######## alu_seq_flat ########
**alu_seq_flat: routed clock nets over the placement**

Bar = 20 um.
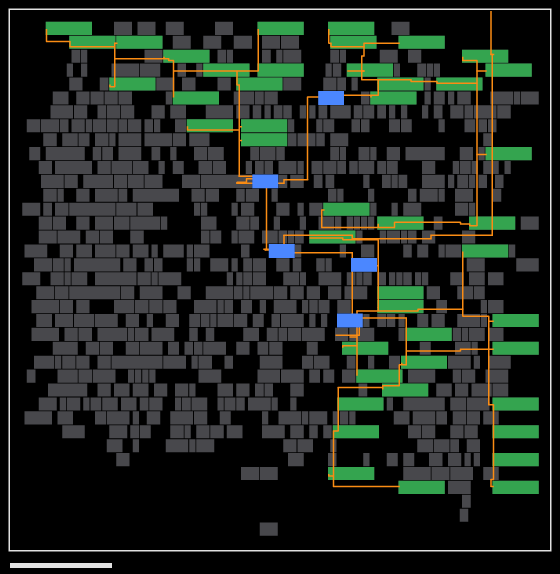

==> config.mk <==
export PLATFORM = sky130hd
export DESIGN_NAME = alu_seq_flat
export DESIGN_NICKNAME = d
export VERILOG_FILES = /design/src/rtl/alu_seq_if.sv /design/src/rtl/alu_seq.sv /design/src/flat_wrapper.sv
export SDC_FILE = /design/constraint.sdc
export NUM_CORES = 1
export LEC_CHECK = 0
export CORE_MARGIN = 2
export CORE_UTILIZATION = 40
export DETAILED_ROUTE_END_ITERATION = 10
export GPL_ROUTABILITY_DRIVEN = 0
export SETUP_SLACK_MARGIN = 0.15
export SYNTH_ARGS = -nofsm -noshare
export SYNTH_HDL_FRONTEND = slang
export SYNTH_SLANG_ARGS = --single-unit
==> constraint.sdc <==
create_clock -name clk -period 2.95 [get_ports clk]
set_input_delay 0.59 -clock clk [delete_from_list [all_inputs] [get_ports clk]]
set_output_delay 0.59 -clock clk [all_outputs]
set_load 0.03 [all_outputs]
==> src/rtl/alu_seq_if.sv <==
// Operand/result handshake bundle for alu_seq.
interface alu_seq_if #(
  parameter int WIDTH = 8
);
  logic             in_valid;
  logic             in_ready;
  logic [3:0]       op;
  logic [WIDTH-1:0] a;
  logic [WIDTH-1:0] b;
  logic             out_valid;
  logic             out_ready;
  logic [WIDTH-1:0] result;
  logic             cout;
  logic             overflow;
  logic             zero;
  logic             negative;

  modport master (
    output in_valid, op, a, b, out_ready,
    input  in_ready, out_valid, result,
    input  cout, overflow, zero, negative
  );

  modport slave (
    input  in_valid, op, a, b, out_ready,
    output in_ready, out_valid, result,
    output cout, overflow, zero, negative
  );
endinterface

==> src/rtl/alu_seq.sv <==
// Sequential ALU: single-cycle logic/arith ops plus
// iterative shifts and shift-add unsigned multiply.
module alu_seq #(
  parameter int WIDTH = 8
) (
  input  logic      clk,
  input  logic      rst,
  alu_seq_if.slave  bus
);
  localparam int SW = $clog2(WIDTH);
  localparam int CW = SW + 1;
  localparam int M  = WIDTH - 1;

  localparam logic [3:0] OP_ADD = 4'd0;
  localparam logic [3:0] OP_SUB = 4'd1;
  localparam logic [3:0] OP_NOT = 4'd2;
  localparam logic [3:0] OP_AND = 4'd3;
  localparam logic [3:0] OP_OR  = 4'd4;
  localparam logic [3:0] OP_XOR = 4'd5;
  localparam logic [3:0] OP_SLT = 4'd6;
  localparam logic [3:0] OP_EQ  = 4'd7;
  localparam logic [3:0] OP_SLL = 4'd8;
  localparam logic [3:0] OP_SRL = 4'd9;
  localparam logic [3:0] OP_SRA = 4'd10;
  localparam logic [3:0] OP_MUL = 4'd11;

  typedef enum logic [1:0] {
    S_IDLE,
    S_EXEC,
    S_DONE
  } state_e;

  state_e             state_q;
  logic [3:0]         op_q;
  logic [2*WIDTH-1:0] acc_q;
  logic [WIDTH-1:0]   mcand_q;
  logic [CW-1:0]      cnt_q;
  logic [WIDTH-1:0]   res_q;
  logic               cout_q;
  logic               ovf_q;
  logic               zero_q;
  logic               neg_q;

  logic               accept;
  logic               multi;
  logic               is_shift;
  logic               is_mul;
  logic               is_sub;
  logic               last;
  logic [SW-1:0]      amt;
  logic [WIDTH-1:0]   bb;
  logic [WIDTH:0]     sum;
  logic [WIDTH-1:0]   alu_res;
  logic               alu_cout;
  logic               alu_ovf;
  logic [WIDTH-1:0]   sh_val;
  logic [WIDTH:0]     mul_hi;
  logic [2*WIDTH-1:0] mul_acc;
  logic [WIDTH-1:0]   res_d;
  logic               cout_d;
  logic               ovf_d;

  assign bus.in_ready  = (state_q == S_IDLE)
                       | ((state_q == S_DONE) & bus.out_ready);
  assign bus.out_valid = (state_q == S_DONE);
  assign bus.result    = res_q;
  assign bus.cout      = cout_q;
  assign bus.overflow  = ovf_q;
  assign bus.zero      = zero_q;
  assign bus.negative  = neg_q;

  assign accept   = bus.in_valid & bus.in_ready;
  assign amt      = bus.b[SW-1:0];
  assign is_mul   = (bus.op == OP_MUL);
  assign is_shift = (bus.op == OP_SLL)
                  | (bus.op == OP_SRL)
                  | (bus.op == OP_SRA);
  assign multi    = is_mul | (is_shift & (amt != '0));
  assign is_sub   = (bus.op == OP_SUB);
  assign bb       = is_sub ? ~bus.b : bus.b;
  assign sum      = {1'b0, bus.a} + {1'b0, bb}
                  + {{WIDTH{1'b0}}, is_sub};
  assign last     = (cnt_q == {{(CW-1){1'b0}}, 1'b1});

  always_comb begin
    alu_res  = '0;
    alu_cout = 1'b0;
    alu_ovf  = 1'b0;
    case (bus.op)
      OP_ADD, OP_SUB: begin
        alu_res  = sum[M:0];
        alu_cout = sum[WIDTH];
        alu_ovf  = (bus.a[M] == bb[M])
                 & (sum[M] != bus.a[M]);
      end
      OP_NOT: alu_res = ~bus.a;
      OP_AND: alu_res = bus.a & bus.b;
      OP_OR:  alu_res = bus.a | bus.b;
      OP_XOR: alu_res = bus.a ^ bus.b;
      OP_SLT: alu_res = {{M{1'b0}},
                         $signed(bus.a) < $signed(bus.b)};
      OP_EQ:  alu_res = {{M{1'b0}}, bus.a == bus.b};
      // zero-amount shifts pass a straight through
      OP_SLL, OP_SRL, OP_SRA: alu_res = bus.a;
      default: alu_res = '0;
    endcase
  end

  always_comb begin
    sh_val = acc_q[M:0];
    case (op_q)
      OP_SLL:  sh_val = {acc_q[M-1:0], 1'b0};
      OP_SRL:  sh_val = {1'b0, acc_q[M:1]};
      OP_SRA:  sh_val = {acc_q[M], acc_q[M:1]};
      default: sh_val = acc_q[M:0];
    endcase
  end

  // multiplier lives in the low half and retires LSB first
  assign mul_hi  = {1'b0, acc_q[2*WIDTH-1:WIDTH]}
                 + (acc_q[0] ? {1'b0, mcand_q}
                             : {(WIDTH+1){1'b0}});
  assign mul_acc = {mul_hi, acc_q[M:1]};

  always_comb begin
    res_d  = alu_res;
    cout_d = alu_cout;
    ovf_d  = alu_ovf;
    if (state_q == S_EXEC) begin
      cout_d = 1'b0;
      if (op_q == OP_MUL) begin
        res_d = mul_acc[M:0];
        ovf_d = |mul_acc[2*WIDTH-1:WIDTH];
      end else begin
        res_d = sh_val;
        ovf_d = 1'b0;
      end
    end
  end

  always_ff @(posedge clk or posedge rst) begin
    if (rst) begin
      state_q <= S_IDLE;
      op_q    <= '0;
      acc_q   <= '0;
      mcand_q <= '0;
      cnt_q   <= '0;
      res_q   <= '0;
      cout_q  <= 1'b0;
      ovf_q   <= 1'b0;
      zero_q  <= 1'b0;
      neg_q   <= 1'b0;
    end else begin
      case (state_q)
        S_EXEC: begin
          cnt_q <= cnt_q - 1'b1;
          acc_q <= (op_q == OP_MUL)
                 ? mul_acc
                 : {acc_q[2*WIDTH-1:WIDTH], sh_val};
          if (last) begin
            state_q <= S_DONE;
            res_q   <= res_d;
            cout_q  <= cout_d;
            ovf_q   <= ovf_d;
            zero_q  <= (res_d == '0);
            neg_q   <= res_d[M];
          end
        end
        S_IDLE, S_DONE: begin
          if (accept) begin
            op_q <= bus.op;
            if (multi) begin
              state_q <= S_EXEC;
              mcand_q <= bus.a;
              acc_q   <= is_mul
                       ? {{WIDTH{1'b0}}, bus.b}
                       : {{WIDTH{1'b0}}, bus.a};
              cnt_q   <= is_mul
                       ? CW'(WIDTH)
                       : {1'b0, amt};
            end else begin
              state_q <= S_DONE;
              res_q   <= res_d;
              cout_q  <= cout_d;
              ovf_q   <= ovf_d;
              zero_q  <= (res_d == '0);
              neg_q   <= res_d[M];
            end
          end else if (state_q == S_DONE && bus.out_ready) begin
            state_q <= S_IDLE;
          end
        end
        default: state_q <= S_IDLE;
      endcase
    end
  end
endmodule

==> src/flat_wrapper.sv <==
// flat-port wrapper written by rule: the top's interface ports become plain ports
module alu_seq_flat 
#(
  parameter int WIDTH = 8
)
  (clk, rst, bus_in_valid, bus_op, bus_a, bus_b, bus_out_ready, bus_in_ready, bus_out_valid, bus_result, bus_cout, bus_overflow, bus_zero, bus_negative);
  alu_seq_if #(.WIDTH(WIDTH)) bus_i ();
  input  logic clk;
  input  logic rst;
  input wire logic [$bits(bus_i.in_valid)-1:0] bus_in_valid;
  input wire logic [$bits(bus_i.op)-1:0] bus_op;
  input wire logic [$bits(bus_i.a)-1:0] bus_a;
  input wire logic [$bits(bus_i.b)-1:0] bus_b;
  input wire logic [$bits(bus_i.out_ready)-1:0] bus_out_ready;
  output wire logic [$bits(bus_i.in_ready)-1:0] bus_in_ready;
  output wire logic [$bits(bus_i.out_valid)-1:0] bus_out_valid;
  output wire logic [$bits(bus_i.result)-1:0] bus_result;
  output wire logic [$bits(bus_i.cout)-1:0] bus_cout;
  output wire logic [$bits(bus_i.overflow)-1:0] bus_overflow;
  output wire logic [$bits(bus_i.zero)-1:0] bus_zero;
  output wire logic [$bits(bus_i.negative)-1:0] bus_negative;
  assign bus_i.in_valid = bus_in_valid;
  assign bus_i.op = bus_op;
  assign bus_i.a = bus_a;
  assign bus_i.b = bus_b;
  assign bus_i.out_ready = bus_out_ready;
  assign bus_in_ready = bus_i.in_ready;
  assign bus_out_valid = bus_i.out_valid;
  assign bus_result = bus_i.result;
  assign bus_cout = bus_i.cout;
  assign bus_overflow = bus_i.overflow;
  assign bus_zero = bus_i.zero;
  assign bus_negative = bus_i.negative;
  alu_seq #(.WIDTH(WIDTH)) u_core (.clk(clk), .rst(rst), .bus(bus_i));
endmodule
######## bp_update_ctrl ########
$ cat src/rtl/bp_update_ctrl_pkg.sv
// Shared types for the branch-predictor update controller.
//   bp_upd_state_e : controller mode (normal draining vs. table init walk)
//   bp_upd_entry_t : one queued predictor update record
// The entry index field is sized for the largest supported table. Users
// keep only the low $clog2(BhtSize) bits.
package bp_update_ctrl_pkg;

    localparam int unsigned BpIdxMaxW = 16;

    typedef enum logic {
        ST_RUN  = 1'b0,
        ST_INIT = 1'b1
    } bp_upd_state_e;

    typedef struct packed {
        logic                 jal;
        logic [BpIdxMaxW-1:0] idx;
        logic                 taken;
        logic [31:0]          target;
    } bp_upd_entry_t;

    // jal records always train as taken.
    function automatic bp_upd_entry_t make_entry(
        input logic                 is_jal,
        input logic [BpIdxMaxW-1:0] idx,
        input logic                 taken,
        input logic [31:0]          target
    );
        bp_upd_entry_t e;
        e.jal    = is_jal;
        e.idx    = idx;
        e.taken  = taken | is_jal;
        e.target = target;
        return e;
    endfunction

endpackage

$ cat src/rtl/bp_upd_fifo.sv
// Update queue: synchronous FIFO with 2 write slots and 1 read port, plus a flush.
// Ports:
//   clk_i, rst_i         clock, async active-high reset
//   flush_i              empty the queue (takes priority over push and pop)
//   wr_en_i[1:0]         per-slot write enable; slot0 is stored ahead of slot1
//   wr_data0_i/1_i       slot write data
//   rd_en_i              pop the head
//   rd_data_o            head entry
//   empty_o, full_o      pointer-compare status
//   free2_o              at least two free entries, from registered pointers only
module bp_upd_fifo
    import bp_update_ctrl_pkg::*;
#(
    parameter int unsigned Depth = 4
) (
    input  logic          clk_i,
    input  logic          rst_i,
    input  logic          flush_i,
    input  logic [1:0]    wr_en_i,
    input  bp_upd_entry_t wr_data0_i,
    input  bp_upd_entry_t wr_data1_i,
    input  logic          rd_en_i,
    output bp_upd_entry_t rd_data_o,
    output logic          empty_o,
    output logic          full_o,
    output logic          free2_o
);

    localparam int unsigned AW = $clog2(Depth);

    logic [AW:0]   wptr_q, rptr_q;
    logic [AW:0]   wptr1;
    logic [AW:0]   count;
    logic [AW:0]   n_wr;
    bp_upd_entry_t mem_q [Depth];

    assign count     = wptr_q - rptr_q;
    assign empty_o   = (wptr_q == rptr_q);
    assign full_o    = (wptr_q[AW] != rptr_q[AW]) && (wptr_q[AW-1:0] == rptr_q[AW-1:0]);
    assign free2_o   = (count <= (AW+1)'(Depth - 2));
    assign rd_data_o = mem_q[rptr_q[AW-1:0]];

    // If only slot1 is written, it goes to the current write slot.
    assign wptr1 = wptr_q + (AW+1)'(wr_en_i[0]);
    assign n_wr  = (AW+1)'(wr_en_i[0]) + (AW+1)'(wr_en_i[1]);

    always_ff @(posedge clk_i or posedge rst_i) begin
        if (rst_i) begin
            wptr_q <= '0;
            rptr_q <= '0;
        end else if (flush_i) begin
            wptr_q <= '0;
            rptr_q <= '0;
        end else begin
            wptr_q <= wptr_q + n_wr;
            if (rd_en_i) begin
                rptr_q <= rptr_q + (AW+1)'(1);
            end
        end
    end

    always_ff @(posedge clk_i) begin
        if (wr_en_i[0]) begin
            mem_q[wptr_q[AW-1:0]] <= wr_data0_i;
        end
        if (wr_en_i[1]) begin
            mem_q[wptr1[AW-1:0]] <= wr_data1_i;
        end
    end

endmodule

$ cat src/rtl/bp_update_ctrl.sv
// Branch-predictor update controller. All BHT/BTB/JTB writes go through one
// write port.
// Ports:
//   clk_i, rst_i                 clock, async active-high reset
//   init_req_i, init_val_i       start (or restart) the table init walk with a value
//   init_busy_o                  init walk in progress
//   ex_*_i                       two resolved EX records per cycle (slot0 is older)
//   ex_rdy_o                     queue can take two records this cycle
//   upd_valid_o / upd_ready_i    write handshake toward the tables
//   upd_init_o                   init write to all tables at upd_idx_o
//   upd_jal_o                    1 = JTB update, 0 = BHT/BTB update
//   upd_idx_o                    table index (JTB uses the low bits)
//   upd_taken_o, upd_target_o    branch outcome and target to write
module bp_update_ctrl
    import bp_update_ctrl_pkg::*;
#(
    parameter int unsigned BhtSize   = 16,
    parameter int unsigned JtbSize   = 4,
    parameter int unsigned FifoDepth = 4,
    localparam int unsigned IdxW     = $clog2(BhtSize)
) (
    input  logic            clk_i,
    input  logic            rst_i,
    input  logic            init_req_i,
    input  logic [31:0]     init_val_i,
    output logic            init_busy_o,
    input  logic [1:0]      ex_valid_i,
    input  logic [1:0]      ex_is_branch_i,
    input  logic [1:0]      ex_is_jal_i,
    input  logic [1:0]      ex_taken_i,
    input  logic [31:0]     ex_pc0_i,
    input  logic [31:0]     ex_pc1_i,
    input  logic [31:0]     ex_target0_i,
    input  logic [31:0]     ex_target1_i,
    output logic            ex_rdy_o,
    output logic            upd_valid_o,
    input  logic            upd_ready_i,
    output logic            upd_init_o,
    output logic            upd_jal_o,
    output logic [IdxW-1:0] upd_idx_o,
    output logic            upd_taken_o,
    output logic [31:0]     upd_target_o
);

    if (JtbSize > BhtSize || FifoDepth < 2) begin : g_bad_params
        $error("bp_update_ctrl: need JtbSize <= BhtSize and FifoDepth >= 2");
    end

    bp_upd_state_e   state_q, state_d;
    logic [IdxW-1:0] init_cnt_q;
    logic [31:0]     init_val_q;

    logic [1:0]      elig;
    logic [1:0]      wr_en;
    bp_upd_entry_t   ent0, ent1, head;
    logic            fifo_empty, fifo_full, fifo_free2;
    logic            pop;
    logic            in_run;

    assign in_run = (state_q == ST_RUN);
    assign elig   = ex_valid_i & (ex_is_branch_i | ex_is_jal_i);

    assign ent0 = make_entry(ex_is_jal_i[0], BpIdxMaxW'(ex_pc0_i[IdxW:1]),
                             ex_taken_i[0], ex_target0_i);
    assign ent1 = make_entry(ex_is_jal_i[1], BpIdxMaxW'(ex_pc1_i[IdxW:1]),
                             ex_taken_i[1], ex_target1_i);

    // Pushes use only registered occupancy. A cycle that starts an init walk
    // flushes the queue, so no new records are stored in that cycle.
    assign wr_en = (in_run && fifo_free2 && !init_req_i) ? elig : 2'b00;
    assign pop   = in_run && !fifo_empty && upd_ready_i;

    bp_upd_fifo #(
        .Depth (FifoDepth)
    ) u_fifo (
        .clk_i      (clk_i),
        .rst_i      (rst_i),
        .flush_i    (init_req_i),
        .wr_en_i    (wr_en),
        .wr_data0_i (ent0),
        .wr_data1_i (ent1),
        .rd_en_i    (pop),
        .rd_data_o  (head),
        .empty_o    (fifo_empty),
        .full_o     (fifo_full),
        .free2_o    (fifo_free2)
    );

    always_ff @(posedge clk_i or posedge rst_i) begin
        if (rst_i) begin
            state_q    <= ST_RUN;
            init_cnt_q <= '0;
            init_val_q <= '0;
        end else begin
            state_q <= state_d;
            if (init_req_i) begin
                init_cnt_q <= '0;
                init_val_q <= init_val_i;
            end else if (state_q == ST_INIT && upd_ready_i) begin
                init_cnt_q <= init_cnt_q + IdxW'(1);
            end
        end
    end

    always_comb begin
        state_d      = state_q;
        init_busy_o  = 1'b0;
        ex_rdy_o     = fifo_free2;
        upd_valid_o  = 1'b0;
        upd_init_o   = 1'b0;
        upd_jal_o    = 1'b0;
        upd_idx_o    = '0;
        upd_taken_o  = 1'b0;
        upd_target_o = '0;

        unique case (state_q)
            ST_RUN: begin
                if (init_req_i) begin
                    state_d = ST_INIT;
                end
                // Outputs are zero while the queue is empty. This keeps stale
                // entries from showing on the port.
                if (!fifo_empty) begin
                    upd_valid_o  = 1'b1;
                    upd_jal_o    = head.jal;
                    upd_idx_o    = head.idx[IdxW-1:0];
                    upd_taken_o  = head.taken;
                    upd_target_o = head.target;
                end
            end
            ST_INIT: begin
                // A restart request wins over finishing the last index.
                if (!init_req_i && upd_ready_i && init_cnt_q == IdxW'(BhtSize - 1)) begin
                    state_d = ST_RUN;
                end
                init_busy_o  = 1'b1;
                ex_rdy_o     = 1'b1;
                upd_valid_o  = 1'b1;
                upd_init_o   = 1'b1;
                upd_idx_o    = init_cnt_q;
                upd_target_o = init_val_q;
            end
            default: state_d = ST_RUN;
        endcase
    end

    logic unused_bits;
    assign unused_bits = ^{ex_pc0_i, ex_pc1_i, head.idx, fifo_full};

endmodule

$ cat config.mk
export PLATFORM = sky130hd
export DESIGN_NAME = bp_update_ctrl
export DESIGN_NICKNAME = d
export VERILOG_FILES = /design/src/rtl/bp_update_ctrl_pkg.sv /design/src/rtl/bp_upd_fifo.sv /design/src/rtl/bp_update_ctrl.sv
export SDC_FILE = /design/constraint.sdc
export NUM_CORES = 1
export LEC_CHECK = 0
export CORE_ASPECT_RATIO = 0.6
export CORE_MARGIN = 4
export CORE_UTILIZATION = 46
export CTS_CLUSTER_SIZE = 25
export DETAILED_ROUTE_END_ITERATION = 6
export GPL_TIMING_DRIVEN = 0
export PLACE_DENSITY = 0.77
export SYNTH_ARGS = -nofsm -noshare
export SYNTH_HDL_FRONTEND = slang
export SYNTH_SLANG_ARGS = --single-unit
$ cat constraint.sdc
create_clock -name clk_i -period 4.7 [get_ports clk_i]
set_input_delay 0.94 -clock clk_i [delete_from_list [all_inputs] [get_ports clk_i]]
set_output_delay 0.94 -clock clk_i [all_outputs]
set_load 0.05 [all_outputs]
######## mux2_arbiter ########
### config.mk
export PLATFORM = sky130hd
export DESIGN_NAME = mux2_arbiter
export DESIGN_NICKNAME = d
export VERILOG_FILES = /design/src/rtl/mux2_arbiter.sv
export SDC_FILE = /design/constraint.sdc
export NUM_CORES = 1
export LEC_CHECK = 0
export ABC_CLOCK_PERIOD_IN_PS = 1940
export CAP_MARGIN = 10
export CORE_MARGIN = 2
export CORE_UTILIZATION = 37
export CTS_BUF_LIST = sky130_fd_sc_hd__clkbuf_4 sky130_fd_sc_hd__clkbuf_8
export DETAILED_ROUTE_END_ITERATION = 10
export HOLD_SLACK_MARGIN = 0.1
export PLACE_DENSITY = 0.81
export SLEW_MARGIN = 15
export SYNTH_ARGS = -nofsm -noshare
export SYNTH_HDL_FRONTEND = slang
export SYNTH_SLANG_ARGS = --single-unit
export TNS_END_PERCENT = 50
### constraint.sdc
create_clock -name clk -period 1.94 [get_ports clk]
set_input_delay 0.194 -clock clk [delete_from_list [all_inputs] [get_ports clk]]
set_output_delay 0.194 -clock clk [all_outputs]
set_load 0.02 [all_outputs]
### src/rtl/mux2_arbiter.sv
// Two-requester burst arbiter driving a shared output port through a select mux.
// Build option: MUX2_ARB_FIXED_PRIORITY_EN makes A win every tie in place of round-robin.
module mux2_arbiter #(
   parameter int unsigned WIDTH     = 8,
   parameter int unsigned MAX_BURST = 4
) (
   input  logic             clk,
   input  logic             rst,
   input  logic             a_valid,
   input  logic [WIDTH-1:0] a_data,
   input  logic             a_last,
   output logic             a_ready,
   input  logic             b_valid,
   input  logic [WIDTH-1:0] b_data,
   input  logic             b_last,
   output logic             b_ready,
   output logic             out_valid,
   output logic [WIDTH-1:0] out_data,
   input  logic             out_ready,
   output logic             sel,
   output logic             grant_a,
   output logic             grant_b,
   output logic             busy
);

   localparam int unsigned CNT_W = 4;
   localparam logic [CNT_W-1:0] BURST_MAX = CNT_W'(MAX_BURST);

   typedef enum logic [1:0] {
      IDLE  = 2'd0,
      GNT_A = 2'd1,
      GNT_B = 2'd2
   } state_t;

   state_t           state_q, state_d;
   logic [CNT_W-1:0] cnt_q, cnt_d;
   logic             sel_q, sel_d;
   logic             tie_pick_b;
   logic             xfer;
   logic             beat_last;

   // State, burst counter and held mux select
   always_ff @(posedge clk) begin
      if (rst) begin
         state_q <= IDLE;
         cnt_q   <= '0;
         sel_q   <= 1'b0;
      end else begin
         state_q <= state_d;
         cnt_q   <= cnt_d;
         sel_q   <= sel_d;
      end
   end

`ifdef MUX2_ARB_FIXED_PRIORITY_EN
   assign tie_pick_b = 1'b0;
`else
   logic last_b_q;

   // Remembers the most recent grant; reset to B so A wins the first tie
   always_ff @(posedge clk) begin
      if (rst) begin
         last_b_q <= 1'b1;
      end else if (state_q == IDLE && state_d != IDLE) begin
         last_b_q <= (state_d == GNT_B);
      end
   end

   assign tie_pick_b = ~last_b_q;
`endif

   // Next-state, counter and mux/handshake decode
   always_comb begin
      state_d   = state_q;
      cnt_d     = cnt_q;
      sel_d     = sel_q;
      out_valid = 1'b0;
      a_ready   = 1'b0;
      b_ready   = 1'b0;
      grant_a   = 1'b0;
      grant_b   = 1'b0;
      busy      = 1'b0;
      xfer      = 1'b0;
      beat_last = 1'b0;

      case (state_q)
         IDLE: begin
            if (a_valid && (!b_valid || !tie_pick_b)) begin
               state_d = GNT_A;
               sel_d   = 1'b0;
            end else if (b_valid) begin
               state_d = GNT_B;
               sel_d   = 1'b1;
            end
         end
         GNT_A: begin
            grant_a   = 1'b1;
            busy      = 1'b1;
            // Reset in this cycle suppresses the handshake so no beat is lost upstream
            out_valid = a_valid & ~rst;
            a_ready   = out_ready & ~rst;
            xfer      = a_valid & out_ready;
            beat_last = a_last;
         end
         GNT_B: begin
            grant_b   = 1'b1;
            busy      = 1'b1;
            out_valid = b_valid & ~rst;
            b_ready   = out_ready & ~rst;
            xfer      = b_valid & out_ready;
            beat_last = b_last;
         end
         default: state_d = IDLE;
      endcase

      if (xfer) begin
         if (beat_last || (cnt_q + CNT_W'(1)) == BURST_MAX) begin
            state_d = IDLE;
            cnt_d   = '0;
         end else begin
            cnt_d = cnt_q + CNT_W'(1);
         end
      end
   end

   assign sel      = sel_q;
   assign out_data = sel_q ? b_data : a_data;

endmodule

######## axi_lite_master ########
**src/rtl/axi_lite_master_pkg.sv**
```systemverilog
// ---------------------------------------------------------------------------
// axi_lite_master_pkg
// Shared bus widths, AXI encodings, reset polarity and FSM state type for the
// single-outstanding AXI-Lite style master.
// Contents:
//   AXI_*_W         bus widths used on every channel
//   AXI_LEN_SINGLE  single-beat burst length
//   AXI_SIZE_8B     8-byte beat size
//   AXI_BURST_INCR  INCR burst encoding
//   AXI_RESP_OKAY   OKAY response encoding
//   RST_ENABLE      level of rst that resets the design
//   state_t         master FSM states
//   respIsError     helper that flags any non-OKAY response
// ---------------------------------------------------------------------------
package axi_lite_master_pkg;

    localparam int AXI_ID_W   = 4;
    localparam int AXI_ADDR_W = 64;
    localparam int AXI_DATA_W = 64;
    localparam int AXI_STRB_W = 8;

    localparam logic [7:0] AXI_LEN_SINGLE = 8'd0;
    localparam logic [2:0] AXI_SIZE_8B    = 3'b011;
    localparam logic [1:0] AXI_BURST_INCR = 2'b01;
    localparam logic [3:0] AXI_CACHE_DEF  = 4'd0;
    localparam logic [2:0] AXI_PROT_DEF   = 3'd0;
    localparam logic [3:0] AXI_QOS_DEF    = 4'd0;
    localparam logic [1:0] AXI_RESP_OKAY  = 2'b00;

    localparam logic RST_ENABLE = 1'b1;

    typedef enum logic [2:0] {
        ST_IDLE  = 3'd0,
        ST_RADDR = 3'd1,
        ST_RDATA = 3'd2,
        ST_WREQ  = 3'd3,
        ST_WRESP = 3'd4,
        ST_DONE  = 3'd5
    } state_t;

    // Anything other than OKAY (SLVERR, DECERR, EXOKAY) is reported to the
    // core as an error, since this master never issues exclusive accesses.
    function automatic logic respIsError(input logic [1:0] resp);
        return resp != AXI_RESP_OKAY;
    endfunction

endpackage

```
**src/rtl/axi_lite_master.sv**
```systemverilog
// ---------------------------------------------------------------------------
// axi_lite_master
// Turns one core request at a time into a single-beat AXI read or write and
// returns a one-cycle completion pulse carrying read data and an error flag.
// Ports:
//   clk, rst                   clock and synchronous active-high reset
//   req_valid / req_ready      core request handshake (ready only when idle)
//   req_write, req_addr,
//   req_wdata, req_wstrb       request payload, latched on acceptance
//   rsp_valid, rsp_rdata,
//   rsp_err                    one-cycle completion pulse
//   axi_aw_* / axi_w_* / axi_b_*   AXI write address, data, response
//   axi_ar_* / axi_r_*             AXI read address and data
// Parameter:
//   AXI_ID                     ID driven on AR/AW and expected back on R/B
// ---------------------------------------------------------------------------
module axi_lite_master
    import axi_lite_master_pkg::*;
#(
    parameter logic [AXI_ID_W-1:0] AXI_ID = 4'd0
) (
    input  logic                  clk,
    input  logic                  rst,

    input  logic                  req_valid,
    output logic                  req_ready,
    input  logic                  req_write,
    input  logic [AXI_ADDR_W-1:0] req_addr,
    input  logic [AXI_DATA_W-1:0] req_wdata,
    input  logic [AXI_STRB_W-1:0] req_wstrb,

    output logic                  rsp_valid,
    output logic [AXI_DATA_W-1:0] rsp_rdata,
    output logic                  rsp_err,

    output logic [AXI_ID_W-1:0]   axi_aw_id,
    output logic [AXI_ADDR_W-1:0] axi_aw_addr,
    output logic [7:0]            axi_aw_len,
    output logic [2:0]            axi_aw_size,
    output logic [1:0]            axi_aw_burst,
    output logic [3:0]            axi_aw_cache,
    output logic [2:0]            axi_aw_prot,
    output logic [3:0]            axi_aw_qos,
    output logic                  axi_aw_valid,
    input  logic                  axi_aw_ready,

    output logic [AXI_DATA_W-1:0] axi_w_data,
    output logic [AXI_STRB_W-1:0] axi_w_strb,
    output logic                  axi_w_last,
    output logic                  axi_w_valid,
    input  logic                  axi_w_ready,

    input  logic [AXI_ID_W-1:0]   axi_b_id,
    input  logic [1:0]            axi_b_resp,
    input  logic                  axi_b_valid,
    output logic                  axi_b_ready,

    output logic [AXI_ID_W-1:0]   axi_ar_id,
    output logic [AXI_ADDR_W-1:0] axi_ar_addr,
    output logic [7:0]            axi_ar_len,
    output logic [2:0]            axi_ar_size,
    output logic [1:0]            axi_ar_burst,
    output logic [3:0]            axi_ar_cache,
    output logic [2:0]            axi_ar_prot,
    output logic [3:0]            axi_ar_qos,
    output logic                  axi_ar_valid,
    input  logic                  axi_ar_ready,

    input  logic [AXI_ID_W-1:0]   axi_r_id,
    input  logic [AXI_DATA_W-1:0] axi_r_data,
    input  logic [1:0]            axi_r_resp,
    input  logic                  axi_r_last,
    input  logic                  axi_r_valid,
    output logic                  axi_r_ready
);

    state_t                  r_state;
    state_t                  w_next_state;

    logic                    r_write;
    logic [AXI_ADDR_W-1:0]   r_addr;
    logic [AXI_DATA_W-1:0]   r_wdata;
    logic [AXI_STRB_W-1:0]   r_wstrb;
    logic                    r_aw_done;
    logic                    r_w_done;
    logic [AXI_DATA_W-1:0]   r_rdata;
    logic                    r_err;

    logic                    w_aw_fire;
    logic                    w_w_fire;
    logic                    w_read_err;
    logic                    w_write_err;

    // AW and W handshakes are derived from state and done flags rather than
    // from the valid outputs, so they never loop back through always_comb.
    assign w_aw_fire = (r_state == ST_WREQ) && !r_aw_done && axi_aw_ready;
    assign w_w_fire  = (r_state == ST_WREQ) && !r_w_done  && axi_w_ready;

    // A single-beat read must come back with LAST set and our own ID.
    assign w_read_err  = respIsError(axi_r_resp) || !axi_r_last || (axi_r_id != AXI_ID);
    assign w_write_err = respIsError(axi_b_resp) || (axi_b_id != AXI_ID);

    // State register plus the transaction registers it governs. Reset drops
    // any in-flight transaction on the floor: the next state is IDLE, so no
    // completion pulse is ever produced for it.
    always_ff @(posedge clk) begin
        if (rst == RST_ENABLE) begin
            r_state   <= ST_IDLE;
            r_write   <= 1'b0;
            r_addr    <= '0;
            r_wdata   <= '0;
            r_wstrb   <= '0;
            r_aw_done <= 1'b0;
            r_w_done  <= 1'b0;
            r_rdata   <= '0;
            r_err     <= 1'b0;
        end else begin
            r_state <= w_next_state;
            case (r_state)
                ST_IDLE: begin
                    if (req_valid) begin
                        r_write   <= req_write;
                        r_addr    <= req_addr;
                        r_wdata   <= req_wdata;
                        r_wstrb   <= req_wstrb;
                        r_aw_done <= 1'b0;
                        r_w_done  <= 1'b0;
                        r_rdata   <= '0;
                        r_err     <= 1'b0;
                    end
                end
                ST_RDATA: begin
                    if (axi_r_valid) begin
                        r_rdata <= axi_r_data;
                        r_err   <= w_read_err;
                    end
                end
                ST_WREQ: begin
                    if (w_aw_fire) begin
                        r_aw_done <= 1'b1;
                    end
                    if (w_w_fire) begin
                        r_w_done <= 1'b1;
                    end
                end
                ST_WRESP: begin
                    if (axi_b_valid) begin
                        r_err <= w_write_err;
                    end
                end
                default: begin
                end
            endcase
        end
    end

    // Next-state and handshake outputs. In WREQ the AW and W channels run
    // independently; the FSM leaves only when each has completed, either in
    // an earlier cycle (done flag) or in this one (fire).
    always_comb begin
        w_next_state = r_state;
        req_ready    = 1'b0;
        axi_ar_valid = 1'b0;
        axi_r_ready  = 1'b0;
        axi_aw_valid = 1'b0;
        axi_w_valid  = 1'b0;
        axi_b_ready  = 1'b0;
        rsp_valid    = 1'b0;
        case (r_state)
            ST_IDLE: begin
                req_ready = 1'b1;
                if (req_valid) begin
                    w_next_state = req_write ? ST_WREQ : ST_RADDR;
                end
            end
            ST_RADDR: begin
                axi_ar_valid = 1'b1;
                if (axi_ar_ready) begin
                    w_next_state = ST_RDATA;
                end
            end
            ST_RDATA: begin
                axi_r_ready = 1'b1;
                if (axi_r_valid) begin
                    w_next_state = ST_DONE;
                end
            end
            ST_WREQ: begin
                axi_aw_valid = !r_aw_done;
                axi_w_valid  = !r_w_done;
                if ((r_aw_done || w_aw_fire) && (r_w_done || w_w_fire)) begin
                    w_next_state = ST_WRESP;
                end
            end
            ST_WRESP: begin
                axi_b_ready = 1'b1;
                if (axi_b_valid) begin
                    w_next_state = ST_DONE;
                end
            end
            ST_DONE: begin
                rsp_valid    = 1'b1;
                w_next_state = ST_IDLE;
            end
            default: begin
                w_next_state = ST_IDLE;
            end
        endcase
    end

    // Payloads are forced to zero whenever their valid is low so the bus
    // never shows stale addresses or data.
    assign axi_ar_id    = axi_ar_valid ? AXI_ID         : '0;
    assign axi_ar_addr  = axi_ar_valid ? r_addr         : '0;
    assign axi_ar_len   = axi_ar_valid ? AXI_LEN_SINGLE : '0;
    assign axi_ar_size  = axi_ar_valid ? AXI_SIZE_8B    : '0;
    assign axi_ar_burst = axi_ar_valid ? AXI_BURST_INCR : '0;
    assign axi_ar_cache = axi_ar_valid ? AXI_CACHE_DEF  : '0;
    assign axi_ar_prot  = axi_ar_valid ? AXI_PROT_DEF   : '0;
    assign axi_ar_qos   = axi_ar_valid ? AXI_QOS_DEF    : '0;

    assign axi_aw_id    = axi_aw_valid ? AXI_ID         : '0;
    assign axi_aw_addr  = axi_aw_valid ? r_addr         : '0;
    assign axi_aw_len   = axi_aw_valid ? AXI_LEN_SINGLE : '0;
    assign axi_aw_size  = axi_aw_valid ? AXI_SIZE_8B    : '0;
    assign axi_aw_burst = axi_aw_valid ? AXI_BURST_INCR : '0;
    assign axi_aw_cache = axi_aw_valid ? AXI_CACHE_DEF  : '0;
    assign axi_aw_prot  = axi_aw_valid ? AXI_PROT_DEF   : '0;
    assign axi_aw_qos   = axi_aw_valid ? AXI_QOS_DEF    : '0;

    assign axi_w_data   = axi_w_valid ? r_wdata : '0;
    assign axi_w_strb   = axi_w_valid ? r_wstrb : '0;
    assign axi_w_last   = axi_w_valid;

    // Writes complete with zero data; the pulse fields are quiet otherwise.
    assign rsp_rdata = (rsp_valid && !r_write) ? r_rdata : '0;
    assign rsp_err   = rsp_valid ? r_err : 1'b0;

endmodule

```
**config.mk**
```make
export PLATFORM = sky130hd
export DESIGN_NAME = axi_lite_master
export DESIGN_NICKNAME = d
export VERILOG_FILES = /design/src/rtl/axi_lite_master_pkg.sv /design/src/rtl/axi_lite_master.sv
export SDC_FILE = /design/constraint.sdc
export NUM_CORES = 1
export LEC_CHECK = 0
export ABC_AREA = 1
export CAP_MARGIN = 10
export CORE_AREA = 5 5 212 214
export DETAILED_ROUTE_END_ITERATION = 10
export DIE_AREA = 0 0 217 219
export PLACE_DENSITY_LB_ADDON = 0.12
export SYNTH_ARGS = -nofsm -noshare
export SYNTH_HDL_FRONTEND = slang
export SYNTH_SLANG_ARGS = --single-unit
```
**constraint.sdc**
```tcl
create_clock -name clk -period 2.17 [get_ports clk]
set_clock_uncertainty 0.05 [all_clocks]
set_input_delay 0.434 -clock clk [delete_from_list [all_inputs] [get_ports clk]]
set_output_delay 0.434 -clock clk [all_outputs]
set_load 0.03 [all_outputs]
```
**mux2_arbiter: congestion heat map**

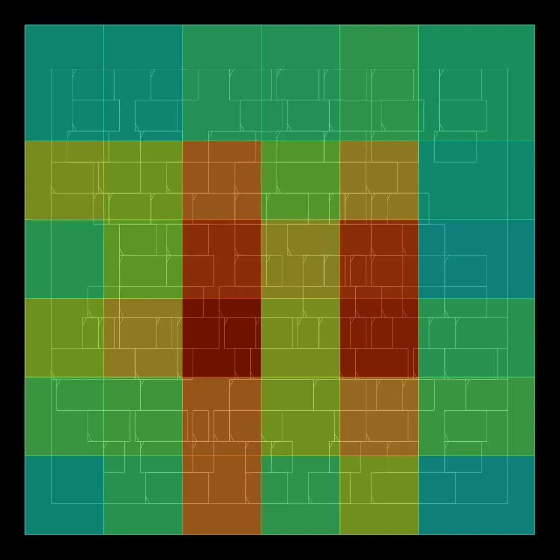
met1 Track Usage GR: 0.2274
GRT Util Overall: 0.1985

**mux2_arbiter: sequential cells colored by netlist name**

Bar = 10 um.
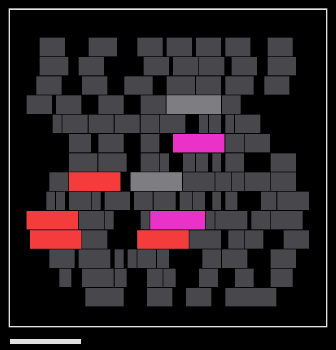
- cnt_q: red (sequential cells 4)
- state_q: magenta (sequential cells 2)

==> qor.csv, mux2_arbiter <==
metric,value,unit
antenna_cells,0,
ant_nets,0,
cp.required,1.75,ns
arrival,1.66,ns
antenna_found_initial,0,
power_leader,combinational logic,
vdd_drop_max,0.4622,mV
core_area,1524,um2
cts_root_buf,clkbuf_4,
netlist.area_leader.share,0.2618,
dpl.cell_count,123,
cts_tree,done,
drtPass1Iterations,4,
status,completed,
dpl-instance-area,1013,um2
area_leaders,"dfxtp_1, mux2_2, ha_1, mux2i_1, inv_1",
path_buffers,1,
aoi_share,0.1840,
worstMarginPinSlew,0.3882,ns
worstPathCellList,"mux2_2, clkdlybuf4s50_1",
final_layout_top_logic_cell,clkdlybuf4s50_1,
synth.logic.top_family,multiplexers,
rsz0062_at_grt,false,
slew-limit-headroom,0.7407,
mux2_arbiter: synthesized netlist by cell type (all sizes together) (2+ instances only):
master	number
o21ai	4
nand2	3
mux2i	3
dfxtp	8
ha	5
nor2b	2
nor2	5
nand3	2
mux2	8
a21oi	4
and3	2
inv	6
mux2_arbiter: what timing repair did:
| item | 4_1_cts | 5_1_grt |
|---|---|---|
| gates resized | 3 | 5 |
| endpoints found under the setup margin | 10 | 10 |
| hold buffers | 0 | 0 |
mux2_arbiter: area by class of cell:
type | count | area [um2] | share of cell area
inverter | 6 | 22.52 | 0.02148
timing repair buffer | 39 | 389.1 | 0.3711
clock buffer | 3 | 22.52 | 0.02148
multi-input combinational | 54 | 431.7 | 0.4117
sequential | 8 | 162.7 | 0.1551
tap | 16 | 20.02 | 0.01909
mux2_arbiter: state kept, by name, summed over array words and instances, names as in the netlist:
register / flops
cnt_q: 4
state_q: 2
last_b_q: 1
sel: 1
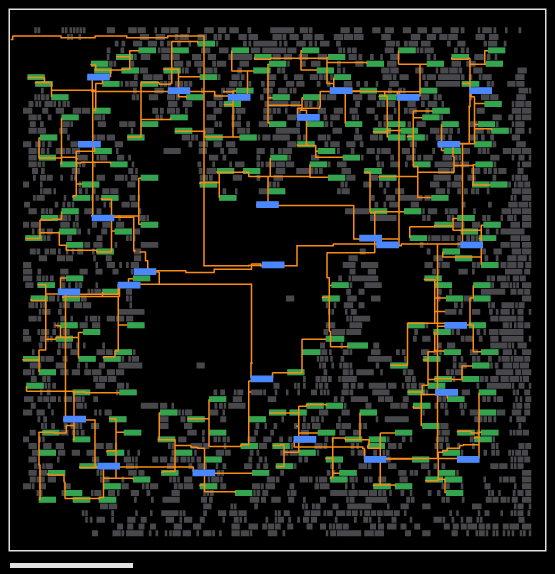
**Above:** axi_lite_master (routed clock nets over the placement).
Bar = 50 um.
- flip-flops: green (count 207)
- clock-net drivers: blue (count 27)
- clock wires: orange (length 3570 um)
- routed clock nets: 28
Skew-Pair Late Insertion Delay: 0.54 ns
clock-net power: 0.00434 W

==> qor.csv, axi_lite_master <==
metric,value,unit
status,"complete, but fails checks",
failed_checks,setup timing,
port_buffers,500,
die_area,47520,um2
layout_setup_ws,-0.2128,ns
gp_congestion,0.7797,
period_needed,2.383,ns
dpl-instance-area,14650,um2
cts_root_buf,clkbuf_16,
pg_seq,0.00519,W
drc,0,
route.met2.wl,21.31,mm
grt_pass1_vias,9900,
power.density,1066,nW/um2
final_layout_top_logic_cell,clkdlybuf4s50_1,
combGateArea,4857,um2
vias,10290,
ys_cells,1375,
ys_area,9781,um2
power_leader,combinational logic,
tns,-41.80,ns
clk_pin_slew,0.06,ns
ys.flop_type,dfxtp_1,
use_met2,0.2906,
setup_violations,273,
regToRegSetupSlack,0.21,ns
cts_made_buffers,27,
top_regs,"r_addr: 64 flops, r_rdata: 64 flops, r_wdata: 64 flops",
grt_pass1_wl,60.96,mm
## axi_lite_master: worst register-to-register path, cell delays in order, from the launching register on
cell     delay (ns)
dfxtp_4        0.37
buf_8          0.13
inv_6          0.04
buf_4          0.13
nand2_2        0.10
nor2_4         0.05
inv_6          0.08
buf_4          0.60
o21ai_0        0.21
a21oi_1        0.15
## axi_lite_master: cells by family (layout without fill, tap and decap cells)
kind of cell	after synthesis	in the layout	share of synthesized area
buf+inv	376	837	0.1828
flops	207	207	0.4237
compound gates	373	373	0.2043
other cells	1	54	0.0003834
simple gates	418	418	0.1888
## axi_lite_master: repair_timing
action                                  in CTS  in global routing
hold endpoints to repair                     0                  0
buffers inserted                            15                  9
pin swaps                                    8                  6
resized                                    252                 69
cloned                                      18                  5
endpoints found under the setup margin     276                275
## axi_lite_master: cell type report
type                            count  share of cell area
Clock buffer                       37             0.04414
Timing Repair inverter              2            0.002357
Tap cell                          546             0.03900
Clock inverter                     10            0.004643
Sequential cell                   207              0.2369
Inverter                          220             0.05029
Antenna cell                        4           0.0005714
Multi-Input combinational cell    841              0.2773
Timing Repair Buffer              568              0.3448
**bp_update_ctrl: placement by cell class**

Bar = 50 um.
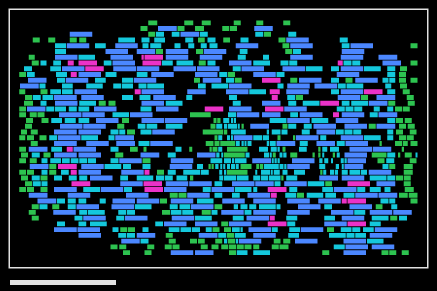
- clock drivers and dummy loads: magenta (cells 32; share of their area 4.7%)
- sequential cells: blue (cells 195; share of their area 46%)
- remaining logic cells: cyan (cells 344; share of their area 33%)
- remaining buffers and delay cells: green (cells 204; share of their area 16%)
Util after Layout: 0.6004
core outline area: 21080 um2

==> qor.csv, bp_update_ctrl <==
metric,value,unit
status,completed,
worstMarginPinSlew,0.9827,ns
grt_overflow,0,
drc,0,
die_y,121.7,um
postCtsSetupRepairBufs,0,
synth_nets,759,
period_needed,4.525,ns
ys_sh_xor,0.01023,
vias,6076,
htreeDepth,4,
grt_pass1_vias,6555,
whs_endpoint,init_val_q[22]$_DFFE_PP0P_,
wl,25.71,mm
cts_tree,done,
layout_setup_ws,0.1747,ns
crit_path_end,ex_rdy_o,
clk_pin_slew,0.07,ns
fmax,0.2210,GHz
max_stage_delay,0.82,ns
dp_hpwl,18.06,mm
crit_cells,7,
ys_area,9908,um2
vdd_drop_max,0.2893,mV
==> bp_update_ctrl: synth_stat cells, types with 8 or more instances <==
cell type | number | share of area
nand3_1 | 11 | 0.0056
a22o_1 | 36 | 0.032
nand2_1 | 8 | 0.0030
buf_6 | 9 | 0.010
mux2_1 | 16 | 0.018
clkbuf_1 | 12 | 0.0045
dfrtp_1 | 43 | 0.11
inv_1 | 8 | 0.0030
mux2_2 | 107 | 0.12
mux2_4 | 57 | 0.086
edfxtp_1 | 152 | 0.46
nor2_1 | 12 | 0.0045
mux4_2 | 38 | 0.086
==> bp_update_ctrl: per-layer routing <==
layer | vias up | part of all wire | track usage
met5 | - | 0.00051 | 0
met4 | 2 | 0.0086 | 0.04242
met3 | 20 | 0.082 | 0.05694
met2 | 252 | 0.47 | 0.3489
met1 | 3138 | 0.44 | 0.3074
li1 | 2664 | - | -
==> bp_update_ctrl: cell type report <==
class	count	area (um2)
fill	1580	8424
clock buffer	19	442.9
buffer	40	251.5
inverter	8	30.03
timing repair buffer	164	1775
antenna	1	2.502
clock inverter	13	130.1
multi-input combinational	336	4038
sequential	195	5640
tap	279	349.1
**alu_seq_flat: sequential cells colored by netlist name**

Bar = 20 um.
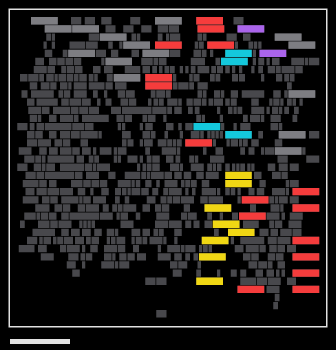
- u_core.state_q: purple (sequential cells 2)
- u_core.mcand_q: yellow (sequential cells 8)
- u_core.acc_q: red (sequential cells 16)
- u_core.op_q: cyan (sequential cells 4; where north-east)

About 'routed clock nets over the placement' of alu_seq_flat:
- flip-flops: green (count 45)
- clock-net drivers: blue (count 5)
- clock wires: orange (length 649 um)
- routed clock nets: 6

==> qor.csv, alu_seq_flat <==
metric,value,unit
area_growth,37.76,%
ant_nets,0,
yosysSeqAreaShare,0.2727,
cts_tree,done,
netlist.area_leader.share,0.2727,
setup.worst_path.start,bus_op[1],
path_buffers,1,
status,completed,
cp.required,3.16,ns
period_needed,2.828,ns
hold_violations,0,
edf_count,0,
die_area,11150,um2
pg_clk,0.000405,W
power_leakage,2.601,nW
initCoreUtil,0.4054,
buf_share,0.2110,
synth_cells,506,
ctsHoldBuffers,0,
ctsResizeCount,48,
netlist_area,4129,um2
hp-start,u_core.mcand_q[3]$_DFFE_PP0P_,
nNonClkBuffers,144,
cp_slowest_cell,or4b_4,
met1_usage,0.3242,
alu_seq_flat: stage by stage:
step           setup TNS (ns)  std cells    util
2_1_floorplan         -0.4553        506       -
3_3_place_gp           -3.701        750  0.5170
3_5_place_dp           -4.221        750  0.5170
4_1_cts                     0        767  0.5434
5_1_grt                     0        771  0.5585
6_report                    0        771  0.5585
alu_seq_flat: synthesized netlist by cell type (all sizes together) (4+ instances only):
master / number
a211oi: 9
a21oi: 48
buf: 13
nand2b: 8
nor2b: 11
o21ai: 44
o221ai: 6
nor3: 11
a31oi: 6
a221oi: 4
mux2: 5
dfrtp: 45
nand3: 9
a22o: 10
o22ai: 4
and2: 8
clkbuf: 9
xnor2: 13
nor2: 51
inv: 31
ha: 42
nand2: 55
nand4: 4
alu_seq_flat: worst paths after layout:
check | to | slack [ns]
min in group asynchronous | u_core.cnt_q[1]$_DFFE_PP0P_ | 0.49
min | u_core.mcand_q[3]$_DFFE_PP0P_ | 0.48
max | u_core.bus.zero$_DFFE_PP0P_ | 0.12
max reg2reg | u_core.bus.overflow$_DFFE_PP0P_ | 0.16
max in group asynchronous | u_core.acc_q[8]$_DFFE_PP0P_ | 1.95
min reg2reg | u_core.mcand_q[3]$_DFFE_PP0P_ | 0.48

==> notes/layouts.md <==
Pictures saved along the way, in no particular order.

Selected gate families.
(a)
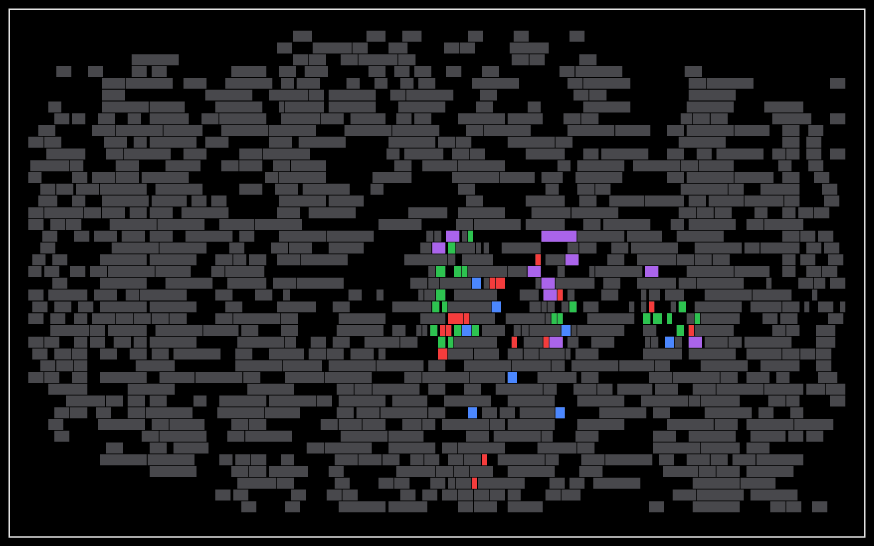
(b)
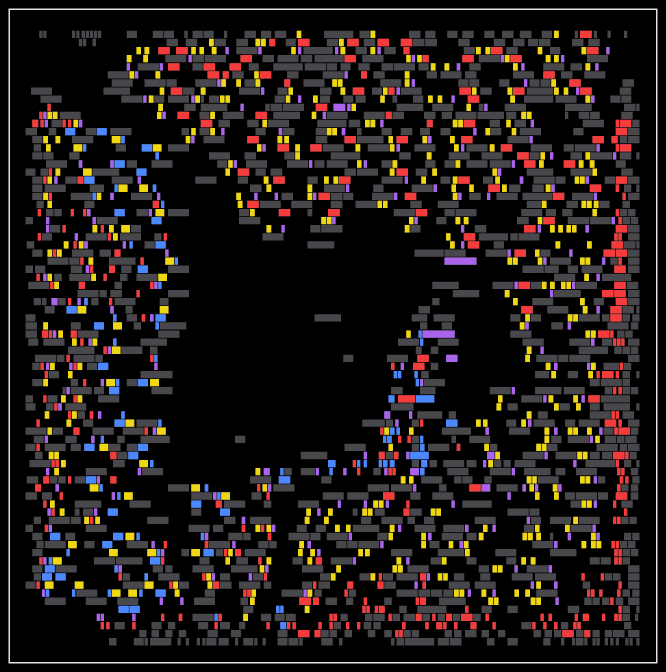
(c)
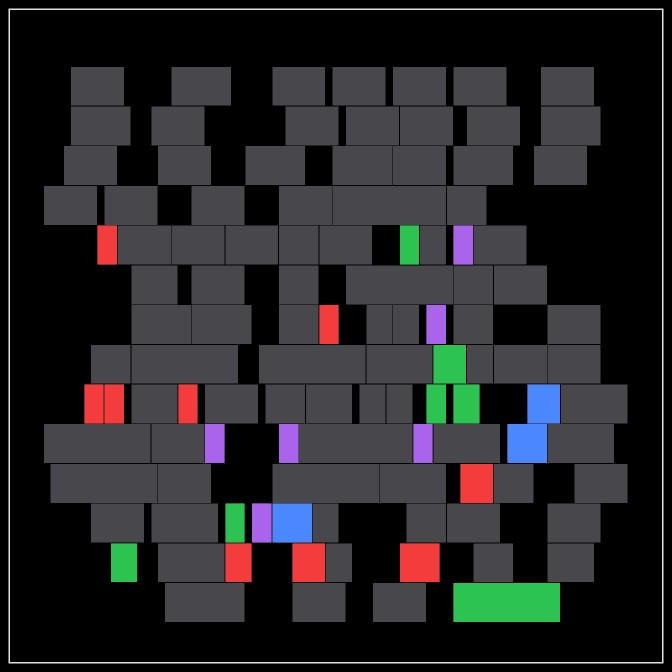
(d)
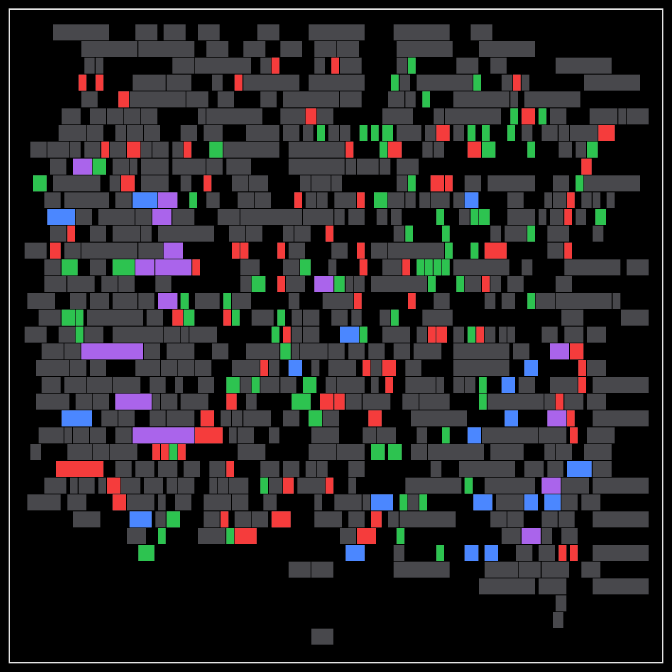
alu_seq_flat: (d)
bp_update_ctrl: (a)
mux2_arbiter: (c)
axi_lite_master: (b)


######## lvds_host ########
$ cat src/rtl/lvds_host.sv
// Host-end LVDS link engine: frames 66-bit words into a 4-bit-per-clock nibble
// stream and deframes the recovered nibble stream, all in the 200 MHz word clock.
module lvds_host #(
   parameter bit TINV = 1'b0,
   parameter bit RINV = 1'b0
) (
   input  logic        c,
   input  logic        r,
   input  logic        tx_valid,
   output logic        tx_ready,
   input  logic [65:0] tx_data,
   output logic [3:0]  txd,
   input  logic [3:0]  rxd,
   output logic        link_up,
   output logic        rx_valid,
   output logic [65:0] rx_data,
   output logic [15:0] rx_count
);

   localparam logic [3:0] TX_MASK = {4{TINV}};
   localparam logic [3:0] TX_IDLE = 4'hF ^ TX_MASK;

   typedef enum logic [1:0] {RX_DOWN, RX_HUNT, RX_DATA} rx_state_t;

   // ---------------------------------------------------------------- transmit
   logic        r_tx_busy;
   logic [4:0]  r_tx_idx;
   logic [63:0] r_tx_sh;
   logic [3:0]  r_txd;
   logic        w_tx_accept;

   assign tx_ready    = !r && (!r_tx_busy || r_tx_idx == 5'd16);
   assign w_tx_accept = tx_valid && tx_ready;
   assign txd         = r_txd;

   // Nibble 0 ({start, d65..d63}) goes straight out; the shifter holds the other 16.
   // NOTE: sequential state uses non-blocking assignments so every register samples pre-edge values.
   always_ff @(posedge c or posedge r) begin
      if (r) begin
         r_tx_busy <= 1'b0;
         r_tx_idx  <= '0;
         r_tx_sh   <= '0;
         r_txd     <= TX_IDLE;
      end else if (w_tx_accept) begin
         r_tx_busy <= 1'b1;
         r_tx_idx  <= '0;
         r_txd     <= {1'b0, tx_data[65:63]} ^ TX_MASK;
         r_tx_sh   <= {tx_data[62:0], 1'b1};
      end else if (r_tx_busy) begin
         if (r_tx_idx == 5'd16) begin
            r_tx_busy <= 1'b0;
            r_txd     <= TX_IDLE;
         end else begin
            r_tx_idx <= r_tx_idx + 5'd1;
            r_txd    <= r_tx_sh[63:60] ^ TX_MASK;
            r_tx_sh  <= {r_tx_sh[59:0], 4'h0};
         end
      end
   end

   // ----------------------------------------------------------------- receive
   rx_state_t   r_state, w_state_nxt;
   logic [2:0]  r_idle_cnt, w_idle_nxt;
   logic [6:0]  r_bit_cnt, w_bit_nxt;
   logic [65:0] r_rx_sh, w_sh_nxt;
   logic [65:0] w_word;
   logic        w_word_done;
   logic [3:0]  w_rxd;
   logic        r_rx_valid;
   logic [65:0] r_rx_data;
   logic [15:0] r_rx_count;

   assign w_rxd    = rxd ^ {4{RINV}};
   assign link_up  = (r_state != RX_DOWN);
   assign rx_valid = r_rx_valid;
   assign rx_data  = r_rx_data;
   assign rx_count = r_rx_count;

   // NOTE: partial-word and shift registers are reset too, so a reset mid-frame leaves nothing stale.
   always_ff @(posedge c or posedge r) begin
      if (r) begin
         r_state    <= RX_DOWN;
         r_idle_cnt <= '0;
         r_bit_cnt  <= '0;
         r_rx_sh    <= '0;
         r_rx_valid <= 1'b0;
         r_rx_data  <= '0;
         r_rx_count <= '0;
      end else begin
         r_state    <= w_state_nxt;
         r_idle_cnt <= w_idle_nxt;
         r_bit_cnt  <= w_bit_nxt;
         r_rx_sh    <= w_sh_nxt;
         r_rx_valid <= w_word_done;
         if (w_word_done) begin
            r_rx_data  <= w_word;
            r_rx_count <= r_rx_count + 16'd1;
         end
      end
   end

   // Bits are walked in line order (rxd[3] first); one frame may end and the next start in one nibble.
   // NOTE: every combinational output gets a default first, so no path can infer a latch.
   always_comb begin
      w_state_nxt = r_state;
      w_idle_nxt  = r_idle_cnt;
      w_bit_nxt   = r_bit_cnt;
      w_sh_nxt    = r_rx_sh;
      w_word      = r_rx_data;
      w_word_done = 1'b0;
      if (r_state == RX_DOWN) begin
         if (w_rxd == 4'hF) begin
            if (r_idle_cnt == 3'd7) begin
               w_state_nxt = RX_HUNT;
               w_idle_nxt  = '0;
            end else begin
               w_idle_nxt = r_idle_cnt + 3'd1;
            end
         end else begin
            w_idle_nxt = '0;
         end
      end else begin
         for (int i = 3; i >= 0; i--) begin
            if (w_state_nxt == RX_HUNT) begin
               if (!w_rxd[i]) begin
                  w_state_nxt = RX_DATA;
                  w_bit_nxt   = '0;
               end
            end else begin
               w_sh_nxt = {w_sh_nxt[64:0], w_rxd[i]};
               if (w_bit_nxt == 7'd65) begin
                  w_word      = w_sh_nxt;
                  w_word_done = 1'b1;
                  w_state_nxt = RX_HUNT;
               end else begin
                  w_bit_nxt = w_bit_nxt + 7'd1;
               end
            end
         end
      end
   end

endmodule

$ cat config.mk
export PLATFORM = sky130hd
export DESIGN_NAME = lvds_host
export DESIGN_NICKNAME = d
export VERILOG_FILES = /design/src/rtl/lvds_host.sv
export SDC_FILE = /design/constraint.sdc
export NUM_CORES = 1
export LEC_CHECK = 0
export CORE_MARGIN = 1
export CORE_UTILIZATION = 40
export CTS_CLUSTER_SIZE = 16
export DETAILED_ROUTE_END_ITERATION = 6
export SYNTH_ARGS = -nofsm -noshare
export SYNTH_HDL_FRONTEND = slang
export SYNTH_SLANG_ARGS = --single-unit
$ cat constraint.sdc
create_clock -name c -period 12.8 [get_ports c]
set_clock_uncertainty 0.05 [all_clocks]
set_input_delay 2.56 -clock c [delete_from_list [all_inputs] [get_ports c]]
set_output_delay 2.56 -clock c [all_outputs]
set_load 0.05 [all_outputs]
######## ber_sync_counter ########
===== config.mk =====
export PLATFORM = sky130hd
export DESIGN_NAME = ber_sync_counter
export DESIGN_NICKNAME = d
export VERILOG_FILES = /design/src/rtl/ber_sync_counter.sv
export SDC_FILE = /design/constraint.sdc
export NUM_CORES = 2
export LEC_CHECK = 0
export ABC_AREA = 0
export CORE_UTILIZATION = 40
export DETAILED_ROUTE_END_ITERATION = 12
export PLACE_DENSITY = 0.58
export SLEW_MARGIN = 20
export SYNTH_ARGS = -nofsm -noshare
export SYNTH_HDL_FRONTEND = slang
export SYNTH_SLANG_ARGS = --single-unit

===== constraint.sdc =====
create_clock -name clock -period 12.4 [get_ports clock]
set_clock_uncertainty 0.15 [all_clocks]
set_input_delay 2.48 -clock clock [delete_from_list [all_inputs] [get_ports clock]]
set_output_delay 2.48 -clock clock [all_outputs]
set_load 0.03 [all_outputs]

===== src/rtl/ber_sync_counter.sv =====
// rtl/ber_sync_counter.sv - BER counter with latency search, lock monitoring and resync
module ber_sync_counter #(
    parameter int MAX_LAT    = 512,
    parameter int WIN        = 511,
    parameter int LOSS_THR   = 127,
    parameter int CNT_W      = 64,
    parameter int EARLY_LOCK = 0,
    localparam int LW        = $clog2(MAX_LAT),
    localparam int EW        = $clog2(WIN + 1)
) (
    input  logic             clock,
    input  logic             i_reset,
    input  logic             i_valid,
    input  logic             i_rx,
    input  logic             i_ref,
    input  logic             i_clear,
    output logic             o_locked,
    output logic [LW-1:0]    o_latency,
    output logic [EW-1:0]    o_min_errors,
    output logic [CNT_W-1:0] o_bits,
    output logic [CNT_W-1:0] o_errors,
    output logic [15:0]      o_resyncs
);

    typedef enum logic {SEARCH, LOCKED} state_t;

    state_t             state;
    logic [MAX_LAT-1:0] ref_buf;
    logic [LW-1:0]      cur_l;
    logic [LW-1:0]      best_l;
    logic [EW-1:0]      best_err;
    logic [EW-1:0]      win_cnt;
    logic [EW-1:0]      win_err;

    logic [LW-1:0]      sel_l;
    logic               err;
    logic [EW-1:0]      win_err_nxt;
    logic               win_end;
    logic               better;
    logic [EW-1:0]      cand_err;
    logic [LW-1:0]      cand_l;
    logic               last_l;

    assign o_locked = (state == LOCKED);

    // Error is taken against the buffer before this sample's reference bit is shifted in.
    always_comb begin
        sel_l       = (state == LOCKED) ? o_latency : cur_l;
        err         = ref_buf[sel_l] ^ i_rx;
        win_err_nxt = win_err + EW'(err);
        win_end     = (win_cnt == EW'(WIN - 1));
        better      = (win_err_nxt < best_err);
        cand_err    = better ? win_err_nxt : best_err;
        cand_l      = better ? cur_l : best_l;
        last_l      = (cur_l == LW'(MAX_LAT - 1));
    end

    always_ff @(posedge clock) begin
        if (i_reset) begin
            state        <= SEARCH;
            ref_buf      <= '0;
            cur_l        <= '0;
            best_l       <= '0;
            best_err     <= '1;
            win_cnt      <= '0;
            win_err      <= '0;
            o_latency    <= '0;
            o_min_errors <= '1;
            o_bits       <= '0;
            o_errors     <= '0;
            o_resyncs    <= '0;
        end else begin
            if (i_valid) begin
                ref_buf <= {ref_buf[MAX_LAT-2:0], i_ref};

                if (win_end) begin
                    win_cnt <= '0;
                    win_err <= '0;
                end else begin
                    win_cnt <= win_cnt + EW'(1);
                    win_err <= win_err_nxt;
                end

                case (state)
                    SEARCH: begin
                        if (win_end) begin
                            if (EARLY_LOCK != 0 && win_err_nxt == '0) begin
                                state        <= LOCKED;
                                o_latency    <= cur_l;
                                o_min_errors <= '0;
                                cur_l        <= '0;
                                best_err     <= '1;
                                best_l       <= '0;
                            end else if (last_l) begin
                                // Sweep done: lock on the best candidate or start over.
                                if (cand_err <= EW'(LOSS_THR)) begin
                                    state        <= LOCKED;
                                    o_latency    <= cand_l;
                                    o_min_errors <= cand_err;
                                end
                                cur_l    <= '0;
                                best_err <= '1;
                                best_l   <= '0;
                            end else begin
                                cur_l    <= cur_l + LW'(1);
                                best_err <= cand_err;
                                best_l   <= cand_l;
                            end
                        end
                    end
                    LOCKED: begin
                        if (o_bits != '1) begin
                            o_bits <= o_bits + CNT_W'(1);
                        end
                        if (err && o_errors != '1) begin
                            o_errors <= o_errors + CNT_W'(1);
                        end
                        if (win_end && win_err_nxt > EW'(LOSS_THR)) begin
                            state    <= SEARCH;
                            cur_l    <= '0;
                            best_err <= '1;
                            best_l   <= '0;
                            if (o_resyncs != 16'hFFFF) begin
                                o_resyncs <= o_resyncs + 16'd1;
                            end
                        end
                    end
                    default: state <= SEARCH;
                endcase
            end

            // Clear wins over a same-cycle count update.
            if (i_clear) begin
                o_bits   <= '0;
                o_errors <= '0;
            end
        end
    end

endmodule


######## button_press_gen ########
File: src/rtl/button_press_gen.sv
// Synthetic key driver: emits N presses of H cycles high, each followed by G cycles low.
// Outputs are registered, with 1 cycle of latency from start; start is ignored while busy and abort returns to idle on the next edge.
module button_press_gen #(
  parameter int HOLD_W = 8,
  parameter int GAP_W  = 8,
  parameter int CNT_W  = 4
) (
  input  logic              clk,
  input  logic              reset,
  input  logic              start,
  input  logic [CNT_W-1:0]  press_count,
  input  logic [HOLD_W-1:0] hold_cycles,
  input  logic [GAP_W-1:0]  gap_cycles,
  input  logic              abort,
  output logic              buttonPressed,
  output logic              busy,
  output logic              done,
  output logic [CNT_W-1:0]  presses_left
);

  typedef enum logic [1:0] {IDLE, PRESS, GAP} state_t;

  state_t            r_state, w_state_nxt;
  logic [HOLD_W-1:0] r_hold, w_hold_nxt, r_hold_cnt, w_hold_cnt_nxt, w_hold_eff;
  logic [GAP_W-1:0]  r_gap, w_gap_nxt, r_gap_cnt, w_gap_cnt_nxt, w_gap_eff;
  logic [CNT_W-1:0]  w_left_nxt;
  logic              w_bp_nxt, w_busy_nxt, w_done_nxt;

  // Zero hold/gap are stretched to one cycle so every press is seen as a press and a release.
  assign w_hold_eff = (hold_cycles == '0) ? HOLD_W'(1) : hold_cycles;
  assign w_gap_eff  = (gap_cycles  == '0) ? GAP_W'(1)  : gap_cycles;

  always_comb begin
    w_state_nxt    = r_state;
    w_hold_nxt     = r_hold;
    w_gap_nxt      = r_gap;
    w_hold_cnt_nxt = r_hold_cnt;
    w_gap_cnt_nxt  = r_gap_cnt;
    w_left_nxt     = presses_left;
    w_bp_nxt       = 1'b0;
    w_busy_nxt     = 1'b0;
    w_done_nxt     = 1'b0;
    case (r_state)
      IDLE: begin
        w_left_nxt = '0;
        if (start && !abort) begin
          if (press_count != '0) begin
            w_state_nxt    = PRESS;
            w_hold_nxt     = w_hold_eff;
            w_gap_nxt      = w_gap_eff;
            w_hold_cnt_nxt = w_hold_eff;
            w_left_nxt     = press_count - CNT_W'(1);
            w_bp_nxt       = 1'b1;
            w_busy_nxt     = 1'b1;
          end else begin
            w_done_nxt = 1'b1;
          end
        end
      end
      PRESS: begin
        if (abort) begin
          w_state_nxt    = IDLE;
          w_left_nxt     = '0;
          w_hold_cnt_nxt = '0;
        end else if (r_hold_cnt == HOLD_W'(1)) begin
          w_state_nxt    = GAP;
          w_gap_cnt_nxt  = r_gap;
          w_hold_cnt_nxt = '0;
          w_busy_nxt     = 1'b1;
        end else begin
          w_hold_cnt_nxt = r_hold_cnt - HOLD_W'(1);
          w_bp_nxt       = 1'b1;
          w_busy_nxt     = 1'b1;
        end
      end
      GAP: begin
        if (abort) begin
          w_state_nxt   = IDLE;
          w_left_nxt    = '0;
          w_gap_cnt_nxt = '0;
        end else if (r_gap_cnt == GAP_W'(1)) begin
          w_gap_cnt_nxt = '0;
          if (presses_left != '0) begin
            w_state_nxt    = PRESS;
            w_hold_cnt_nxt = r_hold;
            w_left_nxt     = presses_left - CNT_W'(1);
            w_bp_nxt       = 1'b1;
            w_busy_nxt     = 1'b1;
          end else begin
            w_state_nxt = IDLE;
            w_done_nxt  = 1'b1;
          end
        end else begin
          w_gap_cnt_nxt = r_gap_cnt - GAP_W'(1);
          w_busy_nxt    = 1'b1;
        end
      end
      default: begin
        w_state_nxt = IDLE;
        w_left_nxt  = '0;
      end
    endcase
  end

  always_ff @(posedge clk or negedge reset) begin
    if (!reset) begin
      r_state       <= IDLE;
      r_hold        <= '0;
      r_gap         <= '0;
      r_hold_cnt    <= '0;
      r_gap_cnt     <= '0;
      presses_left  <= '0;
      buttonPressed <= 1'b0;
      busy          <= 1'b0;
      done          <= 1'b0;
    end else begin
      r_state       <= w_state_nxt;
      r_hold        <= w_hold_nxt;
      r_gap         <= w_gap_nxt;
      r_hold_cnt    <= w_hold_cnt_nxt;
      r_gap_cnt     <= w_gap_cnt_nxt;
      presses_left  <= w_left_nxt;
      buttonPressed <= w_bp_nxt;
      busy          <= w_busy_nxt;
      done          <= w_done_nxt;
    end
  end

endmodule

File: config.mk
export PLATFORM = sky130hd
export DESIGN_NAME = button_press_gen
export DESIGN_NICKNAME = d
export VERILOG_FILES = /design/src/rtl/button_press_gen.sv
export SDC_FILE = /design/constraint.sdc
export NUM_CORES = 1
export LEC_CHECK = 0
export ABC_AREA = 1
export CAP_MARGIN = 25
export CORE_ASPECT_RATIO = 1.4
export CORE_MARGIN = 1.5
export CORE_UTILIZATION = 60
export DETAILED_ROUTE_END_ITERATION = 8
export PLACE_DENSITY = 0.85
export SETUP_SLACK_MARGIN = 0.05
export SYNTH_ARGS = -nofsm -noshare
export SYNTH_HDL_FRONTEND = slang
export SYNTH_SLANG_ARGS = --single-unit
File: constraint.sdc
create_clock -name clk -period 2.36 [get_ports clk]
set_input_delay 0.236 -clock clk [delete_from_list [all_inputs] [get_ports clk]]
set_output_delay 0.236 -clock clk [all_outputs]
set_load 0.1 [all_outputs]
######## afifo_read_drain ########
<file path="src/rtl/afifo_read_drain_pkg.sv">
// Shared constants and FSM encoding for the async-FIFO read-side drain block.
// Imported by the skid buffer and the top level.
package afifo_read_drain_pkg;

  localparam int OCC_W     = 2;
  localparam int BUF_DEPTH = 2;

  typedef enum logic {
    ST_STOP = 1'b0,
    ST_RUN  = 1'b1
  } state_t;

endpackage

</file>
<file path="src/rtl/afifo_read_drain_rd_skid_buf.sv">
// Two-entry in-order output buffer: head is presented on the stream, tail absorbs
// the word arriving while the head is stalled.
module rd_skid_buf
  import afifo_read_drain_pkg::*;
#(
  parameter int data_width = 8
) (
  input  logic                  clk,
  input  logic                  clr,
  input  logic                  wr,
  input  logic [data_width-1:0] wdata,
  input  logic                  rd,
  output logic [data_width-1:0] head,
  output logic [OCC_W-1:0]      occ,
  output logic                  valid
);

  logic [data_width-1:0] tail;
  logic                  do_rd;
  logic                  do_wr;
  logic                  tail_we;

  assign do_rd = rd & (occ != '0);
  assign do_wr = wr & ((occ != OCC_W'(BUF_DEPTH)) | do_rd);
  assign valid = (occ != '0);

  // The tail only takes the new word when the head stays occupied after this edge.
  assign tail_we = do_wr & (((occ == OCC_W'(1)) & ~do_rd) |
                            ((occ == OCC_W'(BUF_DEPTH)) & do_rd));

  always_ff @(posedge clk) begin
    if (clr) begin
      occ  <= '0;
      head <= '0;
    end else if (do_rd && do_wr) begin
      head <= (occ == OCC_W'(1)) ? wdata : tail;
    end else if (do_rd) begin
      if (occ == OCC_W'(BUF_DEPTH)) head <= tail;
      occ <= occ - OCC_W'(1);
    end else if (do_wr) begin
      if (occ == '0) head <= wdata;
      occ <= occ + OCC_W'(1);
    end
  end

  always_ff @(posedge clk) begin
    if (tail_we) tail <= wdata;
  end

endmodule

</file>
<file path="src/rtl/afifo_read_drain.sv">
// Read-side consumer for the async FIFO: issues reads, hides the 1-cycle r_data
// latency behind a 2-entry buffer and delivers words on a valid/ready stream.
module afifo_read_drain
  import afifo_read_drain_pkg::*;
#(
  parameter int data_width  = 8,
  parameter int count_width = 16
) (
  input  logic                   clk,
  input  logic                   clr,
  input  logic                   enable,
  input  logic                   fifo_empty,
  input  logic [data_width-1:0]  fifo_rdata,
  output logic                   fifo_read_en,
  output logic [data_width-1:0]  m_data,
  output logic                   m_valid,
  input  logic                   m_ready,
  output logic                   busy,
  output logic [count_width-1:0] xfer_count
);

  state_t           state;
  logic             inflight;
  logic             pop;
  logic             accept;
  logic [OCC_W-1:0] occ;
  logic [OCC_W:0]   held;

  assign pop = m_valid & m_ready;

  // Words committed to the buffer after this edge; forwarding pop keeps full rate.
  assign held = {1'b0, occ} + (OCC_W + 1)'(inflight) - (OCC_W + 1)'(pop);

  assign fifo_read_en = ~clr & (state == ST_RUN) & ~fifo_empty &
                        (held < (OCC_W + 1)'(BUF_DEPTH));
  assign accept       = fifo_read_en & ~fifo_empty;
  assign busy         = inflight | (occ != '0);

  always_ff @(posedge clk) begin
    if (clr) begin
      state      <= ST_STOP;
      inflight   <= 1'b0;
      xfer_count <= '0;
    end else begin
      state    <= enable ? ST_RUN : ST_STOP;
      inflight <= accept;
      if (pop) xfer_count <= xfer_count + {{(count_width - 1){1'b0}}, 1'b1};
    end
  end

  rd_skid_buf #(
    .data_width(data_width)
  ) u_buf (
    .clk  (clk),
    .clr  (clr),
    .wr   (inflight),
    .wdata(fifo_rdata),
    .rd   (pop),
    .head (m_data),
    .occ  (occ),
    .valid(m_valid)
  );

endmodule

</file>
<file path="config.mk">
export PLATFORM = sky130hd
export DESIGN_NAME = afifo_read_drain
export DESIGN_NICKNAME = d
export VERILOG_FILES = /design/src/rtl/afifo_read_drain_pkg.sv /design/src/rtl/afifo_read_drain_rd_skid_buf.sv /design/src/rtl/afifo_read_drain.sv
export SDC_FILE = /design/constraint.sdc
export NUM_CORES = 1
export LEC_CHECK = 0
export ABC_CLOCK_PERIOD_IN_PS = 3000
export CAP_MARGIN = 20
export CORE_UTILIZATION = 49
export DETAILED_ROUTE_END_ITERATION = 8
export PLACE_DENSITY = 0.79
export RECOVER_POWER = 25
export SLEW_MARGIN = 20
export SYNTH_ARGS = -nofsm -noshare
export SYNTH_HDL_FRONTEND = slang
export SYNTH_HIERARCHICAL = 1
export SYNTH_SLANG_ARGS = --single-unit
</file>
<file path="constraint.sdc">
create_clock -name clk -period 3 [get_ports clk]
set_input_delay 0.3 -clock clk [delete_from_list [all_inputs] [get_ports clk]]
set_output_delay 0.3 -clock clk [all_outputs]
set_load 0.02 [all_outputs]
</file>
**button_press_gen: placement by cell class**

Bar = 20 um.
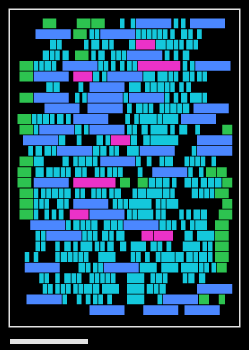
- sequential cells: blue (cells 41; share of their area 34%)
- remaining logic cells: cyan (cells 325; share of their area 52%)
- clock drivers and dummy loads: magenta (cells 8; share of their area 4.6%)
- remaining buffers and delay cells: green (cells 32; share of their area 9.7%)

==> qor.csv, button_press_gen <==
metric,value,unit
worstSetupStartpointType,flop,
status,completed,
clk_pin_slew,0.08,ns
p_seq_frac,0.317,
dpl-instance-area,2930,um2
power_leader,combinational logic,
ys_area,2605,um2
drt-wirelength-per-cell,12.63,um
ys.flops,41,
ctsHoldBuffers,0,
grt_start_max_net_pins,42,
pg_seq,0.00126,W
postCtsSetupRepairBufs,0,
ys_sh_mux,0,
ys.flop_type,dfrtp_1,
==> button_press_gen: area by class of cell <==
class                      count  area (um2)
inverter                      55       209.0
tap                           45       56.30
clock buffer                   5       68.82
sequential                    41        1026
multi-input combinational    270        1346
clock inverter                 3       68.82
fill                         331        1136
timing repair buffer          32       292.8
==> button_press_gen: worst reg2reg max path, cell delays in order, from the launching register on <==
cell,delay (ns)
dfrtp_1,0.44
inv_1,0.10
ha_1,0.22
inv_1,0.06
nor2_1,0.14
nand2_1,0.18
buf_4,0.27
nor3_1,0.19
a21oi_1,0.06
==> button_press_gen: metrics by stage <==
step / std cells / hold WS [ns]
after floorplan: 371 / -0.05959
after global placement: 443 / 0.4292
after detailed placement: 443 / 0.4131
after CTS: 451 / 0.1033
after global routing: 451 / 0.1305
final: 451 / 0.05977
==> button_press_gen: sequential cells by signal (all words and copies together) (netlist names) <==
register and count:
done 1, r_gap 8, busy 1, r_gap_cnt 8
r_state 2, buttonPressed 1, presses_left 4, r_hold_cnt 8
r_hold 8
==> button_press_gen: logic make-up after synthesis <==
family,Yosys count
XOR/XNOR,3
buffers and inverters,60
AND/OR/NAND/NOR,196
AND-OR/OR-AND,59
flip-flops,41
adder cells (fa/ha/maj),12
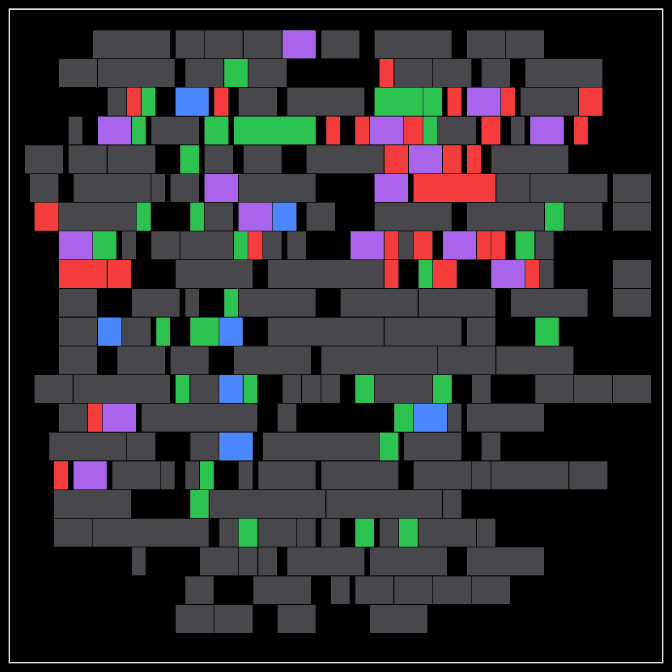
**Above:** afifo_read_drain (selected gate families).
- nand cells: green (cells 31)
- and/or cells: blue (cells 7; most used or3_1)
- xor and xnor cells: purple (cells 15; most used xnor2_1)
- nor cells: red (cells 28; most used nor2_1)

==> qor.csv, afifo_read_drain <==
metric,value,unit
status,completed,
area_leaders,"dfxtp_1, edfxtp_1, a311oi_2, xnor2_1, ha_1",
core_area,3390,um2
comb_power,0.000122,W
slew-limit-headroom,0.04138,
dominant_cells,multi-input combinational cells,
ant_nets,0,
clock-sinks,36,
crit_type,reg -> out,
die_area,3810,um2
ff2ff_path_depth,14,
port_buffers,39,
ctsHoldBuffers,0,
grt_overflow,0,
postCtsSetupRepairBufs,0,
[afifo_read_drain: metal layers]
layer | GRT usage | up-vias | part of all wire
met3 | 0.05383 | 9 | 0.053
met2 | 0.3548 | 49 | 0.49
met5 | 0 | - | 0
li1 | - | 706 | -
met1 | 0.2687 | 674 | 0.43
met4 | 0.1111 | 0 | 0.024
[afifo_read_drain: state kept, by name (all words and copies together), names as in the netlist]
signal	flops
state	1
u_buf/occ	2
u_buf/tail	8
u_buf/head	8
xfer_count	16
inflight	1
[afifo_read_drain: what timing repair did]
action / 4_1_cts / 5_1_grt
pin swaps: 0 / 1
gates resized: 5 / 3
setup endpoints to repair: 1 / 1
[afifo_read_drain: cell families (layout without fill, tap and decap cells)]
| logic type | after synthesis | after routing | share of synthesized area |
|---|---|---|---|
| AND-OR/OR-AND | 32 | 32 | 0.1453 |
| XOR/XNOR | 15 | 15 | 0.07516 |
| adder cells (fa/ha/maj) | 7 | 7 | 0.05440 |
| buffers and inverters | 18 | 64 | 0.04938 |
| flip-flops | 36 | 36 | 0.4581 |
| multiplexers | 1 | 1 | 0.008587 |
| AND/OR/NAND/NOR | 66 | 66 | 0.2090 |
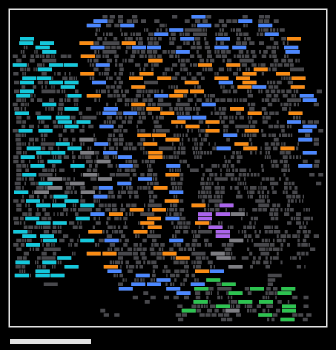
**Above:** lvds_host (sequential cells colored by netlist name).
Bar = 50 um.
- rx_count: green (sequential cells 16; where south-east)
- rx_data: blue (sequential cells 66; where spread over the die)
- r_tx_sh: cyan (sequential cells 64; where a column on the left)
- r_rx_sh: orange (sequential cells 65)
- r_bit_cnt: purple (sequential cells 7)
- not colored: 16

==> qor.csv, lvds_host <==
metric,value,unit
setup_violations,0,
hold_slack,0.4141,ns
status,completed,
netlist.area_leader.share,0.3825,
top_layer_used,met4,
min_path_cells,1,
layout_setup_ws,3.387,ns
clockNetworkAreaShare,0.05403,
die_area,38400,um2
buf_share,0.09893,
fmax,0.1062,GHz
dpl-instance-area,16840,um2
cts_made_buffers,28,
ys_cells,1727,
power_leader,combinational logic,
## lvds_host: path summary, 6_finish.rpt
check	start	end	slack, ns
min in group asynchronous	r	r_tx_sh[26]$_DFFE_PP0P_	2.56
max reg2reg	r_bit_cnt[1]$_DFFE_PP0N_	rx_data[61]$_DFFE_PP0P_	5.24
max in group asynchronous	r	r_rx_sh[45]$_DFFE_PP0N_	8.64
min	rx_count[15]$_DFFE_PP0P_	rx_count[15]$_DFFE_PP0P_	0.41
min reg2reg	rx_count[15]$_DFFE_PP0P_	rx_count[15]$_DFFE_PP0P_	0.41
max	rxd[3]	rx_data[61]$_DFFE_PP0P_	3.39
## lvds_host: cells in the final DEF, fill, tap and decap left out, types with 11 or more instances in the layout
cell             instances
nor3_1                  11
mux2i_1                182
clkbuf_16               29
nand3_1                 17
dfrtp_1                230
buf_4                   20
nand2_1                245
a22oi_1                 61
a21oi_1                 92
o21ai_0                212
nor2_1                 121
o211ai_1                63
ha_1                    13
inv_1                   14
xor2_1                  18
o22ai_1                 19
o22a_1                 123
clkdlybuf4s50_1        161
**ber_sync_counter: congestion heat map**

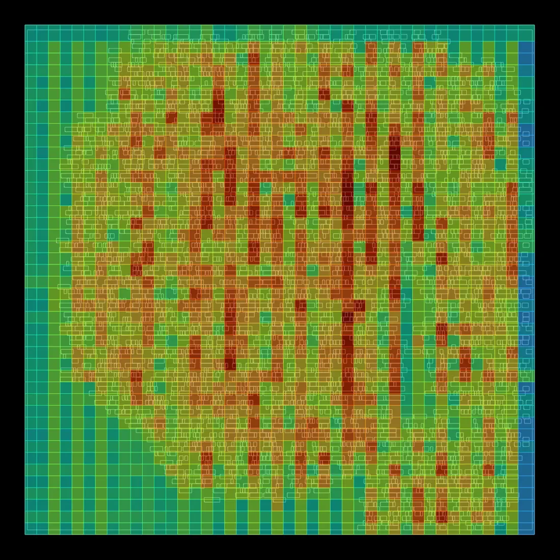
GRT Util Overall: 0.2093
GR peak layer: met2
M3 GR Usage: 0.03015
drt wl/cell: 17.78 um

==> qor.csv, ber_sync_counter <==
metric,value,unit
wl,96.93,mm
crit_path_frequent_cell,a21o_1,
wl_met3,5.140,mm
ys_area,35370,um2
synth_top_cell_by_area,dfxtp_1,
clock_buffer_count,127,
adder_share,0.006013,
whs_endpoint,o_min_errors[3]$_SDFFE_PP1P_,
hold_violations,0,
die_width,299.4,um
ios,169,
die_area,89630,um2
rows,108,
htreeDepth,3,
r2r_start,o_latency[1]$_SDFFE_PP0P_,
min_path_cells,2,
ff_count,720,
hold_slack,0.2906,ns
period_used_share,0.6793,
crit_type,reg -> reg,
ctsHoldBuffers,0,
status,completed,
drv_cap,0,
ys_sh_mux,0.1661,
## ber_sync_counter: cell usage after synthesis (8+ instances only)
cell type	number
inv_1	37
o211ai_1	54
or3_1	67
a22oi_1	58
and2_1	12
xnor2_1	23
nand3_1	97
o21ai_1	8
nor4_1	11
and3_1	41
o22ai_1	168
a2111oi_0	9
a21oi_1	126
nor3_1	67
a21o_1	10
nand2b_1	8
a32oi_1	19
xor2_1	64
a221oi_1	27
nor2_1	961
clkbuf_1	178
o21bai_1	80
buf_4	11
and4_1	16
or4_1	13
o31ai_1	12
dfxtp_1	720
buf_2	74
o211a_1	8
mux2i_1	586
o21ai_0	260
nand2_1	232
ha_1	17
a31oi_1	17
buf_1	64
nand4_1	49
## ber_sync_counter: power by group through the flow
stage          clock network [W]  logic, W  registers [W]
2_1_floorplan                  0  0.000113        0.00237
3_3_place_gp                   0  0.000139        0.00237
3_5_place_dp                   0  0.000138        0.00237
4_1_cts                  0.00248  0.000138        0.00231
5_1_grt                  0.00258  0.000147        0.00231
6_report                 0.00242  0.000137        0.00232
## ber_sync_counter: sequential cells by signal, indices dropped and copies added, names as in the netlist, 16 cells and up
name       cells
ref_buf      512
o_bits        64
o_errors      64
o_resyncs     16

######## mips_control_sequencer ########
**mips_control_sequencer: placement by cell class**

Bar = 20 um.
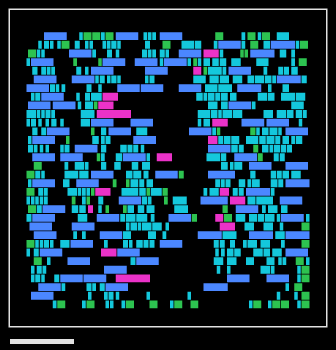

==> config.mk <==
export PLATFORM = sky130hd
export DESIGN_NAME = mips_control_sequencer
export DESIGN_NICKNAME = d
export VERILOG_FILES = /design/src/rtl/mips_control_sequencer_pkg.sv /design/src/rtl/mips_control_sequencer_instr_decoder.sv /design/src/rtl/mips_control_sequencer.sv
export SDC_FILE = /design/constraint.sdc
export NUM_CORES = 1
export LEC_CHECK = 0
export ABC_CLOCK_PERIOD_IN_PS = 2400
export CORE_MARGIN = 5
export CORE_UTILIZATION = 49
export DETAILED_ROUTE_END_ITERATION = 7
export DONT_BUFFER_PORTS = 1
export GPL_TIMING_DRIVEN = 0
export PLACE_DENSITY = 0.74
export SLEW_MARGIN = 0
export SYNTH_ARGS = -nofsm -noshare
export SYNTH_HDL_FRONTEND = slang
export SYNTH_SLANG_ARGS = --single-unit
==> constraint.sdc <==
create_clock -name i_clk -period 2.4 [get_ports i_clk]
set_clock_uncertainty 0.2 [all_clocks]
set_input_delay 0.6 -clock i_clk [delete_from_list [all_inputs] [get_ports i_clk]]
set_output_delay 0.6 -clock i_clk [all_outputs]
set_load 0.02 [all_outputs]
==> src/rtl/mips_control_sequencer_pkg.sv <==
// Shared definitions for the MIPS control sequencer: opcode and funct
// constants, the ALU operation code, the sequencer state encoding and the
// static-control bundle carried from decode through the last phase of an
// instruction.
package mips_control_sequencer_pkg;

   localparam logic [5:0] OP_RTYPE  = 6'h00;
   localparam logic [5:0] OP_ADDI   = 6'h08;
   localparam logic [5:0] OP_LW     = 6'h23;
   localparam logic [5:0] OP_SW     = 6'h2B;
   localparam logic [5:0] OP_HALT   = 6'h3F;
   localparam logic [5:0] FUNCT_ADD = 6'h20;

   localparam logic [3:0] ALU_ADD   = 4'b0101;

   typedef enum logic [2:0] {
      ST_FETCH = 3'd0,
      ST_READ  = 3'd1,
      ST_EXEC  = 3'd2,
      ST_MEM   = 3'd3,
      ST_WB    = 3'd4,
      ST_HALT  = 3'd5
   } state_e;

   // Controls that stay constant for the whole life of one instruction.
   typedef struct packed {
      logic       reg_dst;
      logic       alu_src;
      logic       mem_to_reg;
      logic [3:0] alu_ctrl;
   } ctrl_t;

   localparam ctrl_t CTRL_NONE = '{reg_dst: 1'b0, alu_src: 1'b0,
                                   mem_to_reg: 1'b0, alu_ctrl: 4'b0000};

endpackage

==> src/rtl/mips_control_sequencer_instr_decoder.sv <==
// Combinational instruction decoder.
// Ports:
//   i_opcode  [5:0]  instruction bits 31:26
//   i_funct   [5:0]  instruction bits 5:0 (only meaningful for R-type)
//   o_ctrl           static controls for a legal instruction, else all zero
//   o_is_mem         lw or sw (instruction needs a MEM phase)
//   o_is_load        lw (MEM phase followed by WB)
//   o_illegal        unknown opcode or R-type other than add
//   o_halt           explicit halt opcode
module mips_control_sequencer_instr_decoder
   import mips_control_sequencer_pkg::*;
(
   input  logic [5:0] i_opcode,
   input  logic [5:0] i_funct,
   output ctrl_t      o_ctrl,
   output logic       o_is_mem,
   output logic       o_is_load,
   output logic       o_illegal,
   output logic       o_halt
);

   // Opcode/funct to control mapping.
   always_comb begin
      o_ctrl    = CTRL_NONE;
      o_is_mem  = 1'b0;
      o_is_load = 1'b0;
      o_illegal = 1'b0;
      o_halt    = 1'b0;
      case (i_opcode)
         OP_RTYPE: begin
            if (i_funct == FUNCT_ADD) begin
               o_ctrl = '{reg_dst: 1'b1, alu_src: 1'b0, mem_to_reg: 1'b0, alu_ctrl: ALU_ADD};
            end else begin
               o_illegal = 1'b1;
            end
         end
         OP_ADDI: o_ctrl = '{reg_dst: 1'b0, alu_src: 1'b1, mem_to_reg: 1'b0, alu_ctrl: ALU_ADD};
         OP_LW: begin
            o_ctrl    = '{reg_dst: 1'b0, alu_src: 1'b1, mem_to_reg: 1'b1, alu_ctrl: ALU_ADD};
            o_is_mem  = 1'b1;
            o_is_load = 1'b1;
         end
         OP_SW: begin
            o_ctrl   = '{reg_dst: 1'b0, alu_src: 1'b1, mem_to_reg: 1'b0, alu_ctrl: ALU_ADD};
            o_is_mem = 1'b1;
         end
         OP_HALT: o_halt = 1'b1;
         default: o_illegal = 1'b1;
      endcase
   end

endmodule

==> src/rtl/mips_control_sequencer.sv <==
// Multi-cycle fetch/decode/control sequencer for the MIPS datapath.
// Owns the PC and instruction register, fetches from a combinational
// instruction ROM and sequences FETCH -> READ -> EXEC -> {MEM, WB} -> FETCH.
// Ports:
//   i_clk, i_reset     clock, synchronous active-high reset
//   i_run              permits new fetches (sampled in FETCH only)
//   o_imem_addr        ROM word address (PC[IMEM_AW+1:2])
//   i_imem_data        ROM read data
//   o_instruction      instruction register
//   o_reg_dst/o_alu_src/o_mem_to_reg/o_alu_control  static controls
//   o_reg_write/o_mem_read/o_mem_write               one-cycle strobes
//   o_pc               program counter
//   o_halt             sticky halt / illegal-opcode flag
//   o_retired          completed-instruction count
module mips_control_sequencer
   import mips_control_sequencer_pkg::*;
#(
   parameter int          IMEM_AW  = 6,
   parameter logic [31:0] RESET_PC = 32'h0
) (
   input  logic               i_clk,
   input  logic               i_reset,
   input  logic               i_run,
   output logic [IMEM_AW-1:0] o_imem_addr,
   input  logic [31:0]        i_imem_data,
   output logic [31:0]        o_instruction,
   output logic               o_reg_dst,
   output logic               o_reg_write,
   output logic               o_alu_src,
   output logic               o_mem_write,
   output logic               o_mem_read,
   output logic               o_mem_to_reg,
   output logic [3:0]         o_alu_control,
   output logic [31:0]        o_pc,
   output logic               o_halt,
   output logic [31:0]        o_retired
);

   // PC only spans the ROM byte range; upper bits stay zero after a wrap.
   localparam logic [31:0] PC_MASK = (32'd1 << (IMEM_AW + 2)) - 32'd1;

   state_e      r_state;
   logic [31:0] r_pc;
   logic [31:0] r_ir;
   ctrl_t       r_ctrl;
   logic        r_is_mem;
   logic        r_is_load;
   logic        r_stop;
   logic        r_reg_write;
   logic        r_mem_write;
   logic        r_mem_read;
   logic        r_halt;
   logic [31:0] r_retired;

   ctrl_t       w_dec_ctrl;
   logic        w_dec_is_mem;
   logic        w_dec_is_load;
   logic        w_dec_illegal;
   logic        w_dec_halt;
   logic [31:0] w_pc_next;

   // Decode straight from ROM data so controls are already registered in READ.
   mips_control_sequencer_instr_decoder u_decoder (
      .i_opcode  (i_imem_data[31:26]),
      .i_funct   (i_imem_data[5:0]),
      .o_ctrl    (w_dec_ctrl),
      .o_is_mem  (w_dec_is_mem),
      .o_is_load (w_dec_is_load),
      .o_illegal (w_dec_illegal),
      .o_halt    (w_dec_halt)
   );

   assign w_pc_next = (r_pc + 32'd4) & PC_MASK;

   // Sequencer FSM with registered controls, strobes, PC, IR and retire count.
   always_ff @(posedge i_clk) begin
      if (i_reset) begin
         r_state     <= ST_FETCH;
         r_pc        <= RESET_PC;
         r_ir        <= 32'h0;
         r_ctrl      <= CTRL_NONE;
         r_is_mem    <= 1'b0;
         r_is_load   <= 1'b0;
         r_stop      <= 1'b0;
         r_reg_write <= 1'b0;
         r_mem_write <= 1'b0;
         r_mem_read  <= 1'b0;
         r_halt      <= 1'b0;
         r_retired   <= 32'h0;
      end else begin
         case (r_state)
            ST_FETCH: begin
               if (i_run) begin
                  r_ir      <= i_imem_data;
                  r_pc      <= w_pc_next;
                  r_ctrl    <= (w_dec_illegal || w_dec_halt) ? CTRL_NONE : w_dec_ctrl;
                  r_is_mem  <= w_dec_is_mem;
                  r_is_load <= w_dec_is_load;
                  r_stop    <= w_dec_illegal || w_dec_halt;
                  r_state   <= ST_READ;
               end else begin
                  r_state   <= ST_FETCH;
               end
            end
            ST_READ: begin
               if (r_stop) begin
                  r_halt  <= 1'b1;
                  r_ctrl  <= CTRL_NONE;
                  r_state <= ST_HALT;
               end else begin
                  r_state <= ST_EXEC;
               end
            end
            ST_EXEC: begin
               if (r_is_mem) begin
                  r_mem_read  <= r_is_load;
                  r_mem_write <= !r_is_load;
                  r_state     <= ST_MEM;
               end else begin
                  r_reg_write <= 1'b1;
                  r_state     <= ST_WB;
               end
            end
            ST_MEM: begin
               r_mem_read  <= 1'b0;
               r_mem_write <= 1'b0;
               if (r_is_load) begin
                  r_reg_write <= 1'b1;
                  r_state     <= ST_WB;
               end else begin
                  r_ctrl    <= CTRL_NONE;
                  r_retired <= r_retired + 32'd1;
                  r_state   <= ST_FETCH;
               end
            end
            ST_WB: begin
               r_reg_write <= 1'b0;
               r_ctrl      <= CTRL_NONE;
               r_retired   <= r_retired + 32'd1;
               r_state     <= ST_FETCH;
            end
            ST_HALT: begin
               r_state <= ST_HALT;
            end
            default: begin
               // Corrupted state: park safely with every output quiet.
               r_ctrl      <= CTRL_NONE;
               r_reg_write <= 1'b0;
               r_mem_write <= 1'b0;
               r_mem_read  <= 1'b0;
               r_halt      <= 1'b1;
               r_state     <= ST_HALT;
            end
         endcase
      end
   end

   assign o_imem_addr   = r_pc[IMEM_AW+1:2];
   assign o_instruction = r_ir;
   assign o_reg_dst     = r_ctrl.reg_dst;
   assign o_alu_src     = r_ctrl.alu_src;
   assign o_mem_to_reg  = r_ctrl.mem_to_reg;
   assign o_alu_control = r_ctrl.alu_ctrl;
   assign o_reg_write   = r_reg_write;
   assign o_mem_write   = r_mem_write;
   assign o_mem_read    = r_mem_read;
   assign o_pc          = r_pc;
   assign o_halt        = r_halt;
   assign o_retired     = r_retired;

endmodule

######## matrix_loader_4x4 ########
$ cat config.mk
export PLATFORM = sky130hd
export DESIGN_NAME = matrix_loader_4x4
export DESIGN_NICKNAME = d
export VERILOG_FILES = /design/src/rtl/matrix_loader_4x4.sv
export SDC_FILE = /design/constraint.sdc
export NUM_CORES = 1
export LEC_CHECK = 0
export CORE_MARGIN = 2
export CORE_UTILIZATION = 48
export CTS_BUF_LIST = sky130_fd_sc_hd__clkbuf_16
export CTS_CLUSTER_SIZE = 30
export DETAILED_ROUTE_END_ITERATION = 12
export PLACE_DENSITY = 0.92
export SLEW_MARGIN = 20
export SYNTH_ARGS = -nofsm -noshare
export SYNTH_HDL_FRONTEND = slang
export SYNTH_SLANG_ARGS = --single-unit
$ cat constraint.sdc
create_clock -name clk -period 2.25 [get_ports clk]
set_input_delay 0.3375 -clock clk [delete_from_list [all_inputs] [get_ports clk]]
set_output_delay 0.3375 -clock clk [all_outputs]
set_load 0.02 [all_outputs]
$ cat src/rtl/matrix_loader_4x4.sv
// rtl/matrix_loader_4x4.sv - streams 16 signed elements into a packed 4x4 matrix with ack handshake
// Optional MATRIX_LOADER_COL_MAJOR_EN: write element k to row k%4, column k/4 instead of row-major.
module matrix_loader_4x4 #(
  parameter int ELEM_W = 8,
  parameter int DIM    = 4
) (
  input  logic                              clk,
  input  logic                              rst,
  input  logic                              clear,
  input  logic signed [ELEM_W-1:0]          elem_in,
  input  logic                              elem_valid,
  output logic                              elem_ready,
  output logic signed [DIM*DIM*ELEM_W-1:0]  matriz_4x4,
  output logic                              matrix_valid,
  input  logic                              matrix_ack,
  output logic [4:0]                        elem_count
);

  localparam int N  = DIM * DIM;
  localparam int AW = $clog2(N * ELEM_W);

  typedef enum logic [1:0] {IDLE, FILL, FULL} state_t;

  state_t        state, state_nxt;
  logic          accept;
  logic [3:0]    slot;
  logic [AW-1:0] base;

  assign accept = elem_valid && elem_ready && !clear;

  // Element k lands in matrix slot k, or its transpose position in the column-major build.
  always_comb begin
`ifdef MATRIX_LOADER_COL_MAJOR_EN
    slot = {elem_count[1:0], elem_count[3:2]};
`else
    slot = elem_count[3:0];
`endif
    base = AW'((N - 1 - int'(slot)) * ELEM_W);
  end

  always_ff @(posedge clk) begin
    if (rst) state <= IDLE;
    else     state <= state_nxt;
  end

  always_comb begin
    state_nxt = state;
    if (clear) begin
      state_nxt = IDLE;
    end else begin
      case (state)
        IDLE:    if (accept) state_nxt = FILL;
        FILL:    if (accept && elem_count == 5'd15) state_nxt = FULL;
        FULL:    if (matrix_ack) state_nxt = IDLE;
        default: state_nxt = IDLE;
      endcase
    end
  end

  always_comb begin
    elem_ready   = (state != FULL);
    matrix_valid = (state == FULL);
  end

  // Matrix contents survive ack; only clear and reset wipe them.
  always_ff @(posedge clk) begin
    if (rst || clear) begin
      elem_count <= 5'd0;
      matriz_4x4 <= '0;
    end else if (state == FULL) begin
      if (matrix_ack) elem_count <= 5'd0;
    end else if (accept) begin
      elem_count                  <= elem_count + 5'd1;
      matriz_4x4[base +: ELEM_W]  <= elem_in;
    end
  end

endmodule

######## vline_buf ########
--- config.mk ---
export PLATFORM = sky130hd
export DESIGN_NAME = vline_buf
export DESIGN_NICKNAME = d
export VERILOG_FILES = /design/src/rtl/vline_buf.sv
export SDC_FILE = /design/constraint.sdc
export NUM_CORES = 2
export LEC_CHECK = 0
export CAP_MARGIN = 10
export CORE_UTILIZATION = 48
export CTS_CLUSTER_SIZE = 8
export DETAILED_ROUTE_END_ITERATION = 12
export PLACE_DENSITY = 0.73
export SYNTH_ARGS = -nofsm -noshare
export SYNTH_HDL_FRONTEND = slang
export SYNTH_SLANG_ARGS = --single-unit
--- constraint.sdc ---
create_clock -name i_clk -period 3.96 [get_ports i_clk]
set_clock_uncertainty 0.1 [all_clocks]
set_input_delay 0.792 -clock i_clk [delete_from_list [all_inputs] [get_ports i_clk]]
set_output_delay 0.792 -clock i_clk [all_outputs]
set_load 0.005 [all_outputs]
--- src/rtl/vline_buf.sv ---
// Ping-pong video line buffer: fetch side fills the back bank word by word; scanner swaps and reads word pairs from the front bank.
// Optional VLINE_BUF_BLANK_EN: a failed swap invalidates the front line and blanks the read data until the next good swap.
module vline_buf #(
  parameter int DATA_W     = 16,
  parameter int WORDS_LOG2 = 7
) (
  input  logic                    i_clk,
  input  logic                    i_reset,
  input  logic                    i_wr_valid,
  input  logic [DATA_W-1:0]       i_wr_data,
  input  logic                    i_wr_sol,
  input  logic                    i_wr_eol,
  output logic                    o_wr_ready,
  input  logic                    i_rd_swap,
  input  logic [WORDS_LOG2-2:0]   i_rd_col,
  output logic [2*DATA_W-1:0]     o_rd_data,
  output logic                    o_line_valid,
  input  logic                    i_clr_status,
  output logic                    o_ovf,
  output logic                    o_underrun
);

  localparam int DEPTH = 1 << WORDS_LOG2;

  // Flat storage, addressed as {bank, word}.
  logic [DATA_W-1:0]   mem_q [2*DEPTH];

  logic                rb_q, rb_d;
  logic                bfull_q, bfull_d;
  logic [WORDS_LOG2:0] wp_q, wp_d;
  logic [2*DATA_W-1:0] rd_data_q, rd_data_d;
  logic                line_valid_q, line_valid_d;
  logic                ovf_q, ovf_d;
  logic                underrun_q, underrun_d;

  logic [WORDS_LOG2:0] wp_base;
  logic                wr_en, wr_drop, eol_acc, eol_drop, swap_ok, swap_fail;
  logic [WORDS_LOG2:0] rd_addr_even, rd_addr_odd, wr_addr;

  always_comb begin
    wp_base      = i_wr_sol ? '0 : wp_q;
    wr_en        = i_wr_valid && !bfull_q && !wp_base[WORDS_LOG2];
    wr_drop      = i_wr_valid && !wr_en;
    eol_acc      = i_wr_eol && !bfull_q;
    eol_drop     = i_wr_eol && bfull_q;
    // An eol landing on the same edge counts as a full back bank for the swap.
    swap_ok      = i_rd_swap && (bfull_q || eol_acc);
    swap_fail    = i_rd_swap && !swap_ok;
    wr_addr      = {~rb_q, wp_base[WORDS_LOG2-1:0]};
    rd_addr_even = {rb_q, i_rd_col, 1'b0};
    rd_addr_odd  = {rb_q, i_rd_col, 1'b1};

    wp_d         = eol_acc ? '0 : wp_base + {{WORDS_LOG2{1'b0}}, wr_en};
    bfull_d      = swap_ok ? 1'b0 : (eol_acc ? 1'b1 : bfull_q);
    rb_d         = swap_ok ? ~rb_q : rb_q;
    rd_data_d    = {mem_q[rd_addr_odd], mem_q[rd_addr_even]};

    line_valid_d = line_valid_q;
    if (swap_ok)
      line_valid_d = 1'b1;
`ifdef VLINE_BUF_BLANK_EN
    else if (swap_fail)
      line_valid_d = 1'b0;
`endif

    ovf_d      = (wr_drop || eol_drop) ? 1'b1 : (i_clr_status ? 1'b0 : ovf_q);
    underrun_d = swap_fail ? 1'b1 : (i_clr_status ? 1'b0 : underrun_q);
  end

  always_ff @(posedge i_clk) begin
    if (i_reset) begin
      rb_q         <= 1'b0;
      bfull_q      <= 1'b0;
      wp_q         <= '0;
      rd_data_q    <= '0;
      line_valid_q <= 1'b0;
      ovf_q        <= 1'b0;
      underrun_q   <= 1'b0;
    end else begin
      rb_q         <= rb_d;
      bfull_q      <= bfull_d;
      wp_q         <= wp_d;
      rd_data_q    <= rd_data_d;
      line_valid_q <= line_valid_d;
      ovf_q        <= ovf_d;
      underrun_q   <= underrun_d;
    end
  end

  // Memory has no reset; reset only discards the banks logically.
  always_ff @(posedge i_clk) begin
    if (!i_reset && wr_en)
      mem_q[wr_addr] <= i_wr_data;
  end

  assign o_wr_ready   = !bfull_q;
  assign o_line_valid = line_valid_q;
  assign o_ovf        = ovf_q;
  assign o_underrun   = underrun_q;
`ifdef VLINE_BUF_BLANK_EN
  assign o_rd_data    = line_valid_q ? rd_data_q : '0;
`else
  assign o_rd_data    = rd_data_q;
`endif

endmodule

######## mem_access_ctrl ########
===== config.mk =====
export PLATFORM = sky130hd
export DESIGN_NAME = mem_access_ctrl
export DESIGN_NICKNAME = d
export VERILOG_FILES = /design/src/rtl/mem_access_ctrl.sv
export SDC_FILE = /design/constraint.sdc
export NUM_CORES = 1
export LEC_CHECK = 0
export ABC_CLOCK_PERIOD_IN_PS = 2700
export CAP_MARGIN = 25
export CORE_ASPECT_RATIO = 0.8
export CORE_MARGIN = 10
export CORE_UTILIZATION = 45
export DETAILED_ROUTE_END_ITERATION = 10
export GPL_TIMING_DRIVEN = 0
export PLACE_DENSITY = 0.78
export SLEW_MARGIN = 40
export SYNTH_ARGS = -nofsm -noshare
export SYNTH_HDL_FRONTEND = slang
export SYNTH_SLANG_ARGS = --single-unit

===== constraint.sdc =====
create_clock -name clk -period 2.7 [get_ports clk]
set_input_delay 0.54 -clock clk [delete_from_list [all_inputs] [get_ports clk]]
set_output_delay 0.54 -clock clk [all_outputs]
set_load 0.005 [all_outputs]

===== src/rtl/mem_access_ctrl.sv =====
// Load/store initiator between the MEM stage and a byte-laned, big-endian data RAM.
// Define MEM_ACCESS_CTRL_ALIGN_CHK_EN to flag misaligned half/word accesses instead of forcing alignment.
module mem_access_ctrl #(
    parameter int unsigned WAIT_CYCLES = 0,
    parameter int unsigned ADDR_W      = 32
) (
    input  logic              clk,
    input  logic              rst_n,
    input  logic              req_valid,
    output logic              req_ready,
    input  logic [2:0]        req_op,
    input  logic [ADDR_W-1:0] req_addr,
    input  logic [31:0]       req_wdata,
    output logic              resp_valid,
    output logic [31:0]       resp_rdata,
    output logic              resp_err,
    output logic              ram_ce_o,
    output logic              ram_we_o,
    output logic [ADDR_W-1:0] ram_addr_o,
    output logic [3:0]        ram_sel_o,
    output logic [31:0]       ram_data_o,
    input  logic [31:0]       ram_data_i
);

    localparam logic [2:0] OP_LB  = 3'd0;
    localparam logic [2:0] OP_LH  = 3'd1;
    localparam logic [2:0] OP_LW  = 3'd2;
    localparam logic [2:0] OP_LBU = 3'd3;
    localparam logic [2:0] OP_LHU = 3'd4;
    localparam logic [2:0] OP_SB  = 3'd5;
    localparam logic [2:0] OP_SH  = 3'd6;
    localparam logic [2:0] OP_SW  = 3'd7;

    localparam logic [3:0] WAIT_INIT = 4'(WAIT_CYCLES);

    typedef enum logic [1:0] {
        ST_IDLE   = 2'd0,
        ST_ACCESS = 2'd1,
        ST_RESP   = 2'd2
    } state_e;

    function automatic logic is_store(input logic [2:0] op);
        case (op)
            OP_SB, OP_SH, OP_SW: is_store = 1'b1;
            default:             is_store = 1'b0;
        endcase
    endfunction

    // Loads read the whole word; stores enable only the lanes they write.
    function automatic logic [3:0] lane_sel(input logic [2:0] op, input logic [1:0] ofs);
        case (op)
            OP_SB:   lane_sel = 4'b1000 >> ofs;
            OP_SH:   lane_sel = ofs[1] ? 4'b0011 : 4'b1100;
            OP_SW:   lane_sel = 4'b1111;
            default: lane_sel = 4'b1111;
        endcase
    endfunction

    function automatic logic [31:0] store_data(input logic [2:0] op, input logic [31:0] wd);
        case (op)
            OP_SB:   store_data = {4{wd[7:0]}};
            OP_SH:   store_data = {2{wd[15:0]}};
            OP_SW:   store_data = wd;
            default: store_data = 32'd0;
        endcase
    endfunction

    // Big-endian: offset 0 is the most significant byte of the word.
    function automatic logic [31:0] load_extract(input logic [2:0] op, input logic [1:0] ofs,
                                                 input logic [31:0] d);
        logic [31:0] shifted;
        logic [7:0]  b;
        logic [15:0] h;
        shifted = d >> {~ofs, 3'b000};
        b       = shifted[7:0];
        h       = ofs[1] ? d[15:0] : d[31:16];
        case (op)
            OP_LB:   load_extract = {{24{b[7]}}, b};
            OP_LBU:  load_extract = {24'd0, b};
            OP_LH:   load_extract = {{16{h[15]}}, h};
            OP_LHU:  load_extract = {16'd0, h};
            OP_LW:   load_extract = d;
            default: load_extract = 32'd0;
        endcase
    endfunction

    state_e             state_q;
    logic [3:0]         cnt_q;
    logic [2:0]         op_q;
    logic [1:0]         ofs_q;
    logic               ram_ce_q;
    logic               ram_we_q;
    logic [ADDR_W-1:0]  ram_addr_q;
    logic [3:0]         ram_sel_q;
    logic [31:0]        ram_data_q;
    logic               resp_valid_q;
    logic [31:0]        resp_rdata_q;
    logic               resp_err_q;
    logic               misalign_s;

`ifdef MEM_ACCESS_CTRL_ALIGN_CHK_EN
    // Half accesses need an even address, word accesses a word-aligned one.
    always_comb begin
        misalign_s = 1'b0;
        case (req_op)
            OP_LH, OP_LHU, OP_SH: misalign_s = req_addr[0];
            OP_LW, OP_SW:         misalign_s = |req_addr[1:0];
            default:              misalign_s = 1'b0;
        endcase
    end
`else
    assign misalign_s = 1'b0;
`endif

    // Request/access/response sequencer with all RAM and response outputs registered.
    always_ff @(posedge clk or negedge rst_n) begin
        if (!rst_n) begin
            state_q      <= ST_IDLE;
            cnt_q        <= 4'd0;
            op_q         <= 3'd0;
            ofs_q        <= 2'd0;
            ram_ce_q     <= 1'b0;
            ram_we_q     <= 1'b0;
            ram_addr_q   <= '0;
            ram_sel_q    <= 4'd0;
            ram_data_q   <= 32'd0;
            resp_valid_q <= 1'b0;
            resp_rdata_q <= 32'd0;
            resp_err_q   <= 1'b0;
        end else begin
            case (state_q)
                ST_IDLE: begin
                    resp_valid_q <= 1'b0;
                    if (req_valid) begin
                        op_q  <= req_op;
                        ofs_q <= req_addr[1:0];
                        if (misalign_s) begin
                            resp_valid_q <= 1'b1;
                            resp_err_q   <= 1'b1;
                            resp_rdata_q <= 32'd0;
                            state_q      <= ST_RESP;
                        end else begin
                            ram_ce_q   <= 1'b1;
                            ram_we_q   <= is_store(req_op) && (WAIT_INIT == 4'd0);
                            ram_addr_q <= {req_addr[ADDR_W-1:2], 2'b00};
                            ram_sel_q  <= lane_sel(req_op, req_addr[1:0]);
                            ram_data_q <= store_data(req_op, req_wdata);
                            cnt_q      <= WAIT_INIT;
                            state_q    <= ST_ACCESS;
                        end
                    end
                end
                ST_ACCESS: begin
                    if (cnt_q == 4'd0) begin
                        ram_ce_q     <= 1'b0;
                        ram_we_q     <= 1'b0;
                        ram_addr_q   <= '0;
                        ram_sel_q    <= 4'd0;
                        ram_data_q   <= 32'd0;
                        resp_valid_q <= 1'b1;
                        resp_err_q   <= 1'b0;
                        resp_rdata_q <= is_store(op_q) ? 32'd0 : load_extract(op_q, ofs_q, ram_data_i);
                        state_q      <= ST_RESP;
                    end else begin
                        cnt_q    <= cnt_q - 4'd1;
                        ram_we_q <= is_store(op_q) && (cnt_q == 4'd1);
                    end
                end
                ST_RESP: begin
                    resp_valid_q <= 1'b0;
                    state_q      <= ST_IDLE;
                end
                default: begin
                    resp_valid_q <= 1'b0;
                    ram_ce_q     <= 1'b0;
                    ram_we_q     <= 1'b0;
                    state_q      <= ST_IDLE;
                end
            endcase
        end
    end

    assign req_ready  = (state_q == ST_IDLE);
    assign resp_valid = resp_valid_q;
    assign resp_rdata = resp_rdata_q;
    assign resp_err   = resp_err_q;
    assign ram_ce_o   = ram_ce_q;
    assign ram_we_o   = ram_we_q;
    assign ram_addr_o = ram_addr_q;
    assign ram_sel_o  = ram_sel_q;
    assign ram_data_o = ram_data_q;

endmodule

**matrix_loader_4x4: selected gate families**

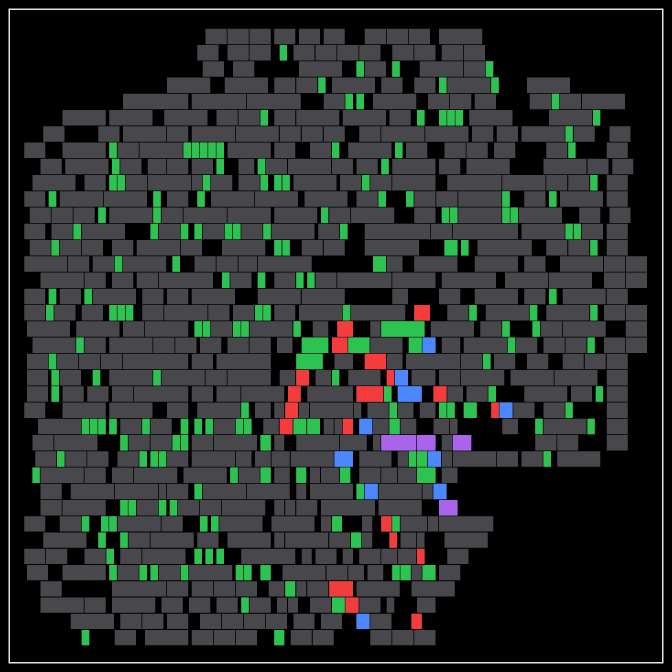
- xor and xnor cells: purple (cells 4; most used xnor2_1)
- nor cells: red (cells 19)
- and/or cells: blue (cells 10)
- nand cells: green (cells 186; most used nand2_1; where spread over the die)
Finished Layout Cells: 860
Comb/total area: 0.3202

==> qor.csv, matrix_loader_4x4 <==
metric,value,unit
status,completed,
grt-busiest-layer,met2,
rows,38,
buf_share,0.2187,
fmax,0.4764,GHz
period_used_share,0.9329,
grt_overflow,0,
ys_sh_xor,0.006601,
ys_area,5308,um2
wl,16.33,mm
grt_start_max_net_pins,59,
crit_type,reg -> out,
ys_sh_mux,0.2282,
drv_cap,0,
antenna_cells,0,
cp_slowest_cell,clkdlybuf4s50_1,
combGateArea,2459,um2
core_area,10790,um2
final_layout_top_logic_cell,nand2_1,
gp_congestion,0.9509,
synth.logic.top_family,multiplexers,
aoi_share,0.03347,
p_int,0.004341,W
ys.flops,135,
rsz0062_at_grt,false,
arrival,1.76,ns
initCoreUtil,0.4918,
finalPower,0.005608,W
## matrix_loader_4x4: path summary, 6_finish.rpt
kind / from / to / slack [ns] / cells after the start
setup / recovery: elem_count[2]$_SDFFE_PP0P_ / elem_count[2] / 0.15 / 1
hold / removal: matriz_4x4[84]$_SDFFE_PP0P_ / matriz_4x4[84]$_SDFFE_PP0P_ / 0.46 / 2
setup reg to reg: elem_count[1]$_SDFFE_PP0P_ / matriz_4x4[49]$_SDFFE_PP0P_ / 0.21 / 7
hold reg to reg: matriz_4x4[84]$_SDFFE_PP0P_ / matriz_4x4[84]$_SDFFE_PP0P_ / 0.46 / 2
## matrix_loader_4x4: power groups by stage
| stage | sequential, W | clock [W] | combinational, W |
|---|---|---|---|
| floorplan | 0.00245 | 0 | 0.0000841 |
| global placement | 0.00245 | 0 | 0.000176 |
| detailed placement | 0.00245 | 0 | 0.000180 |
| CTS | 0.00240 | 0.00303 | 0.000183 |
| global route | 0.00240 | 0.00316 | 0.000197 |
| finish | 0.00240 | 0.00302 | 0.000187 |
## matrix_loader_4x4: per-layer routing
metal | routed length (um) | vias to the layer above
met2 | 8207 | 228
li1 | - | 2161
met5 | 0 | -
met4 | 445 | 0
met1 | 6243 | 2252
met3 | 1437 | 41
**vline_buf: congestion heat map**

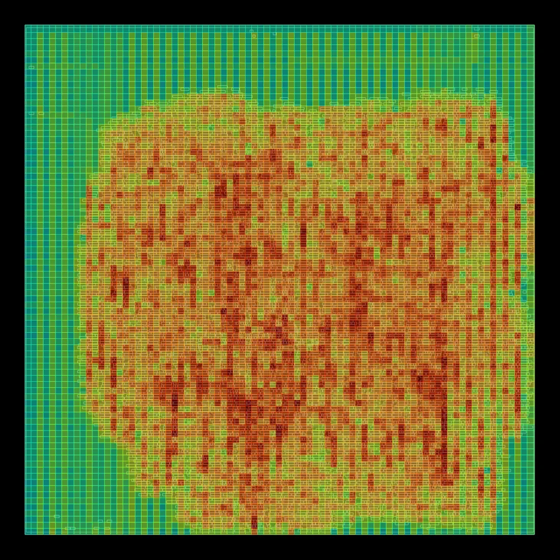
GR peak layer: met2
M3 GR Usage: 0.05564
Util after Layout: 0.5785

==> qor.csv, vline_buf <==
metric,value,unit
nNonClkInverters,5,
synth.logic.top_family,multiplexers,
path_buffers,0,
crit_path_end,o_rd_data[31]$_SDFF_PP0_,
tns,0,ns
worstSetupStartpointType,flop,
slew-limit-headroom,0.04173,
netlist.area_leader.share,0.7826,
rsz0062_at_grt,false,
wl,431.2,mm
status,completed,
synth_top_cell_by_area,edfxtp_1,
ctsHoldBuffers,0,
dpl-instance-area,172000,um2
regToRegSetupSlack,0.23,ns
ios,65,
die_y,574.2,um
ys_sh_simple,0.01991,
n_fill_cell,22130,
rows,209,
-- vline_buf: per-layer routing --
metal  routed length, um  vias up
met1              153700    43170
met4               23230       12
met2              204800     5861
met3               49360      991
li1                    -    32950
met5                  77        -
-- vline_buf: cells in the final DEF (no fill, tap or decap), types with 53 or more instances in the layout --
master	synthesis	final
edfxtp_1	4096	4096
mux4_2	716	716
mux2i_1	616	616
clkbuf_16	0	601
a22oi_1	559	559
buf_4	14	470
buf_12	0	345
nor2_1	303	298
nand3_1	99	99
nand4_1	93	93
nand2_1	90	90
clkbuf_1	222	80
a221oi_1	53	53
-- vline_buf: power by group --
part | switching, W | internal, W
logic | 0.00268 | 0.00154
clock network | 0.0176 | 0.0270
registers | 0.000155 | 0.0483
total | 0.0204 | 0.0769
-- vline_buf: sequential cells by signal (all words and copies together), names as in the netlist --
| signal | flops |
|---|---|
| bfull_q | 1 |
| mem_q | 4096 |
| o_line_valid | 1 |
| o_ovf | 1 |
| o_rd_data | 32 |
| o_underrun | 1 |
| rb_q | 1 |
| wp_q | 8 |
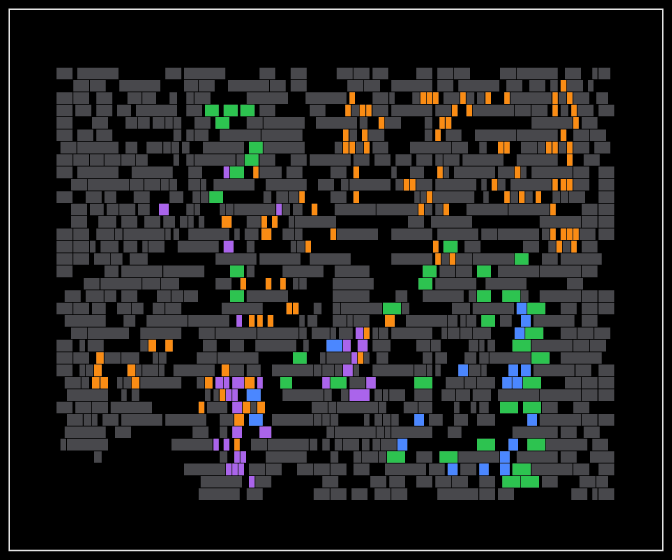
**Above:** mem_access_ctrl (selected gate families).
- nand cells: orange (cells 97; most used nand2_1)
- non-inverting ao/oa cells: green (cells 37; most used o221a_2)
- nor cells: purple (cells 30; most used nor2_1)
- and/or cells: blue (cells 19; most used and2_1)
Comb/total area: 0.3001
Finished Layout Cells: 919
highest-count logic cell in the final layout: clkdlybuf4s50_1

==> qor.csv, mem_access_ctrl <==
metric,value,unit
drt-wirelength-per-cell,20.51,um
worstMarginPinSlew,0.8034,ns
crit_cells,6,
n_fill_cell,873,
grt-busiest-layer,met2,
power.density,1081,nW/um2
crit_path_end,ram_data_o[30]$_DFFE_PN0P_,
htreeDepth,3,
worstSetupStartpointType,input pin,
ys.flop_type,dfrtp_1,
arrival,2.76,ns
p_seq_frac,0.343,
status,completed,
cts_root_buf,clkbuf_16,
initCoreUtil,0.4683,
top_layer_used,met4,
drt-met1-wl,7.992,mm
antenna_found_initial,0,
max_stage_delay,0.52,ns
ys_sh_xor,0.003199,
nNetsFinal,870,
dpl.cell_count,903,
p_comb_frac,0.507,
antenna_cells,0,
ant_nets,0,
-- mem_access_ctrl: power groups by stage --
stage,Combinational [W],Clock [W],Sequential (W)
2_1_floorplan,0.00208,0,0.00295
3_3_place_gp,0.00427,0,0.00296
5_1_grt,0.00482,0.00138,0.00306
4_1_cts,0.00442,0.00131,0.00296
6_report,0.00439,0.00129,0.00297
3_5_place_dp,0.00440,0,0.00299
-- mem_access_ctrl: cell type report --
cell class                 count  area share
buffer                        44     0.02438
tap                          148     0.02313
inverter                      22     0.01032
clock inverter                 5    0.005002
timing repair buffer         203      0.2566
sequential                   112      0.3501
clock buffer                  11     0.03032
multi-input combinational    374      0.3001
-- mem_access_ctrl: stage by stage --
stage / worst slack, ns / power (W) / utilization
floorplan: 0.7690 / 0.005039 / -
global placement: -3.085 / 0.007230 / 0.6577
detailed placement: -0.1303 / 0.007386 / 0.6605
CTS: 0.2164 / 0.008695 / 0.6846
global route: 0.008340 / 0.009248 / 0.6846
finish: 0.2226 / 0.008651 / 0.6846
**mips_control_sequencer: sequential cells colored by netlist name**

Bar = 20 um.
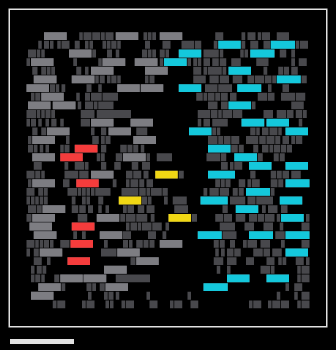
- o_pc: red (sequential cells 6)
- r_state: yellow (sequential cells 3)
- o_retired: cyan (sequential cells 32)
- not colored: 43
Flop+latch power: 0.00158 W
Seq/total area: 0.3861

Notes on 'placement by cell class' of mips_control_sequencer above:
- sequential cells: blue (cells 84; share of their area 40%)
- clock drivers and dummy loads: magenta (cells 16; share of their area 5.2%)
- remaining logic cells: cyan (cells 352; share of their area 46%)
- remaining buffers and delay cells: green (cells 63; share of their area 8.9%)
Util after Layout: 0.5673
design area: 4407 um2

==> qor.csv, mips_control_sequencer <==
metric,value,unit
antenna_cells,0,
worstSetupStartpointType,flop,
htreeDepth,3,
slew-limit-headroom,0.6317,
top_layer_used,met4,
status,completed,
cts_root_buf,clkbuf_8,
clockBufferDepth,2,
nNetsFinal,547,
layout_setup_ws,0.1232,ns
layout_top_cells,"nand2_1, dfxtp_1, a21oi_1",
drt-met1-wl,3.852,mm
synth_cells,472,
ys_sh_simple,0.2604,
netlist_area,3911,um2
cp_slowest_cell,or4_1,
combGateArea,1961,um2
dpl.cell_count,601,
[mips_control_sequencer: final cells by class]
| cell class | count | share of cell area |
|---|---|---|
| multi-input combinational | 348 | 0.4449 |
| sequential | 84 | 0.3861 |
| buffer | 63 | 0.08631 |
| tap | 102 | 0.02896 |
| clock buffer | 9 | 0.02811 |
| clock inverter | 7 | 0.02215 |
| inverter | 4 | 0.003407 |
[mips_control_sequencer: power by group]
group,internal [W],switching (W),leakage (nW)
registers,0.00146,0.000122,0.689
clock network,0.000591,0.000535,0.106
logic,0.000131,0.000230,0.887
[mips_control_sequencer: cells in the mapped netlist (6+ instances only)]
| master | count |
|---|---|
| nor4_1 | 9 |
| nor2_1 | 30 |
| or3_1 | 7 |
| nand4_1 | 12 |
| o21ai_0 | 11 |
| xor2_1 | 12 |
| dfxtp_1 | 84 |
| a21oi_1 | 54 |
| clkbuf_1 | 20 |
| nand2_1 | 88 |
| buf_2 | 6 |
| buf_4 | 36 |
| nor2b_1 | 9 |
[mips_control_sequencer: repair_timing]
action                     4_1_cts  5_1_grt
cloned                           0        0
pin swaps                        0        0
setup endpoints to repair        4       16
resized                          8       12


## Gallery

Routed clock nets over the placement.
picture 1
Bar = 20 um.
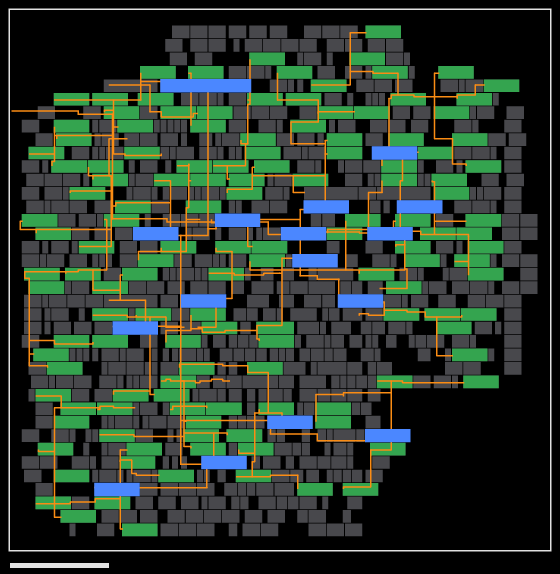
picture 2
Bar = 50 um.
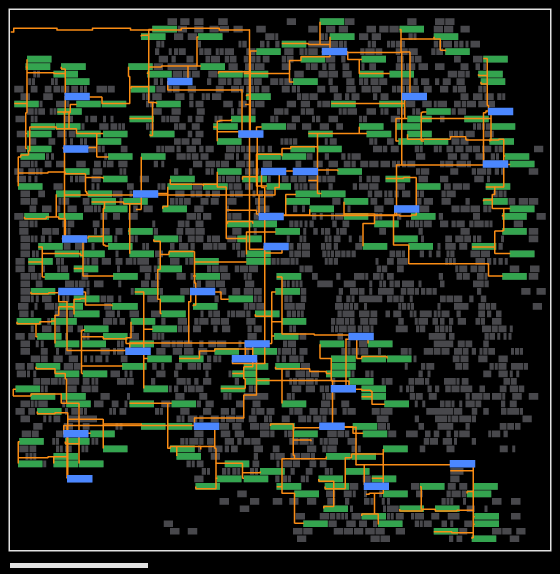
picture 3
Bar = 20 um.
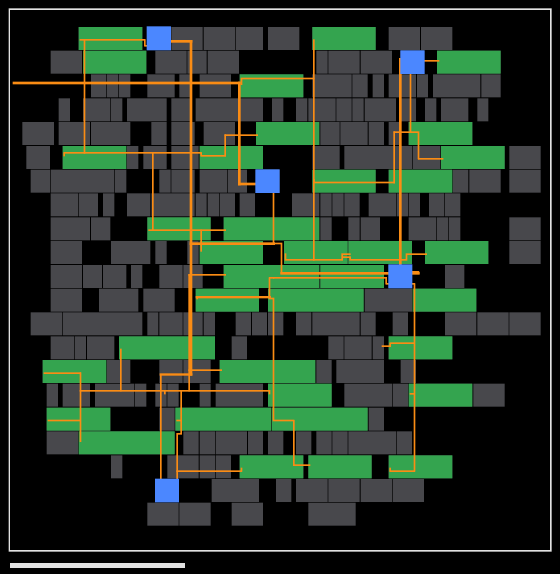
picture 4
Bar = 50 um.
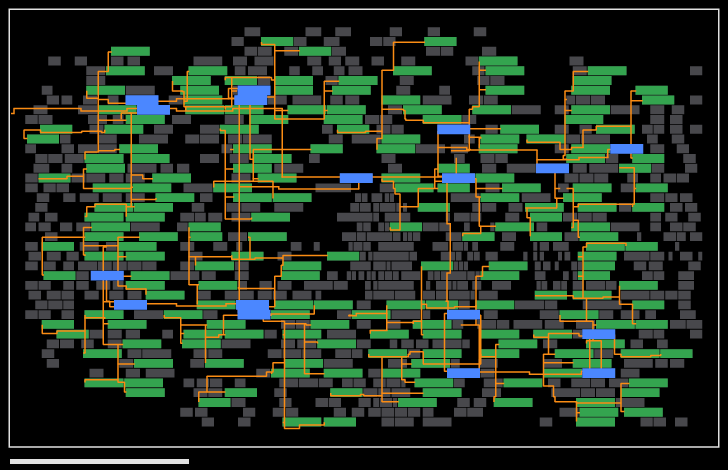
picture 5
Bar = 200 um.
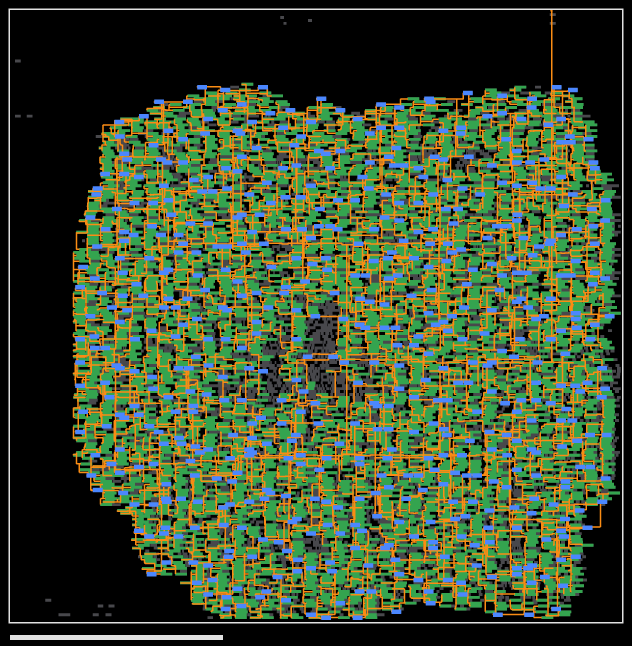
picture 6
Bar = 100 um.
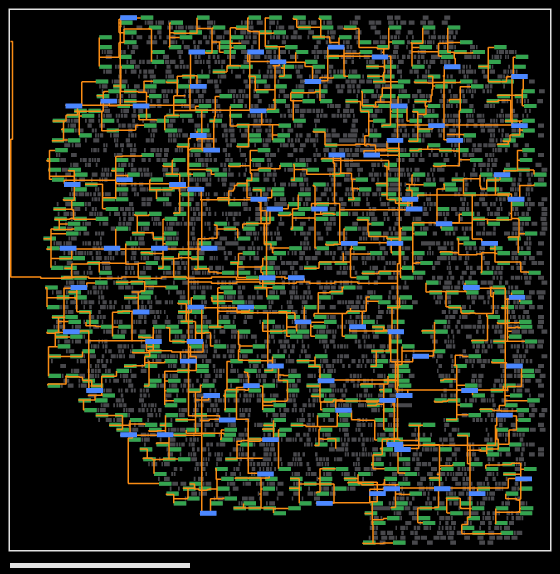
picture 2: lvds_host
picture 6: ber_sync_counter
picture 5: vline_buf
picture 4: bp_update_ctrl
picture 3: afifo_read_drain
picture 1: matrix_loader_4x4
Of these, most sequential cells: picture 5
Of these, fewest sequential cells: picture 3

Key to picture 4:
- clock wires: orange (length 2340 um)
- clock-net drivers: blue (count 17)
- flip-flops: green (count 195)
- routed clock nets: 18
- flops lie: spread over the die


==> layout pictures side by side <==
Routed clock nets over the placement.
Plate I
Bar = 50 um.
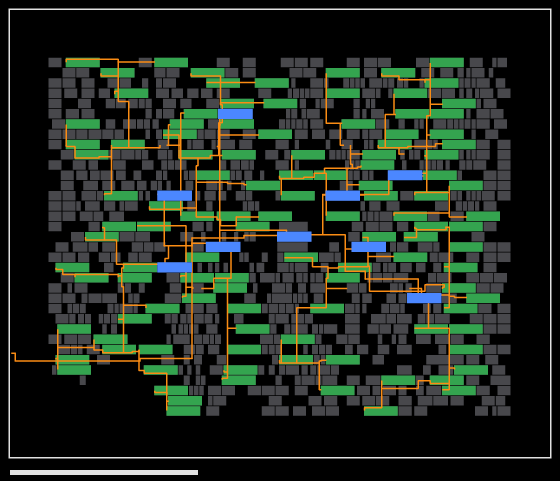
Plate II
Bar = 20 um.
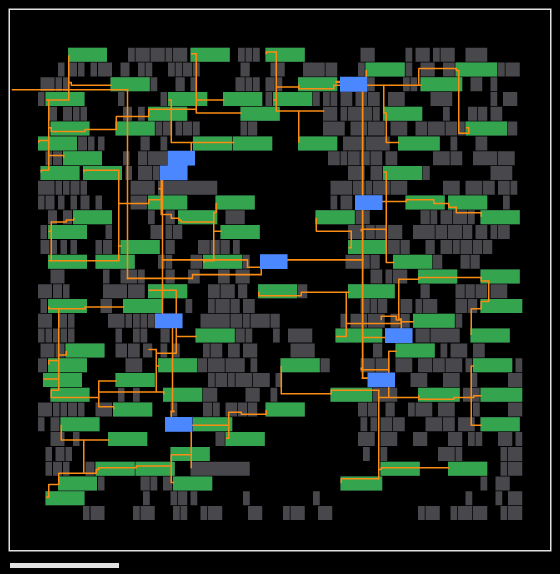
Plate III
Bar = 20 um.
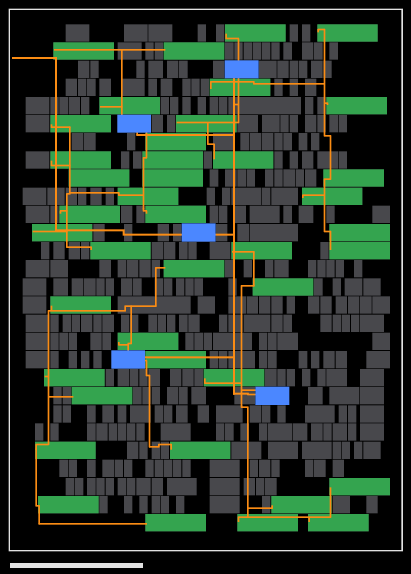
Plate IV
Bar = 10 um.
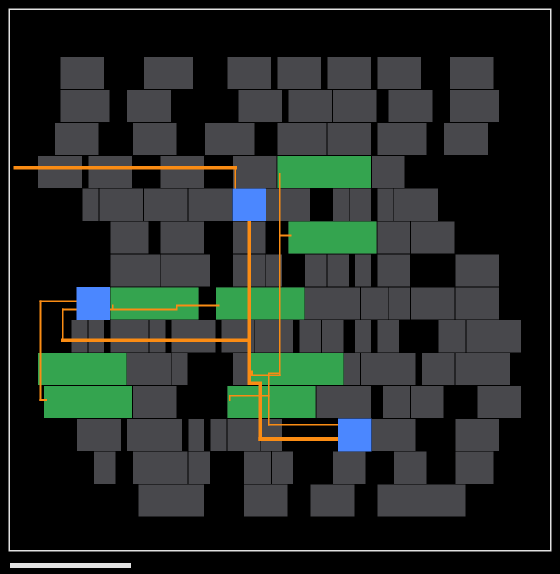
| from | picture |
|---|---|
| mux2_arbiter | Plate IV |
| mips_control_sequencer | Plate II |
| button_press_gen | Plate III |
| mem_access_ctrl | Plate I |
- smallest die: Plate IV
- largest die: Plate I

Power and IR drop assume default switching activity.
